# ---- debug_unit ----
debug_unit/congestion_map.png
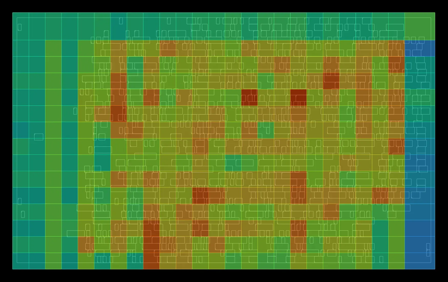
debug_unit/gates.png
Scale: 3 px per um.
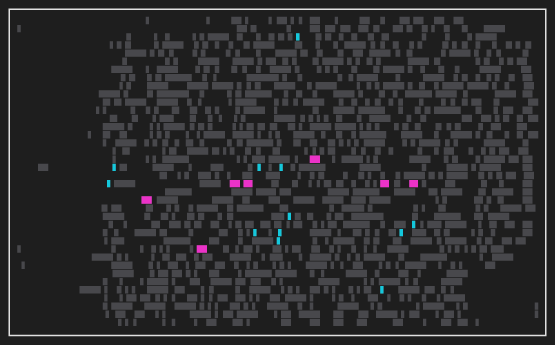
--- src/rtl/debug_unit_pkg.sv ---
// debug_unit_pkg: shared types and constants for the UART-style debug unit.
// Holds the FSM state enum, host command bytes, load ack byte and report packing helper.
package debug_unit_pkg;

    typedef enum logic [2:0] {
        IDLE,
        LOAD_LEN,
        LOAD_BYTE,
        LOAD_WRITE,
        RUN,
        STEP,
        REPORT
    } state_t;

    localparam logic [7:0] CMD_LOAD = 8'h4C;
    localparam logic [7:0] CMD_RUN  = 8'h52;
    localparam logic [7:0] CMD_STEP = 8'h53;
    localparam logic [7:0] ACK_BYTE = 8'h06;

    // Report layout: PC in the low bytes, cycle count above it (sent LSB first).
    function automatic logic [63:0] pack_report(input logic [31:0] pc,
                                                input logic [31:0] cnt);
        return {cnt, pc};
    endfunction

endpackage

--- src/rtl/debug_tx_serializer.sv ---
// debug_tx_serializer: shifts a loaded report (1..8 bytes) out through a valid/ready TX port.
// Ports: i_clk, i_reset (sync, active-low), i_load/i_len/i_data (report), i_tx_ready, o_tx_valid, o_tx_data, o_busy.
module debug_tx_serializer (
    input  logic        i_clk,
    input  logic        i_reset,
    input  logic        i_load,
    input  logic [3:0]  i_len,
    input  logic [63:0] i_data,
    input  logic        i_tx_ready,
    output logic        o_tx_valid,
    output logic [7:0]  o_tx_data,
    output logic        o_busy
);

    logic [63:0] shreg;
    logic [3:0]  left;

    always_ff @(posedge i_clk) begin
        if (!i_reset) begin
            shreg <= 64'h0;
            left  <= 4'd0;
        end else if (i_load) begin
            shreg <= i_data;
            left  <= i_len;
        end else if (o_tx_valid && i_tx_ready) begin
            shreg <= {8'h00, shreg[63:8]};
            left  <= left - 4'd1;
        end
    end

    // Data only moves on an accepted byte, so it is held under backpressure.
    assign o_tx_valid = (left != 4'd0);
    assign o_tx_data  = shreg[7:0];
    assign o_busy     = o_tx_valid;

endmodule

--- src/rtl/debug_unit.sv ---
// debug_unit: byte-command debug controller (load imem, run, single step, report PC/cycles).
// Ports: i_clk, i_reset (sync, active-low), i_rx_valid/i_rx_data, i_tx_ready/o_tx_valid/o_tx_data,
//        i_halt, i_pc, o_pipe_enable, o_imem_we/o_imem_addr/o_imem_data.
// Option: define DEBUG_UNIT_CYCLE_CNT_EN to add the cycle counter (8-byte run/step report).
import debug_unit_pkg::*;

module debug_unit #(
    parameter int IMEM_DEPTH_WORDS = 256,
    parameter int CLK_ENABLE_IDLE  = 0
) (
    input  logic        i_clk,
    input  logic        i_reset,
    input  logic        i_rx_valid,
    input  logic [7:0]  i_rx_data,
    input  logic        i_tx_ready,
    output logic        o_tx_valid,
    output logic [7:0]  o_tx_data,
    input  logic        i_halt,
    input  logic [31:0] i_pc,
    output logic        o_pipe_enable,
    output logic        o_imem_we,
    output logic [31:0] o_imem_addr,
    output logic [31:0] o_imem_data
);

    localparam int IW = (IMEM_DEPTH_WORDS > 1) ? $clog2(IMEM_DEPTH_WORDS) : 1;
`ifdef DEBUG_UNIT_CYCLE_CNT_EN
    localparam logic [3:0] REPORT_LEN = 4'd8;
`else
    localparam logic [3:0] REPORT_LEN = 4'd4;
`endif

    state_t          state, state_n;
    logic [1:0]      byte_cnt;
    logic [31:0]     word;
    logic [IW-1:0]   idx;
    logic [7:0]      words_left;
    logic            ser_load;
    logic [3:0]      ser_len;
    logic [63:0]     ser_data;
    logic            ser_busy;
    logic            pipe_en;
    logic [63:0]     report_data;

    assign pipe_en = (state == RUN || state == STEP) ? !i_halt
                                                     : (CLK_ENABLE_IDLE != 0);
    // Reset forces the pipeline frozen regardless of the idle setting.
    assign o_pipe_enable = i_reset && pipe_en;

`ifdef DEBUG_UNIT_CYCLE_CNT_EN
    logic [31:0] cycle_cnt;
    logic [31:0] cnt_next;

    // Report uses the count including the enable of the cycle that enters REPORT.
    assign cnt_next = cycle_cnt + {31'b0, o_pipe_enable};

    always_ff @(posedge i_clk) begin
        if (!i_reset)
            cycle_cnt <= 32'h0;
        else if (state == LOAD_LEN && i_rx_valid && i_rx_data != 8'h00)
            cycle_cnt <= 32'h0;
        else
            cycle_cnt <= cnt_next;
    end

    assign report_data = pack_report(i_pc, cnt_next);
`else
    assign report_data = {32'h0, i_pc};
`endif

    always_ff @(posedge i_clk) begin
        if (!i_reset) begin
            state      <= IDLE;
            byte_cnt   <= 2'd0;
            word       <= 32'h0;
            idx        <= '0;
            words_left <= 8'd0;
        end else begin
            state <= state_n;
            if (state == LOAD_LEN && i_rx_valid) begin
                words_left <= i_rx_data;
                idx        <= '0;
                byte_cnt   <= 2'd0;
            end
            if (state == LOAD_BYTE && i_rx_valid) begin
                // Shift in from the top so the first byte ends at bits [7:0].
                word     <= {i_rx_data, word[31:8]};
                byte_cnt <= byte_cnt + 2'd1;
            end
            if (state == LOAD_WRITE) begin
                idx        <= idx + IW'(1);
                words_left <= words_left - 8'd1;
            end
        end
    end

    always_comb begin
        state_n  = state;
        ser_load = 1'b0;
        ser_len  = 4'd0;
        ser_data = 64'h0;
        unique case (state)
            IDLE: begin
                if (i_rx_valid) begin
                    case (i_rx_data)
                        CMD_LOAD: state_n = LOAD_LEN;
                        CMD_RUN:  state_n = RUN;
                        CMD_STEP: state_n = STEP;
                        default:  state_n = IDLE;
                    endcase
                end
            end
            LOAD_LEN: begin
                if (i_rx_valid)
                    state_n = (i_rx_data == 8'h00) ? IDLE : LOAD_BYTE;
            end
            LOAD_BYTE: begin
                if (i_rx_valid && byte_cnt == 2'd3)
                    state_n = LOAD_WRITE;
            end
            LOAD_WRITE: begin
                if (words_left == 8'd1) begin
                    state_n  = REPORT;
                    ser_load = 1'b1;
                    ser_len  = 4'd1;
                    ser_data = {56'h0, ACK_BYTE};
                end else begin
                    state_n = LOAD_BYTE;
                end
            end
            RUN: begin
                if (i_halt) begin
                    state_n  = REPORT;
                    ser_load = 1'b1;
                    ser_len  = REPORT_LEN;
                    ser_data = report_data;
                end
            end
            STEP: begin
                state_n  = REPORT;
                ser_load = 1'b1;
                ser_len  = REPORT_LEN;
                ser_data = report_data;
            end
            REPORT: begin
                if (!ser_busy)
                    state_n = IDLE;
            end
            default: state_n = IDLE;
        endcase
    end

    assign o_imem_we   = (state == LOAD_WRITE);
    assign o_imem_addr = {{(30 - IW){1'b0}}, idx, 2'b00};
    assign o_imem_data = word;

    debug_tx_serializer u_tx (
        .i_clk      (i_clk),
        .i_reset    (i_reset),
        .i_load     (ser_load),
        .i_len      (ser_len),
        .i_data     (ser_data),
        .i_tx_ready (i_tx_ready),
        .o_tx_valid (o_tx_valid),
        .o_tx_data  (o_tx_data),
        .o_busy     (ser_busy)
    );

endmodule

--- config.mk ---
export PLATFORM = sky130hd
export DESIGN_NAME = debug_unit
export DESIGN_NICKNAME = d
export VERILOG_FILES = /design/src/rtl/debug_unit_pkg.sv /design/src/rtl/debug_tx_serializer.sv /design/src/rtl/debug_unit.sv
export SDC_FILE = /design/constraint.sdc
export NUM_CORES = 1
export LEC_CHECK = 0
export CAP_MARGIN = 20
export CELL_PAD_IN_SITES_DETAIL_PLACEMENT = 1
export CELL_PAD_IN_SITES_GLOBAL_PLACEMENT = 2
export CORE_ASPECT_RATIO = 0.6
export CORE_MARGIN = 1.5
export CORE_UTILIZATION = 32
export CTS_CLUSTER_DIAMETER = 150
export CTS_CLUSTER_SIZE = 12
export DETAILED_ROUTE_END_ITERATION = 6
export PLACE_DENSITY = 0.91
export SLEW_MARGIN = 0
export SYNTH_ARGS = -nofsm -noshare
export SYNTH_HDL_FRONTEND = slang
export SYNTH_HIERARCHICAL = 1
export SYNTH_SLANG_ARGS = --single-unit
--- constraint.sdc ---
create_clock -name i_clk -period 6.2 [get_ports i_clk]
set_input_delay 1.86 -clock i_clk [delete_from_list [all_inputs] [get_ports i_clk]]
set_output_delay 1.86 -clock i_clk [all_outputs]
set_load 0.01 [all_outputs]
==> flow_summary.json <==
{
  "status": "finished, final reports clean",
  "die_x_um": 178,
  "tap_cells": 240,
  "wl_met2_um": 7520,
  "area.sequential_mm2": 0.00242,
  "antenna_found_initial": 0,
  "io_pins": 120,
  "dr_wl_met3_um": 643,
  "routabilityCongestion": 0.725,
  "hold_depth": 2,
  "vdd_ir_drop_max_v": 0.000263,
  "cts_setup_buffers": 0,
  "worstReg2RegEnd": "u_tx/shreg[22]",
  "ys_cells": 754,
  "die_area_mm2": 0.0193,
  "nets": 883,
  "n_all_buffers": 106,
  "largest_reg_flops": 64,
  "final_area_mm2": 0.00751,
  "layoutNonFillerInstCount": 1084,
  "cts_tree": "done",
  "warnings": 29,
  "synth_flops": 121,
  "cts.clk_slew.worst_paths_ns": 0.05,
  "grt_start_max_net_pins": 121,
  "cts_buffers": 17,
  "syn_area_mm2": 0.00590,
  "num_vias": 5546,
  "max_clock_freq_mhz": 202,
  "drt-vias-per-instance": 5.12,
  "grt.overflow.total": 0,
  "use_met3_pct": 3.45,
  "placed_area_mm2": 0.00691,
  "nonClkBufAreaFrac_pct": 13.8,
  "power.total_uw": 2380,
  "dp_cells": 1054,
  "drc_errors": 0,
  "hold_start": "o_imem_data[1]",
  "regMostFlops": "u_tx/shreg",
  "rows": 38,
  "endpoint": "o_pipe_enable",
  "drive_gt1_share_pct": 6.64,
  "seq_area_share_pct": 32.3,
  "clk_share_pct": 8.05,
  "cp.arrival_ns": 3.10,
  "cp.depth": 3,
  "synthAoiAreaFrac_pct": 26.5,
  "comb_share_pct": 41.3,
  "dp_slack_ns": 1.22,
  "hold_path_class": "reg -> reg",
  "cp_max_fo": 3,
  "fin_crit_sh_pct": 80.0,
  "setup_ws_ns": 1.24,
  "setup_tns_ns": 0,
  "grt_usage_pct": 18.1,
  "hold_viol_final": 0,
  "ys_sh_adder_pct": 1.06,
  "cpPeakStageDelay_ns": 0.57,
  "cts_root_buf": "clkbuf_16",
  "yosys.area_share.simple_pct": 21.2,
  "synthCells": 754,
  "worst-setup-path-type": "in -> out"
}
Notes on debug_unit/congestion_map.png above:
Finished Core Util: 41.6%
met2 Use GR: 25.9%
post-DR wirelength/cell: 16.1 um

Notes on debug_unit/gates.png above:
legend:
  cyan:
    family: inv cells
    cells: 12
  magenta:
    family: non-inverting ao/oa cells
    cells: 7

## placed cells by master (no fill, tap or decap), types with 5 or more instances in the layout
cell type / count
inv_1: 7
a31oi_1: 57
a211oi_1: 7
buf_4: 10
clkdlybuf4s50_1: 93
conb_1: 58
o211ai_1: 10
nand3_1: 62
a21oi_1: 47
ha_1: 5
nor3_1: 6
clkbuf_16: 17
o311ai_0: 6
nand2_1: 85
and2_1: 32
a21boi_1: 7
dfxtp_1: 121
nor2_1: 22
o21ai_0: 116
## report_power, final
part           internal, uW  switching [uW]
sequential              804            20.4
clock                   670             349
combinational           131             409
total                  1600             779

# ---- mips_mc_controller ----
mips_mc_controller/m3.png
Scale: 4 px per um.
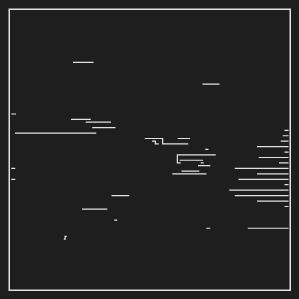
mips_mc_controller/gates.png
Scale: 6 px per um.
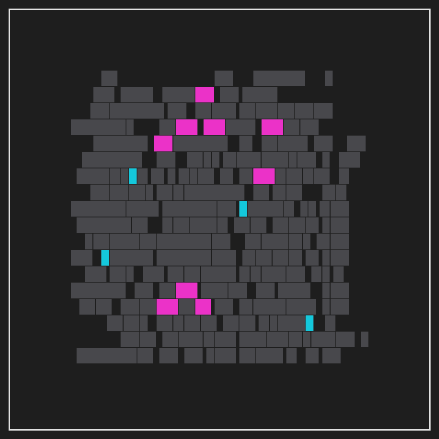
mips_mc_controller/m2.png
Scale: 4 px per um.
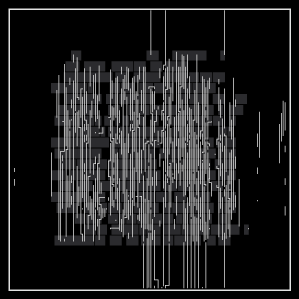
### src/rtl/mips_mc_controller.sv
// mips_mc_controller: multi-cycle MIPS control unit. It is a Moore FSM that
// shares one ALU and one unified memory across cycles. FETCH has one Mealy
// term: irwrite and pcwrite follow mem_ready.
// Each memory wait is bounded by WAIT_LIMIT. If the limit is reached, the FSM
// enters the absorbing TRAP state and sets the sticky bus_err flag.
// An undefined opcode or R-type funct also enters TRAP and sets the sticky
// illegal flag.
// Optional feature: define MIPS_MC_JAL_EN to build the jal/jr states.
// Without it, jal and jr decode as illegal instructions.
module mips_mc_controller #(
  parameter int WAIT_LIMIT = 15,
  parameter int TIMER_W    = 4
) (
  input  logic       clk,
  input  logic       rst,
  input  logic [5:0] opc,
  input  logic [5:0] func,
  input  logic       zero,
  input  logic       mem_ready,
  output logic       iord,
  output logic       memread,
  output logic       memwrite,
  output logic       irwrite,
  output logic       pcwrite,
  output logic       pcwritecond,
  output logic [1:0] pcsrc,
  output logic       alusrca,
  output logic [1:0] alusrcb,
  output logic [2:0] aluoperation,
  output logic [1:0] regdst,
  output logic [1:0] memtoreg,
  output logic       regwrite,
  output logic       illegal,
  output logic       bus_err
);

  localparam logic [5:0] OP_R    = 6'b000000;
  localparam logic [5:0] OP_LW   = 6'b100011;
  localparam logic [5:0] OP_SW   = 6'b101011;
  localparam logic [5:0] OP_BEQ  = 6'b000100;
  localparam logic [5:0] OP_ADDI = 6'b001000;
  localparam logic [5:0] OP_J    = 6'b000010;
  localparam logic [5:0] OP_JAL  = 6'b000011;

  localparam logic [5:0] F_ADD = 6'b100000;
  localparam logic [5:0] F_SUB = 6'b100010;
  localparam logic [5:0] F_AND = 6'b100100;
  localparam logic [5:0] F_OR  = 6'b100101;
  localparam logic [5:0] F_SLT = 6'b101010;
  localparam logic [5:0] F_JR  = 6'b001000;

  localparam logic [2:0] ALU_ADD = 3'b010;
  localparam logic [2:0] ALU_SUB = 3'b110;
  localparam logic [2:0] ALU_AND = 3'b000;
  localparam logic [2:0] ALU_OR  = 3'b001;
  localparam logic [2:0] ALU_SLT = 3'b111;

  localparam logic [TIMER_W-1:0] LIMIT = TIMER_W'(WAIT_LIMIT);

  typedef enum logic [3:0] {
    S_FETCH, S_DECODE, S_MEMADR, S_MEMRD, S_MEMWB, S_MEMWR, S_RTEXE, S_RTWB,
    S_ADDIEXE, S_ADDIWB, S_BRANCH, S_JUMP, S_TRAP
`ifdef MIPS_MC_JAL_EN
    , S_JAL, S_JR
`endif
  } state_t;

  state_t             state_q, state_d;
  logic [TIMER_W-1:0] wait_q, wait_d;
  logic               illegal_q, illegal_d;
  logic               bus_err_q, bus_err_d;
  logic               mem_wait;

  // The branch decision (zero & pcwritecond) is made in the datapath PC
  // enable, so the controller never looks at the zero flag itself.
  logic unused_zero;
  assign unused_zero = zero;

  // State, wait counter and sticky flags. Reset returns to FETCH asynchronously.
  always_ff @(posedge clk or posedge rst) begin
    if (rst) begin
      state_q   <= S_FETCH;
      wait_q    <= '0;
      illegal_q <= 1'b0;
      bus_err_q <= 1'b0;
    end else begin
      state_q   <= state_d;
      wait_q    <= wait_d;
      illegal_q <= illegal_d;
      bus_err_q <= bus_err_d;
    end
  end

  // Next state, trap detection and wait-counter update.
  always_comb begin
    state_d   = state_q;
    illegal_d = illegal_q;
    bus_err_d = bus_err_q;
    mem_wait  = 1'b0;
    case (state_q)
      S_FETCH, S_MEMRD, S_MEMWR: begin
        mem_wait = 1'b1;
        if (mem_ready) begin
          case (state_q)
            S_FETCH: state_d = S_DECODE;
            S_MEMRD: state_d = S_MEMWB;
            default: state_d = S_FETCH;
          endcase
        end else if (wait_q == LIMIT) begin
          state_d   = S_TRAP;
          bus_err_d = 1'b1;
        end
      end
      S_DECODE: begin
        case (opc)
          OP_LW, OP_SW: state_d = S_MEMADR;
          OP_R: begin
            if (func == F_JR) begin
`ifdef MIPS_MC_JAL_EN
              state_d = S_JR;
`else
              state_d   = S_TRAP;
              illegal_d = 1'b1;
`endif
            end else begin
              state_d = S_RTEXE;
            end
          end
          OP_BEQ:  state_d = S_BRANCH;
          OP_ADDI: state_d = S_ADDIEXE;
          OP_J:    state_d = S_JUMP;
`ifdef MIPS_MC_JAL_EN
          OP_JAL:  state_d = S_JAL;
`endif
          default: begin
            state_d   = S_TRAP;
            illegal_d = 1'b1;
          end
        endcase
      end
      S_MEMADR: state_d = (opc == OP_SW) ? S_MEMWR : S_MEMRD;
      S_RTEXE: begin
        case (func)
          F_ADD, F_SUB, F_AND, F_OR, F_SLT: state_d = S_RTWB;
          default: begin
            state_d   = S_TRAP;
            illegal_d = 1'b1;
          end
        endcase
      end
      S_ADDIEXE: state_d = S_ADDIWB;
      S_TRAP:    state_d = S_TRAP;
      default:   state_d = S_FETCH;
    endcase

    if (state_d != state_q)
      wait_d = '0;
    else if (mem_wait && !mem_ready)
      wait_d = wait_q + TIMER_W'(1);
    else
      wait_d = wait_q;
  end

  // Datapath controls decoded from the current state. FETCH adds the
  // mem_ready term for irwrite and pcwrite.
  always_comb begin
    iord         = 1'b0;
    memread      = 1'b0;
    memwrite     = 1'b0;
    irwrite      = 1'b0;
    pcwrite      = 1'b0;
    pcwritecond  = 1'b0;
    pcsrc        = 2'b00;
    alusrca      = 1'b0;
    alusrcb      = 2'b00;
    aluoperation = 3'b000;
    regdst       = 2'b00;
    memtoreg     = 2'b00;
    regwrite     = 1'b0;
    case (state_q)
      S_FETCH: begin
        memread      = 1'b1;
        alusrcb      = 2'b01;
        aluoperation = ALU_ADD;
        irwrite      = mem_ready;
        pcwrite      = mem_ready;
      end
      S_DECODE: begin
        alusrcb      = 2'b11;
        aluoperation = ALU_ADD;
      end
      S_MEMADR, S_ADDIEXE: begin
        alusrca      = 1'b1;
        alusrcb      = 2'b10;
        aluoperation = ALU_ADD;
      end
      S_ADDIWB: begin
        alusrca      = 1'b1;
        alusrcb      = 2'b10;
        aluoperation = ALU_ADD;
        regwrite     = 1'b1;
      end
      S_MEMRD: begin
        memread = 1'b1;
        iord    = 1'b1;
      end
      S_MEMWB: begin
        regwrite = 1'b1;
        memtoreg = 2'b01;
      end
      S_MEMWR: begin
        memwrite = 1'b1;
        iord     = 1'b1;
      end
      S_RTEXE: begin
        alusrca = 1'b1;
        case (func)
          F_ADD:   aluoperation = ALU_ADD;
          F_SUB:   aluoperation = ALU_SUB;
          F_AND:   aluoperation = ALU_AND;
          F_OR:    aluoperation = ALU_OR;
          F_SLT:   aluoperation = ALU_SLT;
          default: aluoperation = 3'b000;
        endcase
      end
      S_RTWB: begin
        regwrite = 1'b1;
        regdst   = 2'b01;
      end
      S_BRANCH: begin
        alusrca      = 1'b1;
        aluoperation = ALU_SUB;
        pcwritecond  = 1'b1;
        pcsrc        = 2'b01;
      end
      S_JUMP: begin
        pcwrite = 1'b1;
        pcsrc   = 2'b10;
      end
`ifdef MIPS_MC_JAL_EN
      S_JAL: begin
        pcwrite  = 1'b1;
        pcsrc    = 2'b10;
        regwrite = 1'b1;
        regdst   = 2'b10;
        memtoreg = 2'b10;
      end
      S_JR: begin
        pcwrite = 1'b1;
        pcsrc   = 2'b11;
      end
`endif
      default: ;
    endcase
  end

  assign illegal = illegal_q;
  assign bus_err = bus_err_q;

endmodule

### config.mk
export PLATFORM = sky130hd
export DESIGN_NAME = mips_mc_controller
export DESIGN_NICKNAME = d
export VERILOG_FILES = /design/src/rtl/mips_mc_controller.sv
export SDC_FILE = /design/constraint.sdc
export NUM_CORES = 1
export LEC_CHECK = 0
export CAP_MARGIN = 20
export CORE_MARGIN = 10
export CORE_UTILIZATION = 46
export DETAILED_ROUTE_END_ITERATION = 8
export PLACE_DENSITY = 0.91
export SYNTH_ARGS = -nofsm -noshare
export SYNTH_HDL_FRONTEND = slang
export SYNTH_SLANG_ARGS = --single-unit
### constraint.sdc
create_clock -name clk -period 2.16 [get_ports clk]
set_clock_uncertainty 0.05 [all_clocks]
set_input_delay 0.432 -clock clk [delete_from_list [all_inputs] [get_ports clk]]
set_output_delay 0.432 -clock clk [all_outputs]
set_load 0.02 [all_outputs]
==> flow_summary.json <==
{
  "topCellsByArea": "dfrtp_1 22%, nor2_1 5.6%, nand2b_1 3.3%",
  "xor_share_pct": 4.60,
  "dp_slack_ns": -0.618,
  "io_pins": 37,
  "cp_cell_sequence": "buf_4 > xnor2_1 > nor3b_1 > dlygate4sd2_1",
  "vdd_ir_drop_max_v": 0.000821,
  "edf_count": 0,
  "period_minus_slack_ns": 2.11,
  "clock_path_buffers": 2,
  "synthCells": 137,
  "fill_cells": 173,
  "r2r_slack_ns": 0.05,
  "hold_viol_final": 0,
  "top_logic_kind": "simple AND/OR/NAND/NOR gates",
  "worst-setup-path-type": "reg -> out",
  "worstReg2RegEnd": "wait_q[3]",
  "nonClkBufAreaFrac_pct": 32.0,
  "cts-htree-levels": 1,
  "drive_gt1_share_pct": 38.6,
  "required_ns": 1.68,
  "yosysChipArea_mm2": 0.00114,
  "synth_seq_share_pct": 21.9,
  "power.total_uw": 1870,
  "r2r_cells": 6,
  "status": "finished, final reports clean",
  "grt.met2_usage_pct": 33.1,
  "synth_flops": 10,
  "cp-startpoint": "state_q[1]",
  "endpoint": "iord",
  "max_clock_freq_mhz": 473,
  "grt_pass1_wl_um": 6880,
  "lay_top_count": "buf_4",
  "use_met3_pct": 3.25,
  "fin_crit_sh_pct": 97.8,
  "comb_area_um2": 947,
  "ys_sh_adder_pct": 1.09,
  "flops": 10,
  "busiest_layer": "met2",
  "final_area_mm2": 0.00187,
  "tap_cells": 30,
  "holdBufCountCts": 0,
  "cp_max_fo": 6,
  "cts-resized-gates": 49,
  "cts_sinks": 10,
  "crit_slowest_cell": "dfrtp_1",
  "drt-vias-per-instance": 5.95,
  "cts_root_buf": "clkbuf_4",
  "nMultiInputCombCells": 114,
  "cts.clk_slew.worst_paths_ns": 0.06,
  "fin_util_pct": 76.9,
  "wl_met1_um": 1630,
  "cpPeakStageDelay_ns": 0.46,
  "drc_errors": 0,
  "setup_tns_ns": 0,
  "warnings": 29,
  "n_all_buffers": 71,
  "non_clock_inverter_count": 4,
  "nets": 221,
  "die_x_um": 69.9,
  "die_area_mm2": 0.00488,
  "most_common_cell": "nor2_1"
}
Notes on mips_mc_controller/m3.png above:
wire length on this layer: 210 um
share of all routed wire: 4.7%
main direction: horizontal
nets with wire on the layer: 35
longest straight run: 20.0 um

Notes on mips_mc_controller/gates.png above:
legend:
  cyan:
    family: inv cells
    cells: 4
  magenta:
    family: non-inverting ao/oa cells
    cells: 9

Notes on mips_mc_controller/m2.png above:
longest straight run: 41.1 um
main direction: vertical

==> critical path: cells and delay by family, from the launching register on <==
family | cells | cell delay, ns
xor+xnor | 1 | 0.13
buf+inv | 2 | 0.57
flops | 1 | 0.46
simple gates | 1 | 0.18
==> logic make-up after synthesis <==
family                   Yosys count
AND-OR/OR-AND                     38
XOR/XNOR                           6
adder cells (fa/ha/maj)            1
buffers and inverters             14
flip-flops                        10
multiplexers                       3
other                              1
AND/OR/NAND/NOR                   64
==> power breakdown <==
part	switching, uW	internal [uW]
sequential	42.3	226
clock	70.4	64.9
combinational	822	648
total	935	939

# ---- i2c_master_ctrl ----
i2c_master_ctrl/m3.png
Scale: 3 px per um.
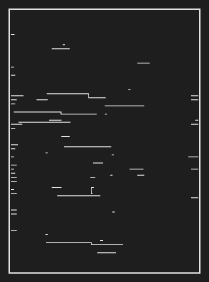
i2c_master_ctrl/m2.png
Scale: 3 px per um.
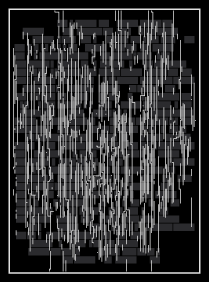
i2c_master_ctrl/congestion_map.png
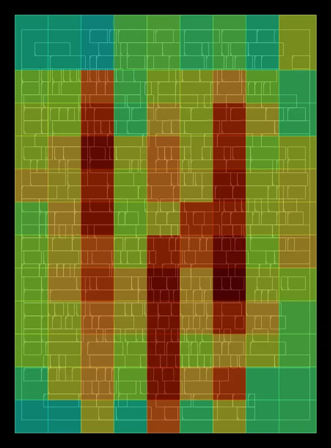
<file path="config.mk">
export PLATFORM = sky130hd
export DESIGN_NAME = i2c_master_ctrl
export DESIGN_NICKNAME = d
export VERILOG_FILES = /design/src/rtl/i2c_master_ctrl.sv
export SDC_FILE = /design/constraint.sdc
export NUM_CORES = 1
export LEC_CHECK = 0
export CAP_MARGIN = 20
export CORE_ASPECT_RATIO = 1.4
export CORE_MARGIN = 1
export CORE_UTILIZATION = 54
export CTS_CLUSTER_DIAMETER = 30
export DETAILED_ROUTE_END_ITERATION = 12
export PLACE_DENSITY = 0.8
export RECOVER_POWER = 50
export SYNTH_ARGS = -nofsm -noshare
export SYNTH_HDL_FRONTEND = slang
export SYNTH_SLANG_ARGS = --single-unit
</file>
<file path="constraint.sdc">
create_clock -name clk -period 2.38 [get_ports clk]
set_input_delay 0.476 -clock clk [delete_from_list [all_inputs] [get_ports clk]]
set_output_delay 0.476 -clock clk [all_outputs]
set_load 0.05 [all_outputs]
</file>
<file path="src/rtl/i2c_master_ctrl.sv">
`default_nettype none
// ============================================================================
// Module   : i2c_master_ctrl
// Purpose  : I2C master for one register write or register read per request
// Revision : 1.0 - initial release
// ============================================================================
module i2c_master_ctrl #(
  parameter int CLK_DIV = 2
) (
  input  logic       clk,
  input  logic       rst,
  input  logic       start,
  input  logic       rw,
  input  logic [6:0] dev_addr,
  input  logic [7:0] reg_addr,
  input  logic [7:0] wr_data,
  output logic       scl,
  output logic       sda_out,
  input  logic       sda_in,
  output logic       busy,
  output logic       done,
  output logic       ack_err,
  output logic [7:0] rd_data
);

  typedef enum logic [3:0] {
    ST_IDLE, ST_START, ST_DEV_W, ST_ACK1, ST_REG, ST_ACK2, ST_WDATA,
    ST_ACK3, ST_RESTART, ST_DEV_R, ST_ACK4, ST_RDATA, ST_MNACK, ST_STOP
  } state_t;

  localparam logic [7:0] c_pre_max = 8'(CLK_DIV - 1);

  state_t     r_state;
  state_t     w_next;
  logic [7:0] r_pre;
  logic [1:0] r_q;
  logic [2:0] r_bit;
  logic       r_rw;
  logic [6:0] r_dev;
  logic [7:0] r_reg;
  logic [7:0] r_wd;
  logic [7:0] r_shift;
  logic       r_done;
  logic       r_ack_err;
  logic [7:0] r_rd;

  logic       w_q_end;
  logic       w_slot_end;
  logic       w_byte_end;
  logic       w_sample;
  logic       w_bit_state;
  logic       w_ack_state;
  logic       w_nack;
  logic [7:0] w_tx_byte;
  logic       w_scl;
  logic       w_sda;

  assign w_q_end     = (r_pre == c_pre_max);
  assign w_slot_end  = w_q_end && (r_q == 2'd3);
  assign w_byte_end  = w_slot_end && (r_bit == 3'd0);
  assign w_sample    = (r_q == 2'd3) && (r_pre == 8'd0);
  assign w_bit_state = (r_state == ST_DEV_W) || (r_state == ST_REG) ||
                       (r_state == ST_WDATA) || (r_state == ST_DEV_R) ||
                       (r_state == ST_RDATA);
  assign w_ack_state = (r_state == ST_ACK1) || (r_state == ST_ACK2) ||
                       (r_state == ST_ACK3) || (r_state == ST_ACK4);
  // With CLK_DIV = 1 the sample cycle is also the slot's last cycle,
  // so the live sda_in must take part in the branch decision.
  assign w_nack      = r_ack_err || (w_sample && sda_in);

  always_comb begin
    w_next    = r_state;
    w_scl     = 1'b1;
    w_sda     = 1'b1;
    w_tx_byte = 8'hFF;
    case (r_state)
      ST_IDLE: begin
        if (start) w_next = ST_START;
      end
      ST_START: begin
        w_sda = ~r_q[1];
        if (w_slot_end) w_next = ST_DEV_W;
      end
      ST_DEV_W, ST_REG, ST_WDATA, ST_DEV_R: begin
        case (r_state)
          ST_DEV_W: w_tx_byte = {r_dev, 1'b0};
          ST_REG:   w_tx_byte = r_reg;
          ST_WDATA: w_tx_byte = r_wd;
          default:  w_tx_byte = {r_dev, 1'b1};
        endcase
        w_scl = r_q[1];
        w_sda = w_tx_byte[r_bit];
        if (w_byte_end) begin
          case (r_state)
            ST_DEV_W: w_next = ST_ACK1;
            ST_REG:   w_next = ST_ACK2;
            ST_WDATA: w_next = ST_ACK3;
            default:  w_next = ST_ACK4;
          endcase
        end
      end
      ST_ACK1: begin
        w_scl = r_q[1];
        if (w_slot_end) w_next = w_nack ? ST_STOP : ST_REG;
      end
      ST_ACK2: begin
        w_scl = r_q[1];
        if (w_slot_end) w_next = w_nack ? ST_STOP : (r_rw ? ST_RESTART : ST_WDATA);
      end
      ST_ACK3: begin
        w_scl = r_q[1];
        if (w_slot_end) w_next = ST_STOP;
      end
      ST_RESTART: begin
        w_scl = (r_q == 2'd1) || (r_q == 2'd2);
        w_sda = ~r_q[1];
        if (w_slot_end) w_next = ST_DEV_R;
      end
      ST_ACK4: begin
        w_scl = r_q[1];
        if (w_slot_end) w_next = w_nack ? ST_STOP : ST_RDATA;
      end
      ST_RDATA: begin
        w_scl = r_q[1];
        if (w_byte_end) w_next = ST_MNACK;
      end
      ST_MNACK: begin
        w_scl = r_q[1];
        if (w_slot_end) w_next = ST_STOP;
      end
      ST_STOP: begin
        w_scl = (r_q != 2'd0);
        w_sda = r_q[1];
        if (w_slot_end) w_next = ST_IDLE;
      end
      default: w_next = ST_IDLE;
    endcase
  end

  always_ff @(posedge clk) begin
    if (!rst) begin
      r_state   <= ST_IDLE;
      r_pre     <= 8'd0;
      r_q       <= 2'd0;
      r_bit     <= 3'd0;
      r_rw      <= 1'b0;
      r_dev     <= 7'd0;
      r_reg     <= 8'd0;
      r_wd      <= 8'd0;
      r_shift   <= 8'd0;
      r_done    <= 1'b0;
      r_ack_err <= 1'b0;
      r_rd      <= 8'd0;
    end else begin
      r_state <= w_next;
      r_done  <= (r_state == ST_STOP) && w_slot_end;
      if (r_state == ST_IDLE) begin
        r_pre <= 8'd0;
        r_q   <= 2'd0;
        if (start) begin
          r_bit     <= 3'd7;
          r_rw      <= rw;
          r_dev     <= dev_addr;
          r_reg     <= reg_addr;
          r_wd      <= wr_data;
          r_ack_err <= 1'b0;
        end
      end else begin
        if (w_q_end) begin
          r_pre <= 8'd0;
          r_q   <= r_q + 2'd1;
        end else begin
          r_pre <= r_pre + 8'd1;
        end
        if (w_slot_end)
          r_bit <= (w_bit_state && (r_bit != 3'd0)) ? r_bit - 3'd1 : 3'd7;
        if (w_sample && w_ack_state && sda_in)
          r_ack_err <= 1'b1;
        if (w_sample && (r_state == ST_RDATA))
          r_shift <= {r_shift[6:0], sda_in};
        if ((r_state == ST_STOP) && w_slot_end && r_rw && !r_ack_err)
          r_rd <= r_shift;
      end
    end
  end

  assign scl     = w_scl;
  assign sda_out = w_sda;
  assign busy    = (r_state != ST_IDLE);
  assign done    = r_done;
  assign ack_err = r_ack_err;
  assign rd_data = r_rd;

endmodule
`default_nettype wire

</file>
==> flow_summary.json <==
{
  "most_common_cell": "nand2_1",
  "wl_met2_um": 3420,
  "maxSlewHeadroom_pct": 64.7,
  "coreArea_mm2": 0.00492,
  "xor_share_pct": 2.18,
  "rsz0062_at_grt": "true",
  "power_density_mw_per_mm2": 812,
  "mux_share_pct": 11.6,
  "cts-htree-levels": 3,
  "finalSetupViolations": 1,
  "endpoint": "sda_out",
  "cp_max_fo": 7,
  "fin_crit_sh_pct": 107,
  "max_clock_freq_mhz": 393,
  "num_vias": 2445,
  "failed_checks": "negative setup slack",
  "setup_ws_ns": -0.165,
  "fp_util_pct": 57.2,
  "status": "complete, but fails checks",
  "postSynthAreaPerCell_um2": 8.50,
  "fill_cells": 381
}
About i2c_master_ctrl/m3.png:
nets with wire on the layer: 39
longest straight run: 17.0 um
wire length on this layer: 225 um
share of all routed wire: 3.5%
main direction: horizontal

About i2c_master_ctrl/m2.png:
main direction: vertical
share of all routed wire: 53%
nets with wire on the layer: 340

About i2c_master_ctrl/congestion_map.png:
Total GRT Usage: 25.7%
met3 GRT Util: 5.89%
met2 Use GR: 46.3%
met1 Use GR: 25.4%
post-DR wirelength/cell: 14.3 um

-- where the power goes --
group | internal, uW | switching, uW | total (uW) | leakage [uW]
combinational | 336 | 424 | 760 | 0.000833
clock | 598 | 441 | 1040 | 0.000114
sequential | 1070 | 76.5 | 1140 | 0.000482
total | 2000 | 941 | 2940 | 0.00143
-- timing repair --
| action | CTS | global route |
|---|---|---|
| resized | 3 | 5 |
| setup endpoints to repair | 2 | 2 |
| gates cloned | 0 | 0 |
| hold endpoints to repair | 0 | 0 |
| pin swaps | 1 | 1 |

# ---- axis_rr_arbiter ----
## config.mk

```make
export PLATFORM = sky130hd
export DESIGN_NAME = axis_rr_arbiter
export DESIGN_NICKNAME = d
export VERILOG_FILES = /design/src/rtl/axis_pkg.sv /design/src/rtl/axis_rr_arbiter_rr_select.sv /design/src/rtl/axis_rr_arbiter.sv
export SDC_FILE = /design/constraint.sdc
export NUM_CORES = 1
export LEC_CHECK = 0
export CORE_MARGIN = 1
export CORE_UTILIZATION = 37
export DETAILED_ROUTE_END_ITERATION = 10
export PLACE_DENSITY = 0.81
export SLEW_MARGIN = 20
export SYNTH_ARGS = -nofsm -noshare
export SYNTH_HDL_FRONTEND = slang
export SYNTH_HIERARCHICAL = 1
export SYNTH_SLANG_ARGS = --single-unit
```

## constraint.sdc

```tcl
create_clock -name clock -period 3.9 [get_ports clock]
set_input_delay 0.78 -clock clock [delete_from_list [all_inputs] [get_ports clock]]
set_output_delay 0.78 -clock clock [all_outputs]
set_load 0.01 [all_outputs]
```

## src/rtl/axis_pkg.sv

```systemverilog
// ============================================================================
// Module      : axis_pkg
// Description : Shared helpers for AXI-stream blocks: clog2, grant-index width
//               and the concatenated stream-slice convention.
// Revision    : 1.0 - initial release
// ============================================================================
`default_nettype none

package axis_pkg;

    function automatic int clog2(input int n);
        int r;
        r = 0;
        for (int i = 0; i < 32; i++) begin
            if ((1 << r) < n) begin
                r = r + 1;
            end
        end
        return r;
    endfunction

    // A single-stream block still needs a one-bit grant index.
    function automatic int grant_width(input int n);
        return (clog2(n) < 1) ? 1 : clog2(n);
    endfunction

    // Stream i of a concatenated bus occupies [i*width +: width].
    function automatic int slice_lo(input int idx, input int width);
        return idx * width;
    endfunction

endpackage

`default_nettype wire

```

## src/rtl/axis_rr_arbiter_rr_select.sv

```systemverilog
// ============================================================================
// Module      : rr_select
// Description : Round-robin pick of the first request after last_grant, done
//               as a double-width masked priority encode.
// Revision    : 1.0 - initial release
// ============================================================================
`default_nettype none

module rr_select
    import axis_pkg::*;
#(
    parameter int N = 4,
    localparam int W = grant_width(N)
) (
    input  logic [N-1:0] req,
    input  logic [W-1:0] last_grant,
    output logic [W-1:0] sel,
    output logic         any
);

    logic [N-1:0]   above;
    logic [2*N-1:0] dbl;
    logic           found;

    always_comb begin
        above = '0;
        for (int i = 0; i < N; i++) begin
            above[i] = (i > int'(last_grant));
        end
        // Lower half holds requests past the pointer, upper half the wrap.
        dbl   = {req, req & above};
        sel   = '0;
        found = 1'b0;
        for (int i = 0; i < 2 * N; i++) begin
            if (!found && dbl[i]) begin
                found = 1'b1;
                sel   = W'((i >= N) ? (i - N) : i);
            end
        end
        any = |req;
    end

endmodule

`default_nettype wire

```

## src/rtl/axis_rr_arbiter.sv

```systemverilog
// ============================================================================
// Module      : axis_rr_arbiter
// Description : Round-robin AXI-stream arbiter with registered output stage.
//               Define AXIS_RR_ARBITER_PACKET_EN for packet-level locking.
// Revision    : 1.0 - initial release
// ============================================================================
`default_nettype none

module axis_rr_arbiter
    import axis_pkg::*;
#(
    parameter int DATA_WIDTH = 8,
    parameter int NUM_INPUTS = 4,
    localparam int GRANT_WIDTH = grant_width(NUM_INPUTS)
) (
    input  logic                             clock,
    input  logic                             resetn,
    input  logic [NUM_INPUTS*DATA_WIDTH-1:0] idata,
    input  logic [NUM_INPUTS-1:0]            ivalid,
    input  logic [NUM_INPUTS-1:0]            ilast,
    output logic [NUM_INPUTS-1:0]            iready,
    output logic [DATA_WIDTH-1:0]            odata,
    output logic                             olast,
    output logic [GRANT_WIDTH-1:0]           ogrant,
    output logic                             ovalid,
    input  logic                             oready
);

    localparam logic [NUM_INPUTS-1:0]  c_ONE       = NUM_INPUTS'(1);
    localparam logic [GRANT_WIDTH-1:0] c_PTR_RESET = GRANT_WIDTH'(NUM_INPUTS - 1);

    logic [NUM_INPUTS-1:0]  eligible;
    logic [GRANT_WIDTH-1:0] sel;
    logic                   any;
    logic                   load;

    logic [DATA_WIDTH-1:0]  odata_q,   odata_d;
    logic                   olast_q,   olast_d;
    logic [GRANT_WIDTH-1:0] ogrant_q,  ogrant_d;
    logic                   ovalid_q,  ovalid_d;
    logic [GRANT_WIDTH-1:0] pointer_q, pointer_d;

`ifdef AXIS_RR_ARBITER_PACKET_EN
    logic lock_q, lock_d;

    // While locked the pointer names the owning stream.
    always_comb begin
        eligible = lock_q ? (ivalid & (c_ONE << pointer_q)) : ivalid;
    end
`else
    always_comb begin
        eligible = ivalid;
    end
`endif

    rr_select #(
        .N (NUM_INPUTS)
    ) u_rr_select (
        .req        (eligible),
        .last_grant (pointer_q),
        .sel        (sel),
        .any        (any)
    );

    always_comb begin
        load      = (!ovalid_q || oready) && any;
        iready    = load ? (c_ONE << sel) : '0;
        odata_d   = odata_q;
        olast_d   = olast_q;
        ogrant_d  = ogrant_q;
        ovalid_d  = ovalid_q;
        pointer_d = pointer_q;
        if (load) begin
            odata_d   = idata[slice_lo(int'(sel), DATA_WIDTH) +: DATA_WIDTH];
            olast_d   = ilast[sel];
            ogrant_d  = sel;
            ovalid_d  = 1'b1;
            pointer_d = sel;
        end else if (ovalid_q && oready) begin
            ovalid_d = 1'b0;
        end
    end

`ifdef AXIS_RR_ARBITER_PACKET_EN
    always_comb begin
        lock_d = lock_q;
        if (load) begin
            lock_d = !ilast[sel];
        end
    end

    always_ff @(posedge clock or negedge resetn) begin
        if (!resetn) begin
            lock_q <= 1'b0;
        end else begin
            lock_q <= lock_d;
        end
    end
`endif

    always_ff @(posedge clock or negedge resetn) begin
        if (!resetn) begin
            odata_q   <= '0;
            olast_q   <= 1'b0;
            ogrant_q  <= '0;
            ovalid_q  <= 1'b0;
            pointer_q <= c_PTR_RESET;
        end else begin
            odata_q   <= odata_d;
            olast_q   <= olast_d;
            ogrant_q  <= ogrant_d;
            ovalid_q  <= ovalid_d;
            pointer_q <= pointer_d;
        end
    end

    assign odata  = odata_q;
    assign olast  = olast_q;
    assign ogrant = ogrant_q;
    assign ovalid = ovalid_q;

endmodule

`default_nettype wire

```

axis_rr_arbiter/sizing.png
Scale: 10 px per um.
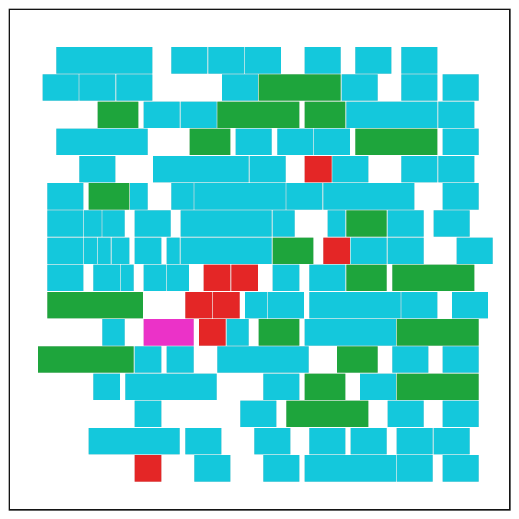
legend:
  cyan:
    size: x1 and smaller
    cells: 95
    share: 77%
    most_used: clkdlybuf4s50_1
  magenta:
    size: x6 and larger
    cells: 1
    share: 0.81%
    most_used: clkbuf_8
  green:
    size: x2
    cells: 19
    share: 15%
    most_used: mux2_2
  red:
    size: x3 and x4
    cells: 8
    share: 6.5%
    most_used: buf_4

axis_rr_arbiter/m3.png
Scale: 6 px per um.
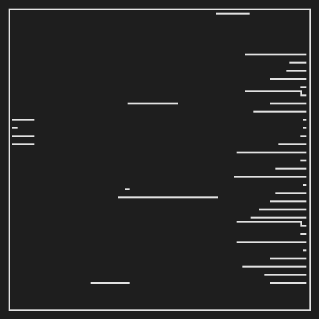
longest straight run: 16.3 um
main direction: horizontal
share of all routed wire: 8.8%

axis_rr_arbiter/m2.png
Scale: 6 px per um.
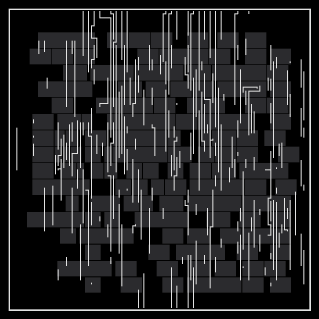
main direction: vertical
wire length on this layer: 1100 um
nets with wire on the layer: 155
share of all routed wire: 46%
longest straight run: 21.1 um

==> flow_summary.json <==
{
  "setup_tns_ns": 0,
  "rsz0062_at_grt": "false",
  "firstDrtPassIters": 4,
  "flops": 14,
  "fin_crit_sh_pct": 91.9,
  "edf_count": 0,
  "area.sequential_um2": 353,
  "hold_path_class": "reg -> reg",
  "ys_types": 22,
  "clkPwrFrac_pct": 17.3,
  "maxCapViolations": 0,
  "crit_top_cell": "clkdlybuf4s50_1",
  "routabilityCongestion": 0.678,
  "end_kind": "output port",
  "critical_path.top_delay_family": "buffers and inverters",
  "cp-startpoint": "ivalid[3]",
  "portBuffers": 58,
  "yosysChipArea_um2": 850,
  "syn_area_um2": 850,
  "p_seq_uw": 212,
  "power.internal_uw": 447,
  "die_y_um": 49.9,
  "use_met3_pct": 8.02,
  "worstHoldEndpoint": "ogrant[0]",
  "wl_met1_um": 996,
  "clockBufferCount": 4,
  "synthAoiAreaFrac_pct": 7.51,
  "sw_frac_of_total_pct": 28.7,
  "fill_cells": 152,
  "maxSlewViolCount": 0,
  "vdd_ir_drop_max_v": 0.000279,
  "cts_root_buf": "clkbuf_4",
  "drt-vias-per-instance": 5.25,
  "dp_cells": 146,
  "startpoint_type": "primary input",
  "worstReg2RegEnd": "odata[5]",
  "non_clock_inverter_count": 0,
  "dr.max_layer_used": "met4",
  "floorplan.nets": 103,
  "status": "finished, final reports clean",
  "power_density_mw_per_mm2": 418,
  "num_vias": 787,
  "power_leader": "combinational logic",
  "comb_area_um2": 460,
  "regToRegStartpoint": "pointer_q[0]",
  "layoutNonFillerInstCount": 150,
  "comb_share_pct": 30.7
}
[stage by stage]
step                area, um2  hold WS, ns  total power [uW]  utilization (%)  worst slack (ns)
floorplan                 850        0.484               371                -              1.29
global placement         1470        0.462               517             71.1             0.446
detailed placement       1470        0.465               525             71.1             0.378
CTS                      1500        0.485               634             72.8             0.378
global route             1500        0.518               664             72.8             0.217
finish                   1500        0.480               628             72.8             0.316
[sequential cells by signal, indices dropped and copies added (netlist names)]
| register | cells |
|---|---|
| odata | 8 |
| ovalid | 1 |
| olast | 1 |
| ogrant | 2 |
| pointer_q | 2 |

# ---- uart_tx_port ----
`src/rtl/uart_tx_port.sv`:
```
// Memory-mapped 8N1 UART transmitter: a DATA register feeds a small byte FIFO
// that a bit-timed FSM drains onto txd; a CTRL/STATUS register reports FIFO state.
module uart_tx_port #(
  parameter int unsigned          BITS         = 32,
  parameter logic [BITS-1:0]      BASE         = 32'hF0000030,
  parameter logic [BITS-1:0]      CTRL_BASE    = 32'hF0000130,
  parameter int unsigned          CLKS_PER_BIT = 564,
  parameter int unsigned          FIFO_DEPTH   = 8,
  parameter int unsigned          FIFO_AW      = 3
) (
  input  logic            clk,
  input  logic            reset,
  input  logic            we,
  input  logic            re,
  input  logic [BITS-1:0] memAddr,
  input  logic [BITS-1:0] dataBusIn,
  output logic [BITS-1:0] dataBusOut,
  output logic            txd
);

  localparam int unsigned TW = $clog2(CLKS_PER_BIT);
  localparam logic [TW-1:0] BIT_LAST = TW'(CLKS_PER_BIT - 1);
  localparam logic [FIFO_AW:0] COUNT_FULL = (FIFO_AW+1)'(FIFO_DEPTH);

  typedef enum logic [1:0] {ST_IDLE, ST_START, ST_DATA, ST_STOP} state_e;

  state_e             state_q;
  logic [TW-1:0]      timer_q;
  logic [2:0]         bit_idx_q;
  logic [7:0]         shift_q;
  logic               txd_q;

  logic [7:0]         mem_q [FIFO_DEPTH];
  logic [FIFO_AW-1:0] wr_ptr_q, rd_ptr_q;
  logic [FIFO_AW:0]   count_q, count_d;
  logic               overflow_q, overflow_d;
  logic [7:0]         last_q;

  logic fifo_empty, fifo_full, timer_done;
  logic data_wr, ctrl_wr, push, pop;
  logic [7:0] fifo_head;
  logic unused_bits;

  assign fifo_empty = (count_q == '0);
  assign fifo_full  = (count_q == COUNT_FULL);
  assign timer_done = (timer_q == '0);
  assign fifo_head  = mem_q[rd_ptr_q];
  assign data_wr    = we && (memAddr == BASE);
  assign ctrl_wr    = we && (memAddr == CTRL_BASE);

  // The FSM takes a byte either from idle or at the last cycle of a stop bit,
  // so a pop frees a slot for a write landing on the same edge.
  assign pop  = !fifo_empty &&
                ((state_q == ST_IDLE) || ((state_q == ST_STOP) && timer_done));
  assign push = data_wr && (!fifo_full || pop);

  // Upper write-data bits have no destination.
  assign unused_bits = ^dataBusIn[BITS-1:8];

  // NOTE: every variable assigned here gets a default first, so no latch is inferred.
  always_comb begin
    count_d = count_q;
    unique case ({push, pop})
      2'b10:   count_d = count_q + 1'b1;
      2'b01:   count_d = count_q - 1'b1;
      default: count_d = count_q;
    endcase
    overflow_d = overflow_q;
    if (ctrl_wr && !dataBusIn[3]) overflow_d = 1'b0;
    if (data_wr && !push)         overflow_d = 1'b1;
  end

  // NOTE: sequential state uses non-blocking assignments only.
  always_ff @(posedge clk or negedge reset) begin
    if (!reset) begin
      wr_ptr_q   <= '0;
      rd_ptr_q   <= '0;
      count_q    <= '0;
      overflow_q <= 1'b0;
      last_q     <= '0;
    end else begin
      count_q    <= count_d;
      overflow_q <= overflow_d;
      if (data_wr) last_q   <= dataBusIn[7:0];
      if (push)    wr_ptr_q <= wr_ptr_q + 1'b1;
      if (pop)     rd_ptr_q <= rd_ptr_q + 1'b1;
    end
  end

  // NOTE: storage is not reset; the pointers and count alone define validity.
  always_ff @(posedge clk) begin
    if (push) mem_q[wr_ptr_q] <= dataBusIn[7:0];
  end

  always_ff @(posedge clk or negedge reset) begin
    if (!reset) begin
      state_q   <= ST_IDLE;
      timer_q   <= '0;
      bit_idx_q <= '0;
      shift_q   <= '0;
      txd_q     <= 1'b1;
    end else begin
      unique case (state_q)
        ST_IDLE: begin
          if (pop) begin
            shift_q <= fifo_head;
            timer_q <= BIT_LAST;
            txd_q   <= 1'b0;
            state_q <= ST_START;
          end
        end
        ST_START: begin
          if (timer_done) begin
            timer_q   <= BIT_LAST;
            bit_idx_q <= '0;
            txd_q     <= shift_q[0];
            state_q   <= ST_DATA;
          end else begin
            timer_q <= timer_q - 1'b1;
          end
        end
        ST_DATA: begin
          if (timer_done) begin
            timer_q <= BIT_LAST;
            shift_q <= {1'b0, shift_q[7:1]};
            if (bit_idx_q == 3'd7) begin
              txd_q   <= 1'b1;
              state_q <= ST_STOP;
            end else begin
              bit_idx_q <= bit_idx_q + 1'b1;
              txd_q     <= shift_q[1];
            end
          end else begin
            timer_q <= timer_q - 1'b1;
          end
        end
        ST_STOP: begin
          if (timer_done) begin
            if (pop) begin
              shift_q <= fifo_head;
              timer_q <= BIT_LAST;
              txd_q   <= 1'b0;
              state_q <= ST_START;
            end else begin
              state_q <= ST_IDLE;
            end
          end else begin
            timer_q <= timer_q - 1'b1;
          end
        end
        default: state_q <= ST_IDLE;
      endcase
    end
  end

  assign txd = txd_q;

  always_comb begin
    dataBusOut = '0;
    if (re && (memAddr == BASE)) begin
      dataBusOut[7:0] = last_q;
    end else if (re && (memAddr == CTRL_BASE)) begin
      dataBusOut[FIFO_AW+4:4] = count_q;
      dataBusOut[3]           = overflow_q;
      dataBusOut[2]           = fifo_empty;
      dataBusOut[1]           = fifo_full;
      dataBusOut[0]           = (state_q != ST_IDLE) || !fifo_empty;
    end
  end

endmodule

```
`config.mk`:
```
export PLATFORM = sky130hd
export DESIGN_NAME = uart_tx_port
export DESIGN_NICKNAME = d
export VERILOG_FILES = /design/src/rtl/uart_tx_port.sv
export SDC_FILE = /design/constraint.sdc
export NUM_CORES = 1
export LEC_CHECK = 0
export ABC_AREA = 1
export CORE_MARGIN = 10
export CORE_UTILIZATION = 59
export CTS_BUF_LIST = sky130_fd_sc_hd__clkbuf_4
export DETAILED_ROUTE_END_ITERATION = 8
export PLACE_DENSITY = 0.88
export SLEW_MARGIN = 5
export SYNTH_ARGS = -nofsm -noshare
export SYNTH_HDL_FRONTEND = slang
export SYNTH_SLANG_ARGS = --single-unit
```
`constraint.sdc`:
```
create_clock -name clk -period 3.9 [get_ports clk]
set_input_delay 0.78 -clock clk [delete_from_list [all_inputs] [get_ports clk]]
set_output_delay 0.78 -clock clk [all_outputs]
set_load 0.005 [all_outputs]
```
uart_tx_port/m3.png
Scale: 2 px per um.
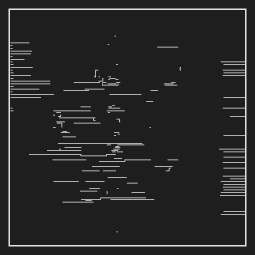
nets with wire on the layer: 101
main direction: horizontal
wire length on this layer: 996 um

==> flow_summary.json <==
{
  "ys_types": 38,
  "ys_sh_adder_pct": 3.13,
  "cts_sinks": 107,
  "setup_ws_ns": 0.226,
  "die_area_mm2": 0.0138,
  "yosys.area_share.simple_pct": 29.2,
  "largest_reg_flops": 64,
  "drtIter0Drc": 402,
  "clk_share_pct": 2.79,
  "p_sw_uw": 460,
  "die_x_um": 117,
  "cts_root_buf": "clkbuf_4",
  "p_leak_uw": 0.00279,
  "dp_cells": 815,
  "cp.arrival_ns": 2.89,
  "dp_slack_ns": 0.284,
  "status": "finished, final reports clean",
  "xor_share_pct": 2.19,
  "portBuffers": 52,
  "synthCells": 640,
  "ys_warn_count": 0,
  "clockBufferCount": 9,
  "r2r_cells": 14,
  "vdd_ir_drop_max_v": 0.000222,
  "holdBufCountCts": 0,
  "clock_path_buffers": 2,
  "syn_to_final_growth_pct": 13.5
}
## worst max path at each step
stage                start       endpoint
4_1_cts        memAddr[18]  dataBusOut[5]
3_3_place_gp   memAddr[18]  dataBusOut[3]
3_5_place_dp   memAddr[18]  dataBusOut[6]
5_1_grt        memAddr[18]  dataBusOut[3]
2_1_floorplan   memAddr[7]     count_q[2]
6_report        memAddr[5]  dataBusOut[5]
## per-layer routing
metal,wire [um],global-route usage [%],part of all wire (%),vias up
met1,4800,20.7,39,2088
met4,320,7.73,2.6,0
met3,996,4.22,8.1,33
li1,-,-,-,2163
met2,6220,31.4,50,199
met5,0,0,0,-

# ---- itran_4x4 ----
itran_4x4/m2.png
Scale: 1 px per um.
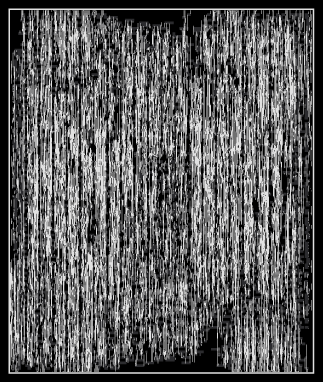
itran_4x4/congestion_map.png
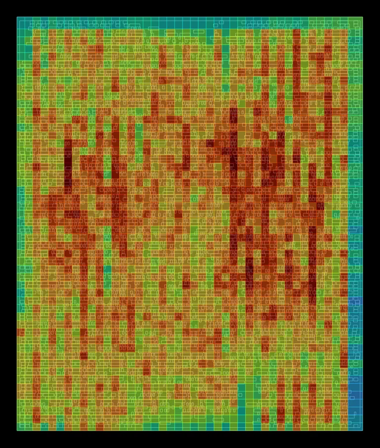
File: config.mk
export PLATFORM = sky130hd
export DESIGN_NAME = itran_4x4
export DESIGN_NICKNAME = d
export VERILOG_FILES = /design/src/rtl/itran_4x4.sv
export SDC_FILE = /design/constraint.sdc
export NUM_CORES = 2
export LEC_CHECK = 0
export ABC_AREA = 1
export CAP_MARGIN = 10
export CELL_PAD_IN_SITES_DETAIL_PLACEMENT = 1
export CELL_PAD_IN_SITES_GLOBAL_PLACEMENT = 1
export CORE_ASPECT_RATIO = 1.2
export CORE_MARGIN = 2
export CORE_UTILIZATION = 44
export CTS_BUF_LIST = sky130_fd_sc_hd__clkbuf_4
export CTS_CLUSTER_DIAMETER = 80
export CTS_CLUSTER_SIZE = 16
export DETAILED_ROUTE_END_ITERATION = 12
export PLACE_DENSITY_LB_ADDON = 0.1
export SLEW_MARGIN = 20
export SYNTH_ARGS = -nofsm -noshare
export SYNTH_HDL_FRONTEND = slang
export SYNTH_SLANG_ARGS = --single-unit
File: constraint.sdc
create_clock -name clk -period 27.4 [get_ports clk]
set_clock_uncertainty 0.2 [all_clocks]
set_input_delay 2.74 -clock clk [delete_from_list [all_inputs] [get_ports clk]]
set_output_delay 2.74 -clock clk [all_outputs]
set_load 0.005 [all_outputs]
File: src/rtl/itran_4x4.sv
// Inverse 4x4 H.264 core integer transform: row pass then column pass, one vector per cycle,
// rounded by (x+32)>>>6 and saturated to OUT_WIDTH. Valid/ready on input and output.
module itran_4x4 #(
  parameter int unsigned IN_WIDTH  = 16,
  parameter int unsigned OUT_WIDTH = 16,
  parameter int unsigned INT_WIDTH = IN_WIDTH + 4
) (
  input  logic                           clk,
  input  logic                           reset,
  input  logic                           in_valid,
  output logic                           in_ready,
  input  logic [15:0][IN_WIDTH-1:0]      coeffs,
  output logic                           out_valid,
  input  logic                           out_ready,
  output logic [15:0][OUT_WIDTH-1:0]     residuals,
  output logic                           sat,
  output logic                           busy
);

  typedef enum logic [1:0] {StIdle, StRow, StCol, StDone} state_e;
  typedef logic signed [INT_WIDTH-1:0] int_t;

  localparam int_t SatMax = int_t'((64'sd1 <<< (OUT_WIDTH - 1)) - 64'sd1);
  localparam int_t SatMin = int_t'(-(64'sd1 <<< (OUT_WIDTH - 1)));

  function automatic logic [3:0][INT_WIDTH-1:0] kernel(input logic [3:0][INT_WIDTH-1:0] a);
    int_t e, f, g, h;
    e = $signed(a[0]) + $signed(a[2]);
    f = $signed(a[0]) - $signed(a[2]);
    g = ($signed(a[1]) >>> 1) - $signed(a[3]);
    h = $signed(a[1]) + ($signed(a[3]) >>> 1);
    kernel[0] = e + h;
    kernel[1] = f + g;
    kernel[2] = f - g;
    kernel[3] = e - h;
  endfunction

  state_e                            state_q, state_d;
  logic [1:0]                        idx_q;
  logic [15:0][IN_WIDTH-1:0]         coef_q;
  logic [3:0][3:0][INT_WIDTH-1:0]    buf_q;
  logic [15:0][OUT_WIDTH-1:0]        residuals_q;
  logic                              sat_q;

  logic [3:0][INT_WIDTH-1:0]         row_a, row_y, col_a, col_y;
  logic [3:0][OUT_WIDTH-1:0]         col_res;
  logic                              col_clip;

  always_comb begin
    row_a = '0;
    col_a = '0;
    for (int k = 0; k < 4; k++) begin
      row_a[k] = INT_WIDTH'($signed(coef_q[{idx_q, 2'(k)}]));
      col_a[k] = buf_q[k][idx_q];
    end
  end

  assign row_y = kernel(row_a);
  assign col_y = kernel(col_a);

  // Round, then clip only at the final narrowing; INT_WIDTH headroom covers both passes.
  always_comb begin
    int_t r;
    r        = '0;
    col_res  = '0;
    col_clip = 1'b0;
    for (int k = 0; k < 4; k++) begin
      r = ($signed(col_y[k]) + int_t'(32)) >>> 6;
      if (r > SatMax) begin
        col_res[k] = SatMax[OUT_WIDTH-1:0];
        col_clip   = 1'b1;
      end else if (r < SatMin) begin
        col_res[k] = SatMin[OUT_WIDTH-1:0];
        col_clip   = 1'b1;
      end else begin
        col_res[k] = r[OUT_WIDTH-1:0];
      end
    end
  end

  always_comb begin
    state_d = state_q;
    unique case (state_q)
      StIdle: if (in_valid)       state_d = StRow;
      StRow:  if (idx_q == 2'd3)  state_d = StCol;
      StCol:  if (idx_q == 2'd3)  state_d = StDone;
      StDone: if (out_ready)      state_d = StIdle;
      default:                    state_d = StIdle;
    endcase
  end

  always_ff @(posedge clk or posedge reset) begin
    if (reset) state_q <= StIdle;
    else       state_q <= state_d;
  end

  always_ff @(posedge clk or posedge reset) begin
    if (reset) begin
      idx_q       <= '0;
      coef_q      <= '0;
      buf_q       <= '0;
      residuals_q <= '0;
      sat_q       <= 1'b0;
    end else begin
      case (state_q)
        StIdle: begin
          if (in_valid) begin
            coef_q <= coeffs;
            idx_q  <= '0;
          end
        end
        StRow: begin
          buf_q[idx_q] <= row_y;
          idx_q        <= idx_q + 2'd1;
          if (idx_q == 2'd3) sat_q <= 1'b0;
        end
        StCol: begin
          for (int k = 0; k < 4; k++) residuals_q[{2'(k), idx_q}] <= col_res[k];
          sat_q <= sat_q | col_clip;
          idx_q <= idx_q + 2'd1;
        end
        default: ;
      endcase
    end
  end

  assign in_ready  = (state_q == StIdle) && !reset;
  assign out_valid = (state_q == StDone);
  assign busy      = (state_q != StIdle);
  assign residuals = residuals_q;
  assign sat       = sat_q;

endmodule
==> flow_summary.json <==
{
  "status": "finished, final reports clean",
  "dp_cells": 7385,
  "cts_sinks": 779,
  "cts_root_buf": "clkbuf_4",
  "met1_usage_pct": 33.0,
  "startpoint_type": "flop",
  "floorplan.nets": 6333,
  "synth_top_area_share_pct": 41.4,
  "antenna_found_initial": 9,
  "coreArea_mm2": 0.106,
  "cts.clk_slew.worst_paths_ns": 0.19,
  "hold_viol_final": 0,
  "rsz0062_at_grt": "false",
  "cp.arrival_ns": 8.59,
  "cts-resized-gates": 0,
  "num_vias": 40700,
  "drive_gt1_share_pct": 7.50,
  "postSynth.asyncResetShare_pct": 100,
  "finalSetupViolations": 0,
  "dr.max_layer_used": "met5",
  "required_ns": 28.11,
  "grt_pass1_wl_um": 253000,
  "cp_cell_sequence": "inv_6 > buf_4 > o21ai_0 > o22ai_1 > ha_1 > a21oi_1 > o21ai_0 > a21oi_1 > o21a_1 > xor2_1 > ha_1 > inv_1 > ha_1 > nand2_1 > nor2_1 > inv_1 > nor3_1 > a21oi_1 > o21ai_0 > nand2_1 > nand3_1 > nand2_1",
  "hold_depth": 2,
  "seq_area_share_pct": 36.4,
  "topCellsByArea": "dfrtp_1 41%, ha_1 9.4%, nand2_1 9.0%",
  "clkLatencyLatePin_ns": 1.01,
  "dp_slack_ns": 19.71,
  "clk_share_pct": 0.919,
  "non_clock_inverter_count": 562,
  "max_clock_freq_mhz": 127,
  "drt-vias-per-instance": 5.46,
  "maxCapViolations": 0,
  "firstDrtPassIters": 5,
  "tightest_slew_ns": 1.15,
  "crit_slowest_cell": "buf_4",
  "clock_path_buffers": 3,
  "regMostFlops": "buf_q",
  "nets": 6670,
  "grt.overflow.total": 0
}
About itran_4x4/m2.png:
wire length on this layer: 86.9 mm
longest straight run: 188 um
main direction: vertical
nets with wire on the layer: 5756

About itran_4x4/congestion_map.png:
met3 GRT Util: 2.82%
grt peak-use layer: met2
Total GRT Usage: 29.9%

==> Yosys cell counts (all sizes together), types with 68 or more instances <==
master and instances:
a21oi 337, nor2 472, xor2 145, o21ai 793
nand3 304, nand2 1147, dfrtp 779, inv 560
mux2 235, clkbuf 201, ha 352, buf 68
==> logic make-up after synthesis <==
kind of cell    count (synthesis)  share of synthesized area [%]
xor+xnor                      181                           3.37
fa+ha+maj                     364                           9.86
flops                         779                           41.4
compound gates               1269                           14.4
simple gates                 2030                           17.9
mux                           247                           5.87
buf+inv                       839                           7.18

# ---- id_ex_stage ----
**src/rtl/id_ex_stage_pkg.sv**
```systemverilog
// Shared pipeline definitions for the ID/EX stage: operand select codes and
// the packed control bundle carried alongside each instruction.
package id_ex_stage_pkg;

    localparam logic [1:0] SEL_REG = 2'b00;  // register-file (or bypassed) data
    localparam logic [1:0] SEL_EXM = 2'b01;  // forward from EX/MEM
    localparam logic [1:0] SEL_MWB = 2'b10;  // forward from MEM/WB
    localparam logic [1:0] SEL_IMM = 2'b11;  // immediate operand

    typedef struct packed {
        logic reg_write;
        logic mem_read;
        logic mem_write;
        logic mem_to_reg;
    } ctrl_t;

endpackage

```
**src/rtl/id_ex_stage_fwd_sel.sv**
```systemverilog
// Operand select resolver. Looks at the instruction currently in EX (which
// will be in EX/MEM when the new instruction executes) and the one in MEM
// (which will be in MEM/WB) and picks the forwarding source for one operand.
import id_ex_stage_pkg::*;

module fwd_sel #(
    parameter int REG_AW = 5
) (
    input  logic [REG_AW-1:0] src,
    input  logic              use_imm,
    input  logic              ex_valid,
    input  logic              ex_reg_write,
    input  logic              ex_mem_read,
    input  logic [REG_AW-1:0] ex_rd,
    input  logic              mem_reg_write,
    input  logic [REG_AW-1:0] mem_rd,
    output logic [1:0]        sel
);

    // Priority: immediate, r0 never forwarded, nearest producer first.
    always_comb begin
        sel = SEL_REG;
        if (use_imm) begin
            sel = SEL_IMM;
        end else if (src == {REG_AW{1'b0}}) begin
            sel = SEL_REG;
        end else if (ex_valid && ex_reg_write && !ex_mem_read && (ex_rd == src)) begin
            sel = SEL_EXM;
        end else if (mem_reg_write && (mem_rd == src)) begin
            sel = SEL_MWB;
        end else begin
            sel = SEL_REG;
        end
    end

endmodule

```
**src/rtl/id_ex_stage.sv**
```systemverilog
// ID/EX pipeline register: captures the decoded instruction, resolves the
// EX operand selects a cycle early, inserts load-use bubbles and obeys
// flush/hold from the rest of the pipeline.
import id_ex_stage_pkg::*;

module id_ex_stage #(
    parameter int DATA_W = 32,
    parameter int REG_AW = 5,
    parameter int OP_W   = 6,
    parameter int CNT_W  = 16
) (
    input  logic              clk,
    input  logic              rst,
    input  logic              flush,
    input  logic              hold,
    input  logic              id_valid,
    input  logic [OP_W-1:0]   id_alu_op,
    input  logic [REG_AW-1:0] id_rs_addr,
    input  logic [REG_AW-1:0] id_rt_addr,
    input  logic [REG_AW-1:0] id_rd_addr,
    input  logic [DATA_W-1:0] id_rs_data,
    input  logic [DATA_W-1:0] id_rt_data,
    input  logic [DATA_W-1:0] id_imm,
    input  logic              id_use_imm,
    input  logic              id_uses_rt,
    input  logic              id_reg_write,
    input  logic              id_mem_read,
    input  logic              id_mem_write,
    input  logic              id_mem_to_reg,
    input  logic              mem_reg_write,
    input  logic [REG_AW-1:0] mem_rd,
    input  logic              wb_reg_write,
    input  logic [REG_AW-1:0] wb_rd,
    input  logic [DATA_W-1:0] wb_data,
    output logic              stall_id,
    output logic              ex_valid,
    output logic [OP_W-1:0]   ex_alu_op,
    output logic [DATA_W-1:0] ex_rs_data,
    output logic [DATA_W-1:0] ex_rt_data,
    output logic [DATA_W-1:0] ex_imm,
    output logic [REG_AW-1:0] ex_rd,
    output logic [1:0]        ex_sel_a,
    output logic [1:0]        ex_sel_b,
    output logic [1:0]        ex_sel_st,
    output logic              ex_reg_write,
    output logic              ex_mem_read,
    output logic              ex_mem_write,
    output logic              ex_mem_to_reg,
    output logic [CNT_W-1:0]  bubble_cnt
);

    logic              ex_valid_r;
    logic [OP_W-1:0]   ex_alu_op_r;
    logic [DATA_W-1:0] ex_rs_data_r;
    logic [DATA_W-1:0] ex_rt_data_r;
    logic [DATA_W-1:0] ex_imm_r;
    logic [REG_AW-1:0] ex_rd_r;
    logic [1:0]        ex_sel_a_r;
    logic [1:0]        ex_sel_b_r;
    logic [1:0]        ex_sel_st_r;
    ctrl_t             ex_ctrl_r;
    logic [CNT_W-1:0]  bubble_cnt_r;

    logic              hazard_s;
    logic [1:0]        sel_a_s;
    logic [1:0]        sel_b_s;
    logic [1:0]        sel_st_s;
    logic [DATA_W-1:0] rs_data_s;
    logic [DATA_W-1:0] rt_data_s;
    ctrl_t             id_ctrl_s;

    assign id_ctrl_s = '{reg_write: id_reg_write, mem_read: id_mem_read,
                         mem_write: id_mem_write, mem_to_reg: id_mem_to_reg};

    fwd_sel #(.REG_AW(REG_AW)) u_sel_a (
        .src(id_rs_addr), .use_imm(1'b0),
        .ex_valid(ex_valid_r), .ex_reg_write(ex_ctrl_r.reg_write),
        .ex_mem_read(ex_ctrl_r.mem_read), .ex_rd(ex_rd_r),
        .mem_reg_write(mem_reg_write), .mem_rd(mem_rd), .sel(sel_a_s)
    );

    fwd_sel #(.REG_AW(REG_AW)) u_sel_b (
        .src(id_rt_addr), .use_imm(id_use_imm),
        .ex_valid(ex_valid_r), .ex_reg_write(ex_ctrl_r.reg_write),
        .ex_mem_read(ex_ctrl_r.mem_read), .ex_rd(ex_rd_r),
        .mem_reg_write(mem_reg_write), .mem_rd(mem_rd), .sel(sel_b_s)
    );

    fwd_sel #(.REG_AW(REG_AW)) u_sel_st (
        .src(id_rt_addr), .use_imm(1'b0),
        .ex_valid(ex_valid_r), .ex_reg_write(ex_ctrl_r.reg_write),
        .ex_mem_read(ex_ctrl_r.mem_read), .ex_rd(ex_rd_r),
        .mem_reg_write(mem_reg_write), .mem_rd(mem_rd), .sel(sel_st_s)
    );

    // Load-use detection: a load in EX whose result ID needs next cycle.
    always_comb begin
        hazard_s = 1'b0;
        if (id_valid && ex_valid_r && ex_ctrl_r.mem_read && (ex_rd_r != {REG_AW{1'b0}})) begin
            if ((ex_rd_r == id_rs_addr) || (id_uses_rt && (ex_rd_r == id_rt_addr))) begin
                hazard_s = 1'b1;
            end else begin
                hazard_s = 1'b0;
            end
        end else begin
            hazard_s = 1'b0;
        end
    end

    // Write-through bypass: a same-cycle register-file write supersedes stale read data.
    always_comb begin
        rs_data_s = id_rs_data;
        rt_data_s = id_rt_data;
        if (wb_reg_write && (wb_rd != {REG_AW{1'b0}})) begin
            if (wb_rd == id_rs_addr) begin
                rs_data_s = wb_data;
            end else begin
                rs_data_s = id_rs_data;
            end
            if (wb_rd == id_rt_addr) begin
                rt_data_s = wb_data;
            end else begin
                rt_data_s = id_rt_data;
            end
        end else begin
            rs_data_s = id_rs_data;
            rt_data_s = id_rt_data;
        end
    end

    // A flushed instruction must not also freeze the front end.
    assign stall_id = hazard_s & ~flush;

    // Pipeline register update: rst > flush > hold > bubble > capture.
    always_ff @(posedge clk) begin
        if (rst) begin
            ex_valid_r   <= 1'b0;
            ex_alu_op_r  <= {OP_W{1'b0}};
            ex_rs_data_r <= {DATA_W{1'b0}};
            ex_rt_data_r <= {DATA_W{1'b0}};
            ex_imm_r     <= {DATA_W{1'b0}};
            ex_rd_r      <= {REG_AW{1'b0}};
            ex_sel_a_r   <= SEL_REG;
            ex_sel_b_r   <= SEL_REG;
            ex_sel_st_r  <= SEL_REG;
            ex_ctrl_r    <= ctrl_t'(4'b0000);
            bubble_cnt_r <= {CNT_W{1'b0}};
        end else if (flush) begin
            ex_valid_r <= 1'b0;
            ex_ctrl_r  <= ctrl_t'(4'b0000);
        end else if (hold) begin
            ex_valid_r <= ex_valid_r;
            ex_ctrl_r  <= ex_ctrl_r;
        end else if (hazard_s) begin
            ex_valid_r <= 1'b0;
            ex_ctrl_r  <= ctrl_t'(4'b0000);
            if (bubble_cnt_r != {CNT_W{1'b1}}) begin
                bubble_cnt_r <= bubble_cnt_r + {{(CNT_W-1){1'b0}}, 1'b1};
            end else begin
                bubble_cnt_r <= bubble_cnt_r;
            end
        end else begin
            ex_valid_r   <= id_valid;
            ex_alu_op_r  <= id_alu_op;
            ex_rs_data_r <= rs_data_s;
            ex_rt_data_r <= rt_data_s;
            ex_imm_r     <= id_imm;
            ex_rd_r      <= id_rd_addr;
            ex_sel_a_r   <= sel_a_s;
            ex_sel_b_r   <= sel_b_s;
            ex_sel_st_r  <= sel_st_s;
            ex_ctrl_r    <= id_ctrl_s;
        end
    end

    assign ex_valid      = ex_valid_r;
    assign ex_alu_op     = ex_alu_op_r;
    assign ex_rs_data    = ex_rs_data_r;
    assign ex_rt_data    = ex_rt_data_r;
    assign ex_imm        = ex_imm_r;
    assign ex_rd         = ex_rd_r;
    assign ex_sel_a      = ex_sel_a_r;
    assign ex_sel_b      = ex_sel_b_r;
    assign ex_sel_st     = ex_sel_st_r;
    assign ex_reg_write  = ex_ctrl_r.reg_write;
    assign ex_mem_read   = ex_ctrl_r.mem_read;
    assign ex_mem_write  = ex_ctrl_r.mem_write;
    assign ex_mem_to_reg = ex_ctrl_r.mem_to_reg;
    assign bubble_cnt    = bubble_cnt_r;

endmodule

```
**config.mk**
```make
export PLATFORM = sky130hd
export DESIGN_NAME = id_ex_stage
export DESIGN_NICKNAME = d
export VERILOG_FILES = /design/src/rtl/id_ex_stage_pkg.sv /design/src/rtl/id_ex_stage_fwd_sel.sv /design/src/rtl/id_ex_stage.sv
export SDC_FILE = /design/constraint.sdc
export NUM_CORES = 1
export LEC_CHECK = 0
export CAP_MARGIN = 20
export CELL_PAD_IN_SITES_DETAIL_PLACEMENT = 1
export CELL_PAD_IN_SITES_GLOBAL_PLACEMENT = 2
export CORE_ASPECT_RATIO = 0.6
export CORE_MARGIN = 2
export CORE_UTILIZATION = 21
export CTS_BUF_LIST = sky130_fd_sc_hd__clkbuf_4
export CTS_CLUSTER_DIAMETER = 50
export DETAILED_ROUTE_END_ITERATION = 10
export GPL_TIMING_DRIVEN = 1
export PLACE_DENSITY_LB_ADDON = 0.1
export SLEW_MARGIN = 10
export SYNTH_ARGS = -nofsm -noshare
export SYNTH_HDL_FRONTEND = slang
export SYNTH_SLANG_ARGS = --single-unit
```
**constraint.sdc**
```tcl
create_clock -name clk -period 2.3 [get_ports clk]
set_clock_uncertainty 0.2 [all_clocks]
set_input_delay 0.46 -clock clk [delete_from_list [all_inputs] [get_ports clk]]
set_output_delay 0.46 -clock clk [all_outputs]
set_load 0.01 [all_outputs]
```
id_ex_stage/gates.png
Scale: 3 px per um.
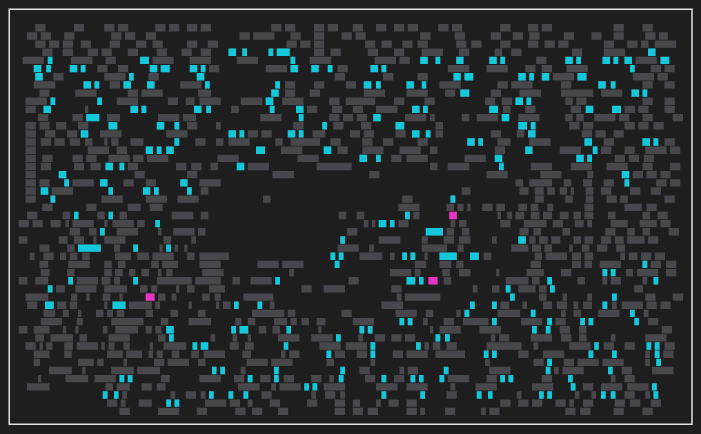
legend:
  magenta:
    family: non-inverting ao/oa cells
    cells: 3
  cyan:
    family: aoi and oai cells
    cells: 249
    where: widely spread

==> flow_summary.json <==
{
  "clock_path_buffers": 2,
  "final_area_mm2": 0.0113,
  "failed_checks": "negative setup slack",
  "finalSetupViolations": 128,
  "max_clock_freq_mhz": 372,
  "antenna_found_initial": 4,
  "syn_area_mm2": 0.00627,
  "lay_top_count": "clkdlybuf4s50_1",
  "firstDrtPassIters": 4,
  "cp-startpoint": "ex_rd[1]",
  "regToRegStartpoint": "ex_rd[1]",
  "ys_warn_count": 0,
  "cts_buffers": 17,
  "synthAoiAreaFrac_pct": 23.3,
  "area.sequential_mm2": 0.00270,
  "postSynth.asyncResetShare_pct": 0,
  "warnings": 28,
  "die_x_um": 227,
  "die_area_mm2": 0.0313,
  "status": "complete, but fails checks",
  "most_common_cell": "dfxtp_1",
  "setup_ws_ns": -0.386,
  "dr_wl_met3_um": 2030
}
id_ex_stage/sizing.png
Scale: 3 px per um.
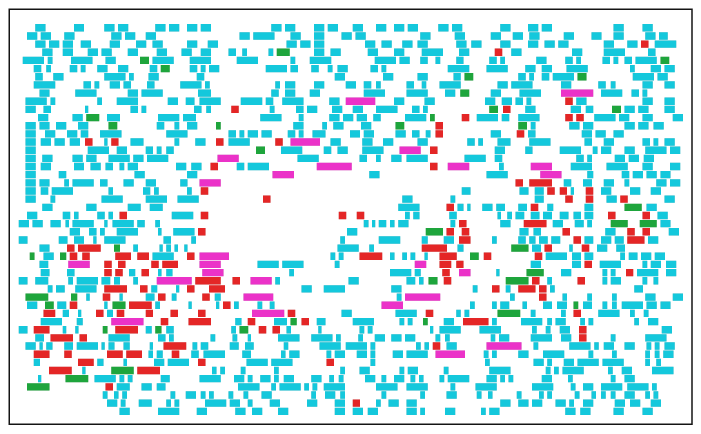
legend:
  magenta:
    size: x6 and larger
    cells: 26
    share: 2.4%
    most_used: buf_12
  green:
    size: x2
    cells: 42
    share: 3.9%
    most_used: a21oi_2
  red:
    size: x3 and x4
    cells: 128
    share: 12%
    most_used: buf_4
  cyan:
    size: x1 and smaller
    cells: 881
    share: 82%
    most_used: clkdlybuf4s50_1

==> stage by stage <==
step	instances	setup TNS, ns
CTS	1475	-10.76
floorplan	705	0
finish	1480	-17.26
global placement	1430	-82.09
global route	1478	-26.72
detailed placement	1430	-83.66
==> report_power, final <==
group          internal, uW  switching (uW)  leakage [uW]
clock                   753             986      0.000156
combinational           673             503       0.00296
sequential             2430            63.9       0.00110
total                  3860            1550       0.00422
==> tightest hold or removal path, stage by stage <==
cell	delay, ns
clkdlybuf4s50_1	0.40
nand3_1	0.07
a21oi_1	0.05

# ---- player_sequencer ----
player_sequencer/congestion_map.png
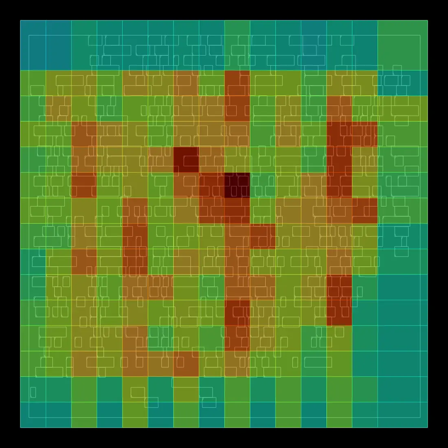
player_sequencer/gates.png
Scale: 4 px per um.
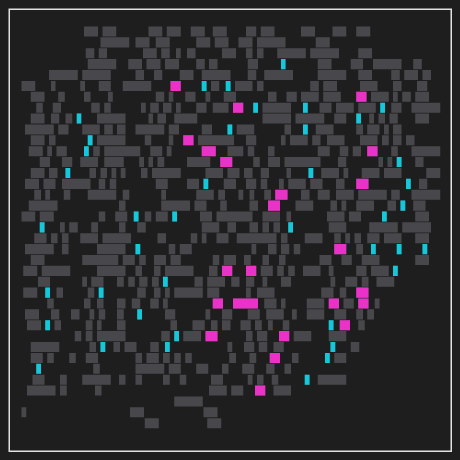
player_sequencer/sizing.png
Scale: 4 px per um.
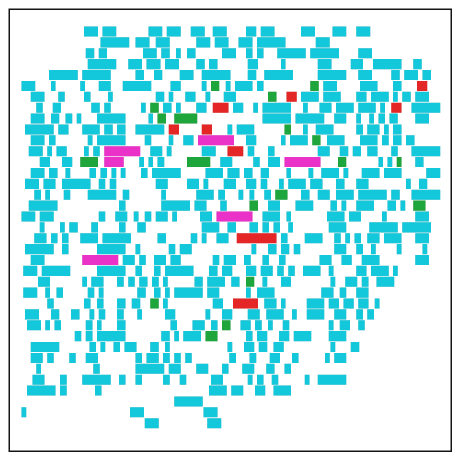
===== src/rtl/player_sequencer_pkg.sv =====
// Shared types and constants for the music player sequencer.
// The button order here is also the bit order of the command vector.
package player_sequencer_pkg;

  typedef enum logic [1:0] {
    ST_PAUSED  = 2'd0,
    ST_PLAYING = 2'd1,
    ST_LOAD    = 2'd2
  } state_t;

  localparam int SEEK_SHORT = 10;
  localparam int SEEK_LONG  = 30;
  localparam logic [7:0] END_WORD = 8'h00;

  localparam int NUM_BTN = 7;
  localparam int B_PLAY  = 0;
  localparam int B_PROX  = 1;
  localparam int B_PREV  = 2;
  localparam int B_P30   = 3;
  localparam int B_V30   = 4;
  localparam int B_P10   = 5;
  localparam int B_V10   = 6;

  // Seek distance in seconds for the highest-priority seek command present.
  function automatic int seek_seconds(input logic [NUM_BTN-1:0] cmd);
    if (cmd[B_P30])      return SEEK_LONG;
    else if (cmd[B_V30]) return -SEEK_LONG;
    else if (cmd[B_P10]) return SEEK_SHORT;
    else if (cmd[B_V10]) return -SEEK_SHORT;
    else                 return 0;
  endfunction

endpackage


===== src/rtl/player_sequencer_button_edge.sv =====
// One-bit button register with a rising-edge command pulse.
// The pulse is combinational so a command acts in the cycle the level rises.
module button_edge (
  input  logic clk,
  input  logic reset,
  input  logic btn,
  output logic pulse
);

  logic q;

  always_ff @(posedge clk) begin
    if (reset) q <= 1'b0;
    else       q <= btn;
  end

  assign pulse = btn & ~q;

endmodule


===== src/rtl/player_sequencer.sv =====
// Player controller: button edges, navigation arbitration, song/address sequencing.
// LOAD is a single cycle after any song (re)start; it then returns to the state held in play.
module player_sequencer
  import player_sequencer_pkg::*;
#(
  parameter int ADDR_W      = 22,
  parameter int SEL_W       = 2,
  parameter int SAMPLE_RATE = 8000,
  parameter int RESTART_SEC = 3
) (
  input  logic                clk,
  input  logic                reset,
  input  logic                sample_tick,
  input  logic                btn_play_pause,
  input  logic                btn_prox,
  input  logic                btn_prev,
  input  logic                btn_passa_10s,
  input  logic                btn_volta_10s,
  input  logic                btn_passa_30s,
  input  logic                btn_volta_30s,
  input  logic [7:0]          rom_data,
  output logic [SEL_W-1:0]    select,
  output logic [ADDR_W-1:0]   endereco,
  output logic                play,
  output logic                start,
  output logic signed [8:0]   time_adder
);

  localparam int SW = ADDR_W + 2;
  localparam logic [ADDR_W-1:0] ADDR_MAX     = {ADDR_W{1'b1}};
  localparam logic [ADDR_W-1:0] RESTART_ADDR = ADDR_W'(RESTART_SEC * SAMPLE_RATE);

  logic [NUM_BTN-1:0] btn_lvl, cmd;

  assign btn_lvl = {btn_volta_10s, btn_passa_10s, btn_volta_30s, btn_passa_30s,
                    btn_prev, btn_prox, btn_play_pause};

  button_edge u_edge [NUM_BTN-1:0] (
    .clk   (clk),
    .reset (reset),
    .btn   (btn_lvl),
    .pulse (cmd)
  );

  state_t                state, state_n;
  logic                  play_n;
  logic [SEL_W-1:0]      sel_n;
  logic [ADDR_W-1:0]     addr_n;
  logic signed [8:0]     ta_n;

  int                    seek_sec;
  logic                  seek_req, seek_over, eos;
  logic signed [SW-1:0]  seek_sum;

  // Seek target is computed two bits wider and signed so both under- and overflow are visible.
  always_comb begin
    seek_sec  = seek_seconds(cmd);
    seek_req  = |cmd[B_V10:B_P30];
    seek_sum  = $signed({2'b00, endereco}) + $signed(SW'(seek_sec * SAMPLE_RATE));
    seek_over = seek_sum > $signed({2'b00, ADDR_MAX});
    eos       = (state == ST_PLAYING) && sample_tick &&
                ((rom_data == END_WORD) || (endereco == ADDR_MAX));
  end

  always_comb begin
    play_n  = play ^ cmd[B_PLAY];
    state_n = play_n ? ST_PLAYING : ST_PAUSED;
    sel_n   = select;
    addr_n  = endereco;
    ta_n    = '0;
    // Navigation is masked during LOAD so it stays exactly one cycle.
    if (state != ST_LOAD) begin
      if (eos || cmd[B_PROX]) begin
        sel_n   = select + 1'b1;
        addr_n  = '0;
        state_n = ST_LOAD;
      end else if (cmd[B_PREV]) begin
        if (endereco < RESTART_ADDR) sel_n = select - 1'b1;
        addr_n  = '0;
        state_n = ST_LOAD;
      end else if (seek_req) begin
        if (seek_sum[SW-1]) begin
          addr_n  = '0;
          state_n = ST_LOAD;
        end else if (seek_over) begin
          sel_n   = select + 1'b1;
          addr_n  = '0;
          state_n = ST_LOAD;
        end else begin
          addr_n = seek_sum[ADDR_W-1:0];
          ta_n   = 9'(seek_sec);
        end
      end else if ((state == ST_PLAYING) && sample_tick) begin
        addr_n = endereco + 1'b1;
      end
    end
  end

  always_ff @(posedge clk) begin
    if (reset) begin
      state      <= ST_PAUSED;
      play       <= 1'b0;
      select     <= '0;
      endereco   <= '0;
      time_adder <= '0;
    end else begin
      state      <= state_n;
      play       <= play_n;
      select     <= sel_n;
      endereco   <= addr_n;
      time_adder <= ta_n;
    end
  end

  assign start = (state == ST_LOAD);

endmodule


===== config.mk =====
export PLATFORM = sky130hd
export DESIGN_NAME = player_sequencer
export DESIGN_NICKNAME = d
export VERILOG_FILES = /design/src/rtl/player_sequencer_pkg.sv /design/src/rtl/player_sequencer_button_edge.sv /design/src/rtl/player_sequencer.sv
export SDC_FILE = /design/constraint.sdc
export NUM_CORES = 1
export LEC_CHECK = 0
export CELL_PAD_IN_SITES_DETAIL_PLACEMENT = 1
export CELL_PAD_IN_SITES_GLOBAL_PLACEMENT = 2
export CORE_MARGIN = 2
export CORE_UTILIZATION = 33
export CTS_CLUSTER_DIAMETER = 120
export DETAILED_ROUTE_END_ITERATION = 12
export PLACE_DENSITY = 0.86
export SETUP_SLACK_MARGIN = 0.4
export SYNTH_ARGS = -nofsm -noshare
export SYNTH_HDL_FRONTEND = slang
export SYNTH_SLANG_ARGS = --single-unit

===== constraint.sdc =====
create_clock -name clk -period 9.4 [get_ports clk]
set_input_delay 1.41 -clock clk [delete_from_list [all_inputs] [get_ports clk]]
set_output_delay 1.41 -clock clk [all_outputs]
set_load 0.01 [all_outputs]

==> flow_summary.json <==
{
  "worst-setup-path-type": "in -> reg",
  "tightest_slew_ns": 1.22,
  "cts_root_buf": "clkbuf_16",
  "grt_start_max_net_pins": 37,
  "drtIter0Drc": 140,
  "grt_usage_pct": 20.3,
  "io_pins": 53,
  "coreArea_mm2": 0.0109,
  "ys_types": 60,
  "nMultiInputCombCells": 377,
  "lay_top_count": "a21oi_1",
  "clkLatencyLatePin_ns": 0.29,
  "syn_area_mm2": 0.00371,
  "finalSetupViolations": 0,
  "die_area_mm2": 0.0121,
  "fin_crit_sh_pct": 87.7,
  "synth-main-ff-cell": "dfxtp_1",
  "ys_cells": 475,
  "worstReg2RegEnd": "endereco[18]",
  "final_area_mm2": 0.00449,
  "cts.clk_slew.worst_paths_ns": 0.06,
  "r2r_cells": 28,
  "maxSlewHeadroom_pct": 18.7,
  "regToRegStartpoint": "u_edge[3].q",
  "area.sequential_um2": 761,
  "max_clock_freq_mhz": 121,
  "layoutNonFillerInstCount": 659,
  "detail-route-antenna-nets": 0,
  "routabilityCongestion": 0.925,
  "nets": 585,
  "hold_path_class": "reg -> reg",
  "cts_setup_buffers": 0,
  "hold_ws_ns": 0.490,
  "postSynthAreaPerCell_um2": 7.82,
  "maxSlewViolCount": 0,
  "non_clock_inverter_count": 41,
  "mostFrequentLayoutCells": "55 x a21oi_1, 51 x clkdlybuf4s50_1, 43 x ha_1, 39 x inv_1, 38 x dfxtp_1",
  "grt_pass1_wl_um": 19000,
  "status": "finished, final reports clean",
  "required_ns": 9.61,
  "clock_path_buffers": 2,
  "grt.overflow.total": 0,
  "topCellsByArea": "dfxtp_1 20%, ha_1 14%, a21oi_1 7.4%",
  "fp_util_pct": 34.0,
  "setup_tns_ns": 0
}
Notes on player_sequencer/congestion_map.png above:
met1 Use GR: 27.3%
grt peak-use layer: met2
met2 Use GR: 34.8%

Notes on player_sequencer/gates.png above:
legend:
  cyan:
    family: inv cells
    cells: 41
  magenta:
    family: non-inverting ao/oa cells
    cells: 23

Notes on player_sequencer/sizing.png above:
legend:
  magenta:
    size: x6 and larger
    cells: 6
    share: 1.2%
    most_used: clkbuf_16
  cyan:
    size: x1 and smaller
    cells: 485
    share: 93%
    most_used: a21oi_1
  red:
    size: x3 and x4
    cells: 9
    share: 1.7%
    most_used: buf_4
  green:
    size: x2
    cells: 19
    share: 3.7%
    most_used: or2_2

report_power, final:
part	switching (uW)	internal (uW)	total, uW
clock	73.6	105	179
sequential	21.8	176	198
combinational	404	294	698
total	500	575	1070
cells by family after synthesis:
logic type | count (synthesis)
fa+ha+maj | 49
compound gates | 136
other cells | 1
flops | 38
simple gates | 161
buf+inv | 61
xor+xnor | 29
sequential cells by signal, indices dropped and copies added, names as in the netlist:
| register | count |
|---|---|
| time_adder | 4 |
| play | 1 |
| u_edge.q | 7 |
| select | 2 |
| endereco | 22 |
| state | 2 |

# ---- fetch_stage ----
### config.mk
export PLATFORM = sky130hd
export DESIGN_NAME = fetch_stage
export DESIGN_NICKNAME = d
export VERILOG_FILES = /design/src/rtl/fetch_stage.sv
export SDC_FILE = /design/constraint.sdc
export NUM_CORES = 1
export LEC_CHECK = 0
export ABC_AREA = 1
export CORE_AREA = 2 2 141 116
export DETAILED_ROUTE_END_ITERATION = 10
export DIE_AREA = 0 0 143 118
export GPL_ROUTABILITY_DRIVEN = 0
export PLACE_DENSITY = 0.71
export SLEW_MARGIN = 15
export SYNTH_ARGS = -nofsm -noshare
export SYNTH_HDL_FRONTEND = slang
export SYNTH_SLANG_ARGS = --single-unit
### constraint.sdc
create_clock -name clk -period 5.8 [get_ports clk]
set_input_delay 1.16 -clock clk [delete_from_list [all_inputs] [get_ports clk]]
set_output_delay 1.16 -clock clk [all_outputs]
set_load 0.03 [all_outputs]
### src/rtl/fetch_stage.sv
// Instruction-fetch stage: launches memory requests from the PC, holds the
// returned word in the IF/ID register, and uses a one-entry skid buffer when decode stalls.
module fetch_stage #(
   parameter int              WIDTH = 32,
   parameter int              ILEN  = 32,
   parameter logic [ILEN-1:0] NOP   = 32'h0000_0013
) (
   input  logic             clk,
   input  logic             rst,
   input  logic [WIDTH-1:0] pc_in,
   output logic             pc_stall,
   output logic             mem_req,
   output logic [WIDTH-1:0] mem_addr,
   input  logic             mem_ack,
   input  logic [ILEN-1:0]  mem_rdata,
   input  logic             id_stall,
   input  logic             flush,
   output logic             if_valid,
   output logic [ILEN-1:0]  if_instr,
   output logic [WIDTH-1:0] if_pc
);

   typedef enum logic [1:0] {S_IDLE, S_REQ, S_DISCARD} state_t;

   state_t           state, state_nxt;
   logic             skid_valid;
   logic [ILEN-1:0]  skid_instr;
   logic [WIDTH-1:0] skid_pc;

   logic id_ready, ack_live, skid_drain, resp_to_id, resp_to_skid;
   logic launch_ok, launch;

   always_comb begin
      // NOTE: every signal driven here gets a default first, so no path can infer a latch.
      launch    = 1'b0;
      state_nxt = state;

      id_ready     = ~if_valid | ~id_stall;
      ack_live     = (state == S_REQ) & mem_ack;
      skid_drain   = skid_valid & id_ready;
      resp_to_id   = ack_live & ~skid_valid & id_ready;
      resp_to_skid = ack_live & ~resp_to_id;
      launch_ok    = rst & ~flush;

      case (state)
         S_IDLE: begin
            launch = launch_ok & (~skid_valid | skid_drain);
            if (launch) state_nxt = S_REQ;
         end
         S_REQ: begin
            if (flush) begin
               state_nxt = mem_ack ? S_IDLE : S_DISCARD;
            end else if (mem_ack) begin
               // Only relaunch when the skid stays empty, so it can never overflow.
               launch    = launch_ok & resp_to_id;
               state_nxt = launch ? S_REQ : S_IDLE;
            end
         end
         S_DISCARD: begin
            if (mem_ack) state_nxt = S_IDLE;
         end
         default: state_nxt = S_IDLE;
      endcase
   end

   assign pc_stall = ~launch;

   always_ff @(posedge clk) begin
      if (!rst) begin
         // NOTE: state uses non-blocking assignments so every flop samples pre-edge values.
         state      <= S_IDLE;
         mem_req    <= 1'b0;
         mem_addr   <= '0;
         if_valid   <= 1'b0;
         if_instr   <= NOP;
         if_pc      <= '0;
         skid_valid <= 1'b0;
      end else begin
         state   <= state_nxt;
         mem_req <= (state_nxt != S_IDLE);
         if (launch) mem_addr <= pc_in;

         if (flush) begin
            if_valid   <= 1'b0;
            if_instr   <= NOP;
            skid_valid <= 1'b0;
         end else begin
            if (skid_drain) begin
               if_valid <= 1'b1;
               if_instr <= skid_instr;
               if_pc    <= skid_pc;
            end else if (resp_to_id) begin
               if_valid <= 1'b1;
               if_instr <= mem_rdata;
               if_pc    <= mem_addr;
            end else if (if_valid & ~id_stall) begin
               if_valid <= 1'b0;
            end

            if (resp_to_skid)    skid_valid <= 1'b1;
            else if (skid_drain) skid_valid <= 1'b0;
         end
      end
   end

   // NOTE: skid payload is qualified by skid_valid, so it needs no reset.
   always_ff @(posedge clk) begin
      if (resp_to_skid & ~flush) begin
         skid_instr <= mem_rdata;
         skid_pc    <= mem_addr;
      end
   end

   a_skid_no_overwrite : assert property (@(posedge clk) disable iff (!rst)
      (resp_to_skid & ~flush) |-> (~skid_valid | skid_drain));

endmodule

==> flow_summary.json <==
{
  "rsz0062_at_grt": "false",
  "cts-htree-levels": 4,
  "powerComb_uw": 266,
  "status": "finished, final reports clean",
  "drc_errors": 0,
  "maxSlewHeadroom_pct": 38.5,
  "synth-main-ff-cell": "dfxtp_1",
  "die_y_um": 118,
  "grt.met2_usage_pct": 31.3,
  "cp_max_fo": 27,
  "syn_to_final_growth_pct": 36.7,
  "firstDrtPassIters": 4,
  "ys_sh_adder_pct": 0,
  "power_leader": "sequential cells",
  "synthAoiAreaFrac_pct": 2.94,
  "end_kind": "output port",
  "cts_setup_buffers": 0,
  "cp.depth": 7,
  "detail-route-antenna-nets": 0,
  "setup_ws_ns": 1.58,
  "crit_slowest_cell": "clkdlybuf4s50_1",
  "die_area_mm2": 0.0169,
  "power.total_uw": 2670,
  "busiest_layer": "met2",
  "drive_gt1_share_pct": 5.70,
  "postSynth.asyncResetShare_pct": 0,
  "cts_sinks": 165,
  "most_common_cell": "nand2_1",
  "portBuffers": 167,
  "max_clock_freq_mhz": 237,
  "finClkSkew_ns": 0.00956,
  "p_sw_uw": 641,
  "dp_cells": 1131,
  "sw_frac_of_total_pct": 24.0,
  "finalSetupViolations": 0,
  "die_x_um": 143,
  "mux_share_pct": 0,
  "cp-startpoint": "flush",
  "synth_top_area_share_pct": 31.0,
  "clk-power_uw": 1150,
  "yosysChipArea_mm2": 0.00651,
  "hpwl_um": 9650,
  "cts.clk_slew.worst_paths_ns": 0.06,
  "ys_types": 24,
  "cts_tree": "done",
  "holdBufCountCts": 0,
  "hold_ws_ns": 0.464,
  "grt_pass1_vias": 4959,
  "synth_flops": 165,
  "layoutNonFillerInstCount": 1163,
  "hold_viol_final": 0,
  "worst-setup-path-type": "in -> out",
  "hold_depth": 2
}
[final cells by class]
class | instances | area [um2]
clock inverters | 15 | 178
multi-input cells | 533 | 2200
fillers | 1395 | 6540
repair buffers | 175 | 1730
inverters | 43 | 164
flip-flops and latches | 165 | 3940
well taps | 215 | 269
clock buffers | 17 | 425
[cells by family after synthesis]
kind of cell | Yosys count
DFF | 165
AOI/OAI and AO/OA | 36
and+or+nand+nor | 497
buffers and inverters | 88
[worst min-delay path, delay by kind of cell (launching register included)]
family | cells | cell delay (ns)
compound gates | 1 | 0.05
flops | 1 | 0.31
simple gates | 1 | 0.06
fetch_stage/sizing.png
Scale: 3 px per um.
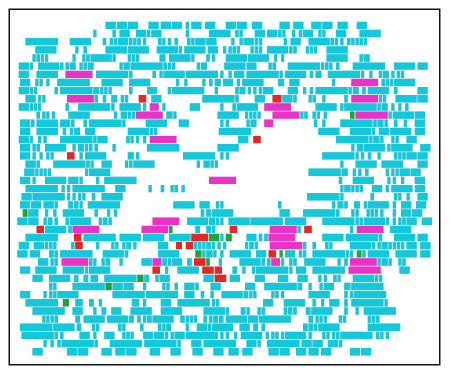
legend:
  cyan:
    size: x1 and smaller
    cells: 894
    share: 94%
    most_used: nand2_1
  magenta:
    size: x6 and larger
    cells: 24
    share: 2.5%
    most_used: clkbuf_16
  green:
    size: x2
    cells: 12
    share: 1.3%
  red:
    size: x3 and x4
    cells: 18
    share: 1.9%
    most_used: buf_4

fetch_stage/m3.png
Scale: 2 px per um.
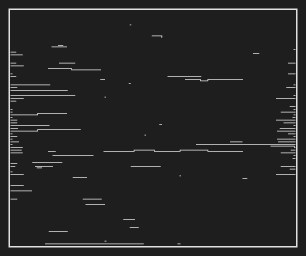
main direction: horizontal
longest straight run: 49.5 um
share of all routed wire: 4.9%


# ---- stack8_ctrl_flat ----
### src/rtl/stack8_ctrl_if.sv
// Command/response handshake bundle for the 8-deep stack controller.
// The master issues push/pop commands and consumes pop responses.
interface stack8_ctrl_if;
  logic        cmd_valid;
  logic        cmd_op;     // 0 = push, 1 = pop
  logic [15:0] cmd_data;
  logic        cmd_ready;
  logic        rsp_valid;
  logic [15:0] rsp_data;
  logic        rsp_err;
  logic        rsp_ready;

  modport master (
    output cmd_valid, cmd_op, cmd_data, rsp_ready,
    input  cmd_ready, rsp_valid, rsp_data, rsp_err
  );

  modport slave (
    input  cmd_valid, cmd_op, cmd_data, rsp_ready,
    output cmd_ready, rsp_valid, rsp_data, rsp_err
  );
endinterface

### src/rtl/stack8_ctrl.sv
// LIFO controller over an external 8-word register memory (combinational read).
// Pushes write in the accept cycle; pops read one cycle later from the decremented index.
module stack8_ctrl (
  input  logic             clk,
  input  logic             rst_n,
  input  logic             clr,
  stack8_ctrl_if.slave     bus,
  output logic [3:0]       count,
  output logic             full,
  output logic             empty,
  output logic             overflow_err,
  output logic             underflow_err,
  output logic [2:0]       mem_address,
  output logic             mem_load,
  output logic [15:0]      mem_in,
  input  logic [15:0]      mem_out
);

  typedef enum logic [1:0] {IDLE, READ, RESP} state_t;

  state_t      state;
  logic [15:0] rsp_data_q;
  logic        rsp_err_q;
  logic        push_acc;
  logic        pop_acc;

  assign full  = (count == 4'd8);
  assign empty = (count == 4'd0);

  // Commands are blocked while held in reset or flushing.
  assign bus.cmd_ready = rst_n && !clr && (state == IDLE);
  assign push_acc      = bus.cmd_valid && bus.cmd_ready && !bus.cmd_op;
  assign pop_acc       = bus.cmd_valid && bus.cmd_ready &&  bus.cmd_op;

  // count is the write slot when idle and the top index once a pop has decremented it.
  assign mem_address = count[2:0];
  assign mem_in      = bus.cmd_data;
  assign mem_load    = push_acc && !full;

  assign bus.rsp_valid = (state == RESP);
  assign bus.rsp_data  = rsp_data_q;
  assign bus.rsp_err   = rsp_err_q;

  always_ff @(posedge clk) begin
    if (!rst_n) begin
      state         <= IDLE;
      count         <= 4'd0;
      rsp_data_q    <= 16'h0000;
      rsp_err_q     <= 1'b0;
      overflow_err  <= 1'b0;
      underflow_err <= 1'b0;
    end else if (clr) begin
      state         <= IDLE;
      count         <= 4'd0;
      rsp_err_q     <= 1'b0;
      overflow_err  <= 1'b0;
      underflow_err <= 1'b0;
    end else begin
      case (state)
        IDLE: begin
          if (push_acc) begin
            if (!full) count        <= count + 4'd1;
            else       overflow_err <= 1'b1;
          end else if (pop_acc) begin
            if (!empty) begin
              count <= count - 4'd1;
              state <= READ;
            end else begin
              rsp_data_q    <= 16'h0000;
              rsp_err_q     <= 1'b1;
              underflow_err <= 1'b1;
              state         <= RESP;
            end
          end
        end
        READ: begin
          rsp_data_q <= mem_out;
          rsp_err_q  <= 1'b0;
          state      <= RESP;
        end
        RESP: begin
          if (bus.rsp_ready) begin
            rsp_err_q <= 1'b0;
            state     <= IDLE;
          end
        end
        default: state <= IDLE;
      endcase
    end
  end

endmodule

### src/flat_wrapper.sv
// flat-port wrapper written by rule: the top's interface ports become plain ports
module stack8_ctrl_flat 
  (clk, rst_n, clr, count, full, empty, overflow_err, underflow_err, mem_address, mem_load, mem_in, mem_out, bus_cmd_valid, bus_cmd_op, bus_cmd_data, bus_rsp_ready, bus_cmd_ready, bus_rsp_valid, bus_rsp_data, bus_rsp_err);
  stack8_ctrl_if bus_i ();
  input  logic clk;
  input  logic rst_n;
  input  logic clr;
  output logic [3:0] count;
  output logic full;
  output logic empty;
  output logic overflow_err;
  output logic underflow_err;
  output logic [2:0] mem_address;
  output logic mem_load;
  output logic [15:0] mem_in;
  input  logic [15:0] mem_out;
  input wire logic [$bits(bus_i.cmd_valid)-1:0] bus_cmd_valid;
  input wire logic [$bits(bus_i.cmd_op)-1:0] bus_cmd_op;
  input wire logic [$bits(bus_i.cmd_data)-1:0] bus_cmd_data;
  input wire logic [$bits(bus_i.rsp_ready)-1:0] bus_rsp_ready;
  output wire logic [$bits(bus_i.cmd_ready)-1:0] bus_cmd_ready;
  output wire logic [$bits(bus_i.rsp_valid)-1:0] bus_rsp_valid;
  output wire logic [$bits(bus_i.rsp_data)-1:0] bus_rsp_data;
  output wire logic [$bits(bus_i.rsp_err)-1:0] bus_rsp_err;
  assign bus_i.cmd_valid = bus_cmd_valid;
  assign bus_i.cmd_op = bus_cmd_op;
  assign bus_i.cmd_data = bus_cmd_data;
  assign bus_i.rsp_ready = bus_rsp_ready;
  assign bus_cmd_ready = bus_i.cmd_ready;
  assign bus_rsp_valid = bus_i.rsp_valid;
  assign bus_rsp_data = bus_i.rsp_data;
  assign bus_rsp_err = bus_i.rsp_err;
  stack8_ctrl u_core (.clk(clk), .rst_n(rst_n), .clr(clr), .bus(bus_i), .count(count), .full(full), .empty(empty), .overflow_err(overflow_err), .underflow_err(underflow_err), .mem_address(mem_address), .mem_load(mem_load), .mem_in(mem_in), .mem_out(mem_out));
endmodule
### config.mk
export PLATFORM = sky130hd
export DESIGN_NAME = stack8_ctrl_flat
export DESIGN_NICKNAME = d
export VERILOG_FILES = /design/src/rtl/stack8_ctrl_if.sv /design/src/rtl/stack8_ctrl.sv /design/src/flat_wrapper.sv
export SDC_FILE = /design/constraint.sdc
export NUM_CORES = 1
export LEC_CHECK = 0
export ABC_CLOCK_PERIOD_IN_PS = 2900
export CAP_MARGIN = 10
export CORE_AREA = 2 2 63 65
export CTS_CLUSTER_SIZE = 24
export DETAILED_ROUTE_END_ITERATION = 10
export DIE_AREA = 0 0 65 67
export PLACE_DENSITY = 0.82
export SYNTH_ARGS = -nofsm -noshare
export SYNTH_HDL_FRONTEND = slang
export SYNTH_SLANG_ARGS = --single-unit
### constraint.sdc
create_clock -name clk -period 2.9 [get_ports clk]
set_input_delay 0.29 -clock clk [delete_from_list [all_inputs] [get_ports clk]]
set_output_delay 0.29 -clock clk [all_outputs]
set_load 0.01 [all_outputs]
stack8_ctrl_flat/gates.png
Scale: 8 px per um.
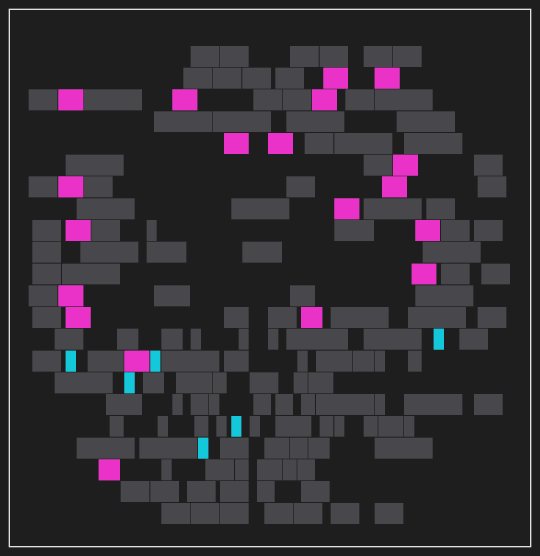
legend:
  magenta:
    family: non-inverting ao/oa cells
    cells: 19
  cyan:
    family: inv cells
    cells: 6

==> flow_summary.json <==
{
  "syn_to_final_growth_pct": 37.7,
  "cts_tree": "done",
  "final_area_mm2": 0.00168,
  "status": "finished, final reports clean",
  "most_common_cell": "dfxtp_1",
  "placed_area_mm2": 0.00163,
  "dr.max_layer_used": "met4",
  "yosys.area_share.simple_pct": 11.4,
  "grt_usage_pct": 12.6,
  "tightest_slew_ns": 0.758,
  "die_x_um": 65,
  "finClkSkew_ns": 0.00658,
  "die_area_mm2": 0.00436,
  "largest_reg_flops": 16,
  "num_vias": 961,
  "die_y_um": 67,
  "grt_pass1_wl_um": 4240,
  "vdd_ir_drop_max_v": 0.000327,
  "synthAoiAreaFrac_pct": 19.9,
  "cp.depth": 7,
  "drtIter0Drc": 16
}
power groups by stage:
stage,registers (uW),logic [uW],clock network [uW]
floorplan,363,69.9,0
global placement,362,101,0
detailed placement,362,103,0
CTS,354,103,211
global route,355,111,225
finish,354,102,199
placed cells by master (no fill, tap or decap), types with 3 or more instances in the layout:
cell type and instances:
clkdlybuf4s50_1 52, dfxtp_1 25, a22o_1 17, nor2_1 8
a21oi_1 7, inv_1 6, nand2_1 6, ha_1 6
a211oi_1 4, xnor2_1 3, clkbuf_8 3

# ---- regfile_writeback_queue ----
regfile_writeback_queue/gates.png
Scale: 3 px per um.
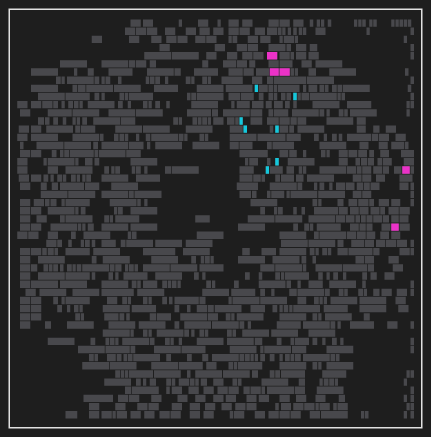
regfile_writeback_queue/sizing.png
Scale: 3 px per um.
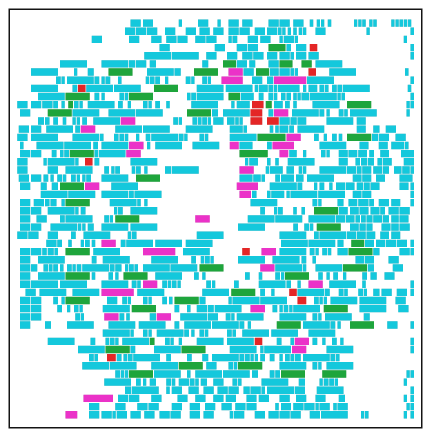
regfile_writeback_queue/m2.png
Scale: 2 px per um.
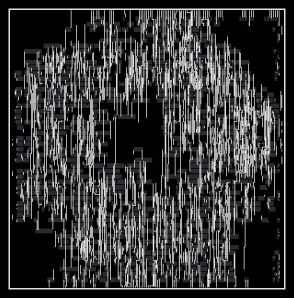
--- src/rtl/regfile_writeback_queue.sv ---
// Writeback queue for the register-file write port, doubling as a pending-write scoreboard for decode.
// Define WB_BYPASS_EN to build youngest-entry forwarding on fwd_data1/2 (tied to 0 otherwise).
module regfile_writeback_queue #(
  parameter int DEPTH  = 4,
  parameter int DATA_W = 32,
  parameter int ADDR_W = 5
) (
  input  logic                     clk,
  input  logic                     rst_n,
  input  logic                     flush,
  input  logic                     drain_en,
  input  logic                     mem_valid,
  output logic                     mem_ready,
  input  logic [ADDR_W-1:0]        mem_rd,
  input  logic [DATA_W-1:0]        mem_data,
  input  logic                     alu_valid,
  output logic                     alu_ready,
  input  logic [ADDR_W-1:0]        alu_rd,
  input  logic [DATA_W-1:0]        alu_data,
  output logic                     reg_write,
  output logic [ADDR_W-1:0]        write_reg,
  output logic [DATA_W-1:0]        write_data,
  input  logic [ADDR_W-1:0]        query_reg1,
  input  logic [ADDR_W-1:0]        query_reg2,
  output logic                     pending1,
  output logic                     pending2,
  output logic [DATA_W-1:0]        fwd_data1,
  output logic [DATA_W-1:0]        fwd_data2,
  output logic [$clog2(DEPTH):0]   count
);

  localparam int PW = $clog2(DEPTH);
  localparam int CW = PW + 1;

  logic [ADDR_W-1:0] r_rd   [DEPTH];
  logic [DATA_W-1:0] r_data [DEPTH];
  logic [DEPTH-1:0]  r_vld;
  logic [PW-1:0]     r_wr_ptr;
  logic [PW-1:0]     r_rd_ptr;
  logic [CW-1:0]     r_count;

  logic              w_full;
  logic              w_empty;
  logic              w_acc_mem;
  logic              w_acc_alu;
  logic              w_push;
  logic              w_pop;
  logic [ADDR_W-1:0] w_push_rd;
  logic [DATA_W-1:0] w_push_data;

  function automatic logic f_pending(
    input logic [ADDR_W-1:0] q,
    input logic [DEPTH-1:0]  vld,
    input logic [ADDR_W-1:0] rd [DEPTH]
  );
    logic hit;
    hit = 1'b0;
    for (int k = 0; k < DEPTH; k++) begin
      hit = hit | (vld[k] & (rd[k] == q));
    end
    return hit & (q != '0);
  endfunction

`ifdef WB_BYPASS_EN
  // Walk oldest to youngest from the head so the last match is the youngest entry.
  function automatic logic [DATA_W-1:0] f_youngest(
    input logic [ADDR_W-1:0] q,
    input logic [PW-1:0]     head,
    input logic [DEPTH-1:0]  vld,
    input logic [ADDR_W-1:0] rd   [DEPTH],
    input logic [DATA_W-1:0] data [DEPTH]
  );
    logic [DATA_W-1:0] res;
    logic [PW-1:0]     idx;
    res = '0;
    for (int k = 0; k < DEPTH; k++) begin
      idx = head + PW'(k);
      if (vld[idx] && (rd[idx] == q) && (q != '0)) begin
        res = data[idx];
      end
    end
    return res;
  endfunction
`endif

  assign w_full    = (r_count == CW'(DEPTH));
  assign w_empty   = (r_count == '0);
  assign mem_ready = !w_full && !flush;
  assign alu_ready = !w_full && !flush && !mem_valid;
  assign w_acc_mem = mem_valid && mem_ready;
  assign w_acc_alu = alu_valid && alu_ready;

  assign w_push_rd   = w_acc_mem ? mem_rd   : alu_rd;
  assign w_push_data = w_acc_mem ? mem_data : alu_data;
  // x0 results complete the handshake but never occupy a slot.
  assign w_push      = (w_acc_mem || w_acc_alu) && (w_push_rd != '0);

  assign reg_write  = !w_empty && drain_en && !flush;
  assign w_pop      = reg_write;
  assign write_reg  = w_empty ? '0 : r_rd[r_rd_ptr];
  assign write_data = w_empty ? '0 : r_data[r_rd_ptr];
  assign count      = r_count;

  assign pending1 = f_pending(query_reg1, r_vld, r_rd);
  assign pending2 = f_pending(query_reg2, r_vld, r_rd);

`ifdef WB_BYPASS_EN
  assign fwd_data1 = f_youngest(query_reg1, r_rd_ptr, r_vld, r_rd, r_data);
  assign fwd_data2 = f_youngest(query_reg2, r_rd_ptr, r_vld, r_rd, r_data);
`else
  assign fwd_data1 = '0;
  assign fwd_data2 = '0;
`endif

  // Queue storage, pointers and occupancy; flush overrides push and pop.
  always_ff @(posedge clk or negedge rst_n) begin
    if (!rst_n) begin
      r_vld    <= '0;
      r_wr_ptr <= '0;
      r_rd_ptr <= '0;
      r_count  <= '0;
      for (int i = 0; i < DEPTH; i++) begin
        r_rd[i]   <= '0;
        r_data[i] <= '0;
      end
    end else if (flush) begin
      r_vld    <= '0;
      r_wr_ptr <= '0;
      r_rd_ptr <= '0;
      r_count  <= '0;
    end else begin
      if (w_push) begin
        r_rd[r_wr_ptr]   <= w_push_rd;
        r_data[r_wr_ptr] <= w_push_data;
        r_vld[r_wr_ptr]  <= 1'b1;
        r_wr_ptr         <= r_wr_ptr + 1'b1;
      end
      if (w_pop) begin
        r_vld[r_rd_ptr] <= 1'b0;
        r_rd_ptr        <= r_rd_ptr + 1'b1;
      end
      case ({w_push, w_pop})
        2'b10:   r_count <= r_count + 1'b1;
        2'b01:   r_count <= r_count - 1'b1;
        default: r_count <= r_count;
      endcase
    end
  end

endmodule
--- config.mk ---
export PLATFORM = sky130hd
export DESIGN_NAME = regfile_writeback_queue
export DESIGN_NICKNAME = d
export VERILOG_FILES = /design/src/rtl/regfile_writeback_queue.sv
export SDC_FILE = /design/constraint.sdc
export NUM_CORES = 1
export LEC_CHECK = 0
export CAP_MARGIN = 20
export CORE_AREA = 2 2 135 137
export CTS_BUF_LIST = sky130_fd_sc_hd__clkbuf_2 sky130_fd_sc_hd__clkbuf_4 sky130_fd_sc_hd__clkbuf_8
export DETAILED_ROUTE_END_ITERATION = 10
export DIE_AREA = 0 0 137 139
export PLACE_DENSITY = 0.79
export REMOVE_ABC_BUFFERS = 1
export SYNTH_ARGS = -nofsm -noshare
export SYNTH_HDL_FRONTEND = slang
export SYNTH_SLANG_ARGS = --single-unit
--- constraint.sdc ---
create_clock -name clk -period 4.9 [get_ports clk]
set_input_delay 1.47 -clock clk [delete_from_list [all_inputs] [get_ports clk]]
set_output_delay 1.47 -clock clk [all_outputs]
set_load 0.02 [all_outputs]
==> flow_summary.json <==
{
  "finClkSkew_ns": 0.0112,
  "cts-resized-gates": 4,
  "io_pins": 199,
  "ys_warn_count": 0,
  "status": "finished, final reports clean",
  "num_vias": 6195,
  "dr.max_layer_used": "met4",
  "rsz0062_at_grt": "false",
  "cts_tree": "done",
  "drt-total-wl_um": 19100,
  "worstHoldEndpoint": "r_data[63]",
  "wl_met2_um": 9960,
  "ys_sh_adder_pct": 1.39,
  "synth_flops": 159,
  "comb_share_pct": 39.2,
  "ys_types": 45,
  "regMostFlops": "r_data",
  "grt_pass1_wl_um": 31800,
  "worstReg2RegEnd": "count[1]"
}
Notes on regfile_writeback_queue/gates.png above:
legend:
  cyan:
    family: inv cells
    cells: 7
  magenta:
    family: non-inverting ao/oa cells
    cells: 5

Notes on regfile_writeback_queue/sizing.png above:
legend:
  green:
    size: x2
    cells: 49
    share: 5.2%
    most_used: mux4_2
  red:
    size: x3 and x4
    cells: 13
    share: 1.4%
    most_used: buf_4
  cyan:
    size: x1 and smaller
    cells: 851
    share: 90%
    most_used: nor2_1
  magenta:
    size: x6 and larger
    cells: 31
    share: 3.3%
    most_used: clkbuf_8

Notes on regfile_writeback_queue/m2.png above:
longest straight run: 66.0 um
nets with wire on the layer: 846
main direction: vertical
wire length on this layer: 9960 um
share of all routed wire: 52%

per-stage QoR:
stage               util [%]  hold WS, ns  setup slack [ns]  total power, uW  setup TNS (ns)
finish                  57.8        0.528             0.222             5940               0
global route            57.8        0.547             0.119             6360               0
CTS                     57.6        0.533           0.00982             5980               0
detailed placement      55.1        0.515            -0.104             4920          -0.165
global placement        55.1        0.505            0.0124             4800               0
floorplan                  -        0.491             -1.42             3970         -210.54
worst max-delay path, delay by kind of cell:
family	cells	cell delay (ns)
AND-OR/OR-AND	1	0.13
XOR/XNOR	1	0.21
buffers and inverters	2	0.86
AND/OR/NAND/NOR	3	0.54

# ---- pipeline_hazard_ctl ----
## src/rtl/pipeline_hazard_ctl.sv

```systemverilog
// Stall/flush sequencer for the 5-stage pipeline.
// It resolves three kinds of event:
//  - data-memory wait states, which freeze the front of the pipe;
//  - taken-branch flushes;
//  - load-use hazards.
// It also keeps saturating stall and flush counters.
module pipeline_hazard_ctl #(
  parameter int unsigned MEM_TIMEOUT = 255,
  parameter int unsigned CNT_W       = 32
) (
  input  logic             clk,
  input  logic             rst,
  input  logic [4:0]       ifid_rs,
  input  logic [4:0]       ifid_rt,
  input  logic             idex_mem_read,
  input  logic [4:0]       idex_rt,
  input  logic             branch_taken,
  input  logic             dmem_req,
  input  logic             dmem_ready,
  output logic             pc_write,
  output logic             ifid_write,
  output logic             ifid_flush,
  output logic             idex_bubble,
  output logic             idex_hold,
  output logic             exmem_flush,
  output logic             exmem_hold,
  output logic             memwb_bubble,
  output logic             mem_err,
  output logic [CNT_W-1:0] stall_cycles,
  output logic [CNT_W-1:0] flush_count
);

  localparam int unsigned TMO_W = (MEM_TIMEOUT < 2) ? 1 : $clog2(MEM_TIMEOUT + 1);

  typedef enum logic [1:0] {
    RUN,
    LU_STALL,
    FLUSH,
    MEM_WAIT
  } state_t;

  state_t           state, state_nx;
  logic             pending_br, pending_br_nx;
  logic [TMO_W-1:0] tmo, tmo_nx;
  logic             mem_err_nx;
  logic             flush_evt;
  logic             lu;

  // Load-use hazard: a load in EX writes a register that the instruction in ID reads.
  always_comb begin
    lu = idex_mem_read && (idex_rt != '0) &&
         ((idex_rt == ifid_rs) || (idex_rt == ifid_rt));
  end

  // Next-state logic and pipeline control outputs.
  always_comb begin
    state_nx      = state;
    pending_br_nx = pending_br;
    tmo_nx        = tmo;
    mem_err_nx    = mem_err;
    flush_evt     = 1'b0;
    pc_write      = 1'b1;
    ifid_write    = 1'b1;
    ifid_flush    = 1'b0;
    idex_bubble   = 1'b0;
    idex_hold     = 1'b0;
    exmem_flush   = 1'b0;
    exmem_hold    = 1'b0;
    memwb_bubble  = 1'b0;

    if (rst) begin
      pc_write     = 1'b0;
      ifid_write   = 1'b0;
      ifid_flush   = 1'b1;
      idex_bubble  = 1'b1;
      exmem_flush  = 1'b1;
      memwb_bubble = 1'b1;
    end else begin
      case (state)
        MEM_WAIT: begin
          if (dmem_ready) begin
            // Access completes: release the freeze this cycle.
            // Replay any branch that arrived while frozen.
            tmo_nx = '0;
            if (pending_br) begin
              ifid_flush    = 1'b1;
              idex_bubble   = 1'b1;
              exmem_flush   = 1'b1;
              flush_evt     = 1'b1;
              pending_br_nx = 1'b0;
              state_nx      = FLUSH;
            end else begin
              state_nx = RUN;
            end
          end else begin
            pc_write     = 1'b0;
            ifid_write   = 1'b0;
            idex_hold    = 1'b1;
            exmem_hold   = 1'b1;
            memwb_bubble = 1'b1;
            if (tmo == TMO_W'(MEM_TIMEOUT)) begin
              mem_err_nx    = 1'b1;
              tmo_nx        = '0;
              pending_br_nx = 1'b0;
              state_nx      = RUN;
            end else begin
              tmo_nx = tmo + TMO_W'(1);
            end
          end
        end
        default: begin
          // RUN, LU_STALL and FLUSH share one event handler.
          // Load-use is only honoured in RUN: after a stall or flush, ID holds a replayed instruction or a NOP.
          state_nx = RUN;
          if (dmem_req && !dmem_ready) begin
            pc_write      = 1'b0;
            ifid_write    = 1'b0;
            idex_hold     = 1'b1;
            exmem_hold    = 1'b1;
            memwb_bubble  = 1'b1;
            tmo_nx        = TMO_W'(1);
            pending_br_nx = branch_taken;
            state_nx      = MEM_WAIT;
          end else if (branch_taken) begin
            ifid_flush  = 1'b1;
            idex_bubble = 1'b1;
            exmem_flush = 1'b1;
            flush_evt   = 1'b1;
            state_nx    = FLUSH;
          end else if (lu && (state == RUN)) begin
            pc_write    = 1'b0;
            ifid_write  = 1'b0;
            idex_bubble = 1'b1;
            state_nx    = LU_STALL;
          end
        end
      endcase
    end
  end

  // FSM state, pending branch, timeout counter and the sticky error flag.
  always_ff @(posedge clk) begin
    if (rst) begin
      state      <= RUN;
      pending_br <= 1'b0;
      tmo        <= '0;
      mem_err    <= 1'b0;
    end else begin
      state      <= state_nx;
      pending_br <= pending_br_nx;
      tmo        <= tmo_nx;
      mem_err    <= mem_err_nx;
    end
  end

  // Saturating performance counters.
  always_ff @(posedge clk) begin
    if (rst) begin
      stall_cycles <= '0;
      flush_count  <= '0;
    end else begin
      if (!pc_write && (stall_cycles != '1))
        stall_cycles <= stall_cycles + CNT_W'(1);
      if (flush_evt && (flush_count != '1))
        flush_count <= flush_count + CNT_W'(1);
    end
  end

endmodule
```

## config.mk

```make
export PLATFORM = sky130hd
export DESIGN_NAME = pipeline_hazard_ctl
export DESIGN_NICKNAME = d
export VERILOG_FILES = /design/src/rtl/pipeline_hazard_ctl.sv
export SDC_FILE = /design/constraint.sdc
export NUM_CORES = 1
export LEC_CHECK = 0
export ABC_AREA = 1
export CAP_MARGIN = 20
export CORE_MARGIN = 4
export CORE_UTILIZATION = 53
export CTS_CLUSTER_SIZE = 8
export DETAILED_ROUTE_END_ITERATION = 6
export PLACE_DENSITY = 0.93
export RECOVER_POWER = 25
export SYNTH_ARGS = -nofsm -noshare
export SYNTH_HDL_FRONTEND = slang
export SYNTH_SLANG_ARGS = --single-unit
export TNS_END_PERCENT = 5
```

## constraint.sdc

```tcl
create_clock -name clk -period 2.3 [get_ports clk]
set_clock_uncertainty 0.05 [all_clocks]
set_input_delay 0.46 -clock clk [delete_from_list [all_inputs] [get_ports clk]]
set_output_delay 0.46 -clock clk [all_outputs]
set_load 0.05 [all_outputs]
```

pipeline_hazard_ctl/sizing.png
Scale: 4 px per um.
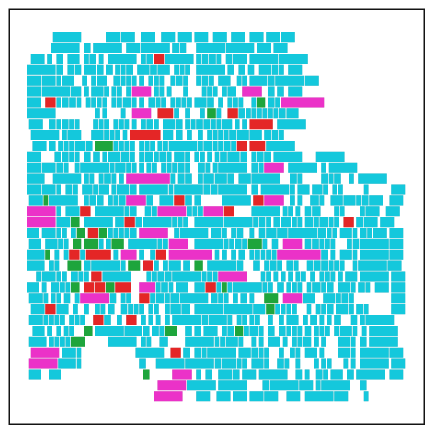
legend:
  green:
    size: x2
    cells: 25
    share: 2.8%
    most_used: nand2_2
  red:
    size: x3 and x4
    cells: 29
    share: 3.3%
    most_used: buf_4
  magenta:
    size: x6 and larger
    cells: 27
    share: 3.1%
    most_used: clkbuf_8
  cyan:
    size: x1 and smaller
    cells: 801
    share: 91%
    most_used: nand2_1

==> flow_summary.json <==
{
  "rsz0062_at_grt": "true",
  "yosysChipArea_mm2": 0.00482,
  "ys_cells": 772,
  "cp_max_fo": 4,
  "synthCells": 772,
  "vdd_ir_drop_max_v": 0.000296,
  "drtIter0Drc": 427,
  "synth_seq_share_pct": 31.6,
  "startpoint_type": "primary input",
  "cts-resized-gates": 12,
  "r2r_slack_ns": 0.16,
  "hold_viol_final": 0,
  "cts.clk_slew.worst_paths_ns": 0.07,
  "grt_start_max_net_pins": 35,
  "p_seq_uw": 1340,
  "grt_usage_pct": 25.8,
  "placed_area_mm2": 0.00604,
  "hpwl_um": 9960,
  "fin_util_pct": 72.9,
  "path_buffers": 6,
  "busiest_layer": "met2",
  "pwr-share-comb_pct": 11.1,
  "die_area_mm2": 0.0107,
  "dp_cells": 975,
  "portBuffers": 93,
  "status": "finished, final reports clean",
  "coreArea_mm2": 0.00876,
  "routabilityCongestion": 0.980,
  "finalSetupViolations": 0,
  "postSynth.asyncResetShare_pct": 0,
  "sw_frac_of_total_pct": 23.8,
  "antennaDiodeCount": 0,
  "firstDrtPassIters": 6,
  "powerComb_uw": 342,
  "cp.depth": 8
}
-- flip-flops by register name (all words and copies together), names as in the netlist --
register / cells
stall_cycles: 32
flush_count: 32
tmo: 8
pending_br: 1
state: 2
mem_err: 1
-- cell families after synthesis --
kind of cell | share of synthesized area (%)
adders and majority gates | 0.779
and+or+nand+nor | 42.6
AOI/OAI and AO/OA | 8.91
DFF | 31.6
buffers and inverters | 8.15
xor gates and xnor gates | 8.00
-- area by class of cell --
type	count	area [um2]
clock buffers	11	151
well taps	108	135
inverters	68	255
repair buffers	120	1230
clock inverters	4	120
fillers	649	2380
multi-input cells	603	2970
flip-flops and latches	76	1520


==> gallery <==
The metal 3 layer.
Plate I
Scale: 4 px per um.
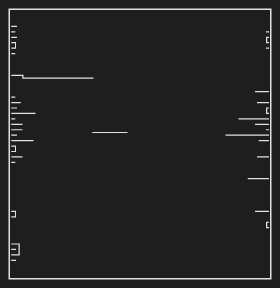
Plate II
Scale: 2 px per um.
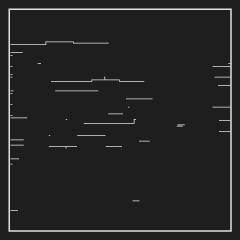
Plate III
Scale: 3 px per um.
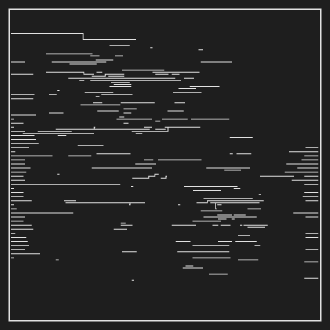
Plate IV
Scale: 1 px per um.
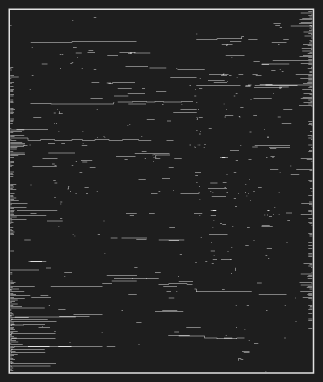
Plate V
Scale: 2 px per um.
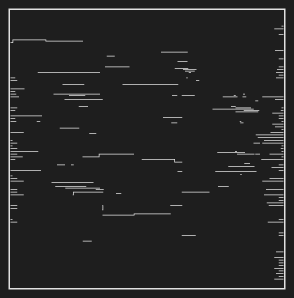
Plate VI
Scale: 2 px per um.
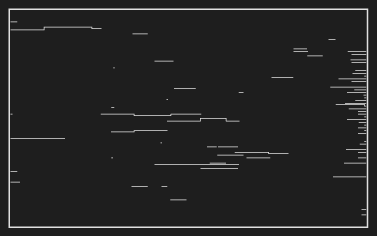
Plate III is pipeline_hazard_ctl.
Plate VI is debug_unit.
Plate I is stack8_ctrl_flat.
Plate V is regfile_writeback_queue.
Plate II is player_sequencer.
Plate IV is itran_4x4.
- smallest die: Plate I


## Gallery

Gate families picked out.
image #1
Scale: 3 px per um.
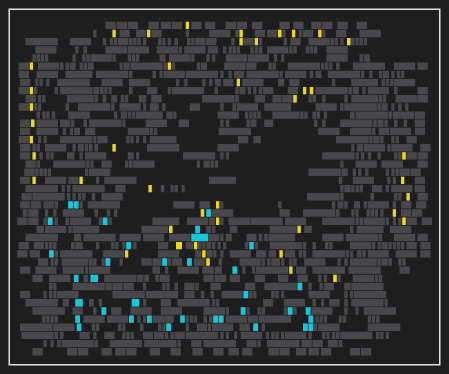
image #2
Scale: 4 px per um.
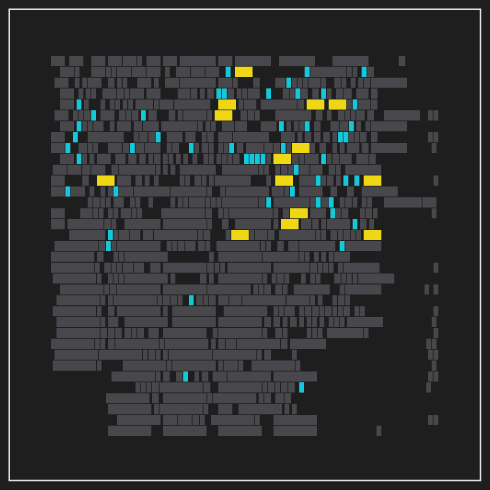
image #3
Scale: 6 px per um.
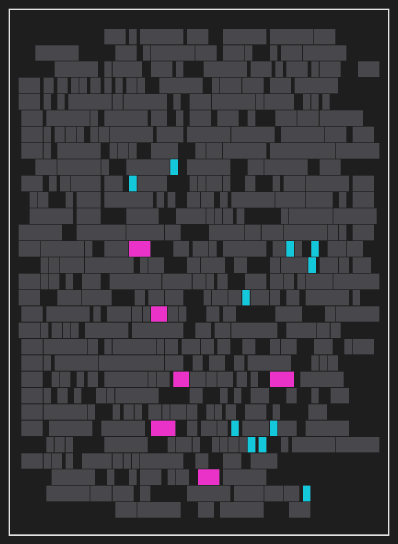
image #4
Scale: 10 px per um.
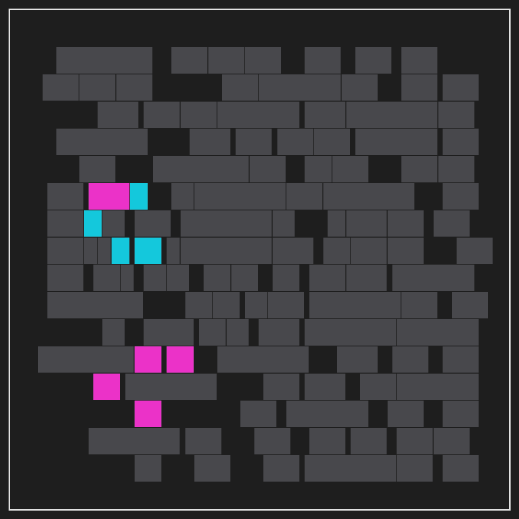
image #5
Scale: 4 px per um.
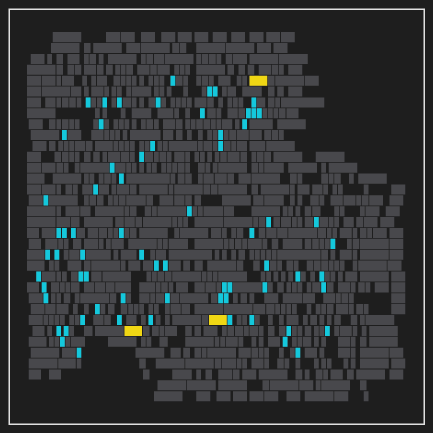
image #5: pipeline_hazard_ctl
image #3: i2c_master_ctrl
image #4: axis_rr_arbiter
image #2: uart_tx_port
image #1: fetch_stage

Key to image #2:
legend:
  yellow:
    family: fa/ha/maj cells
    cells: 14
  cyan:
    family: inv cells
    cells: 50

Power and IR drop assume default switching activity.
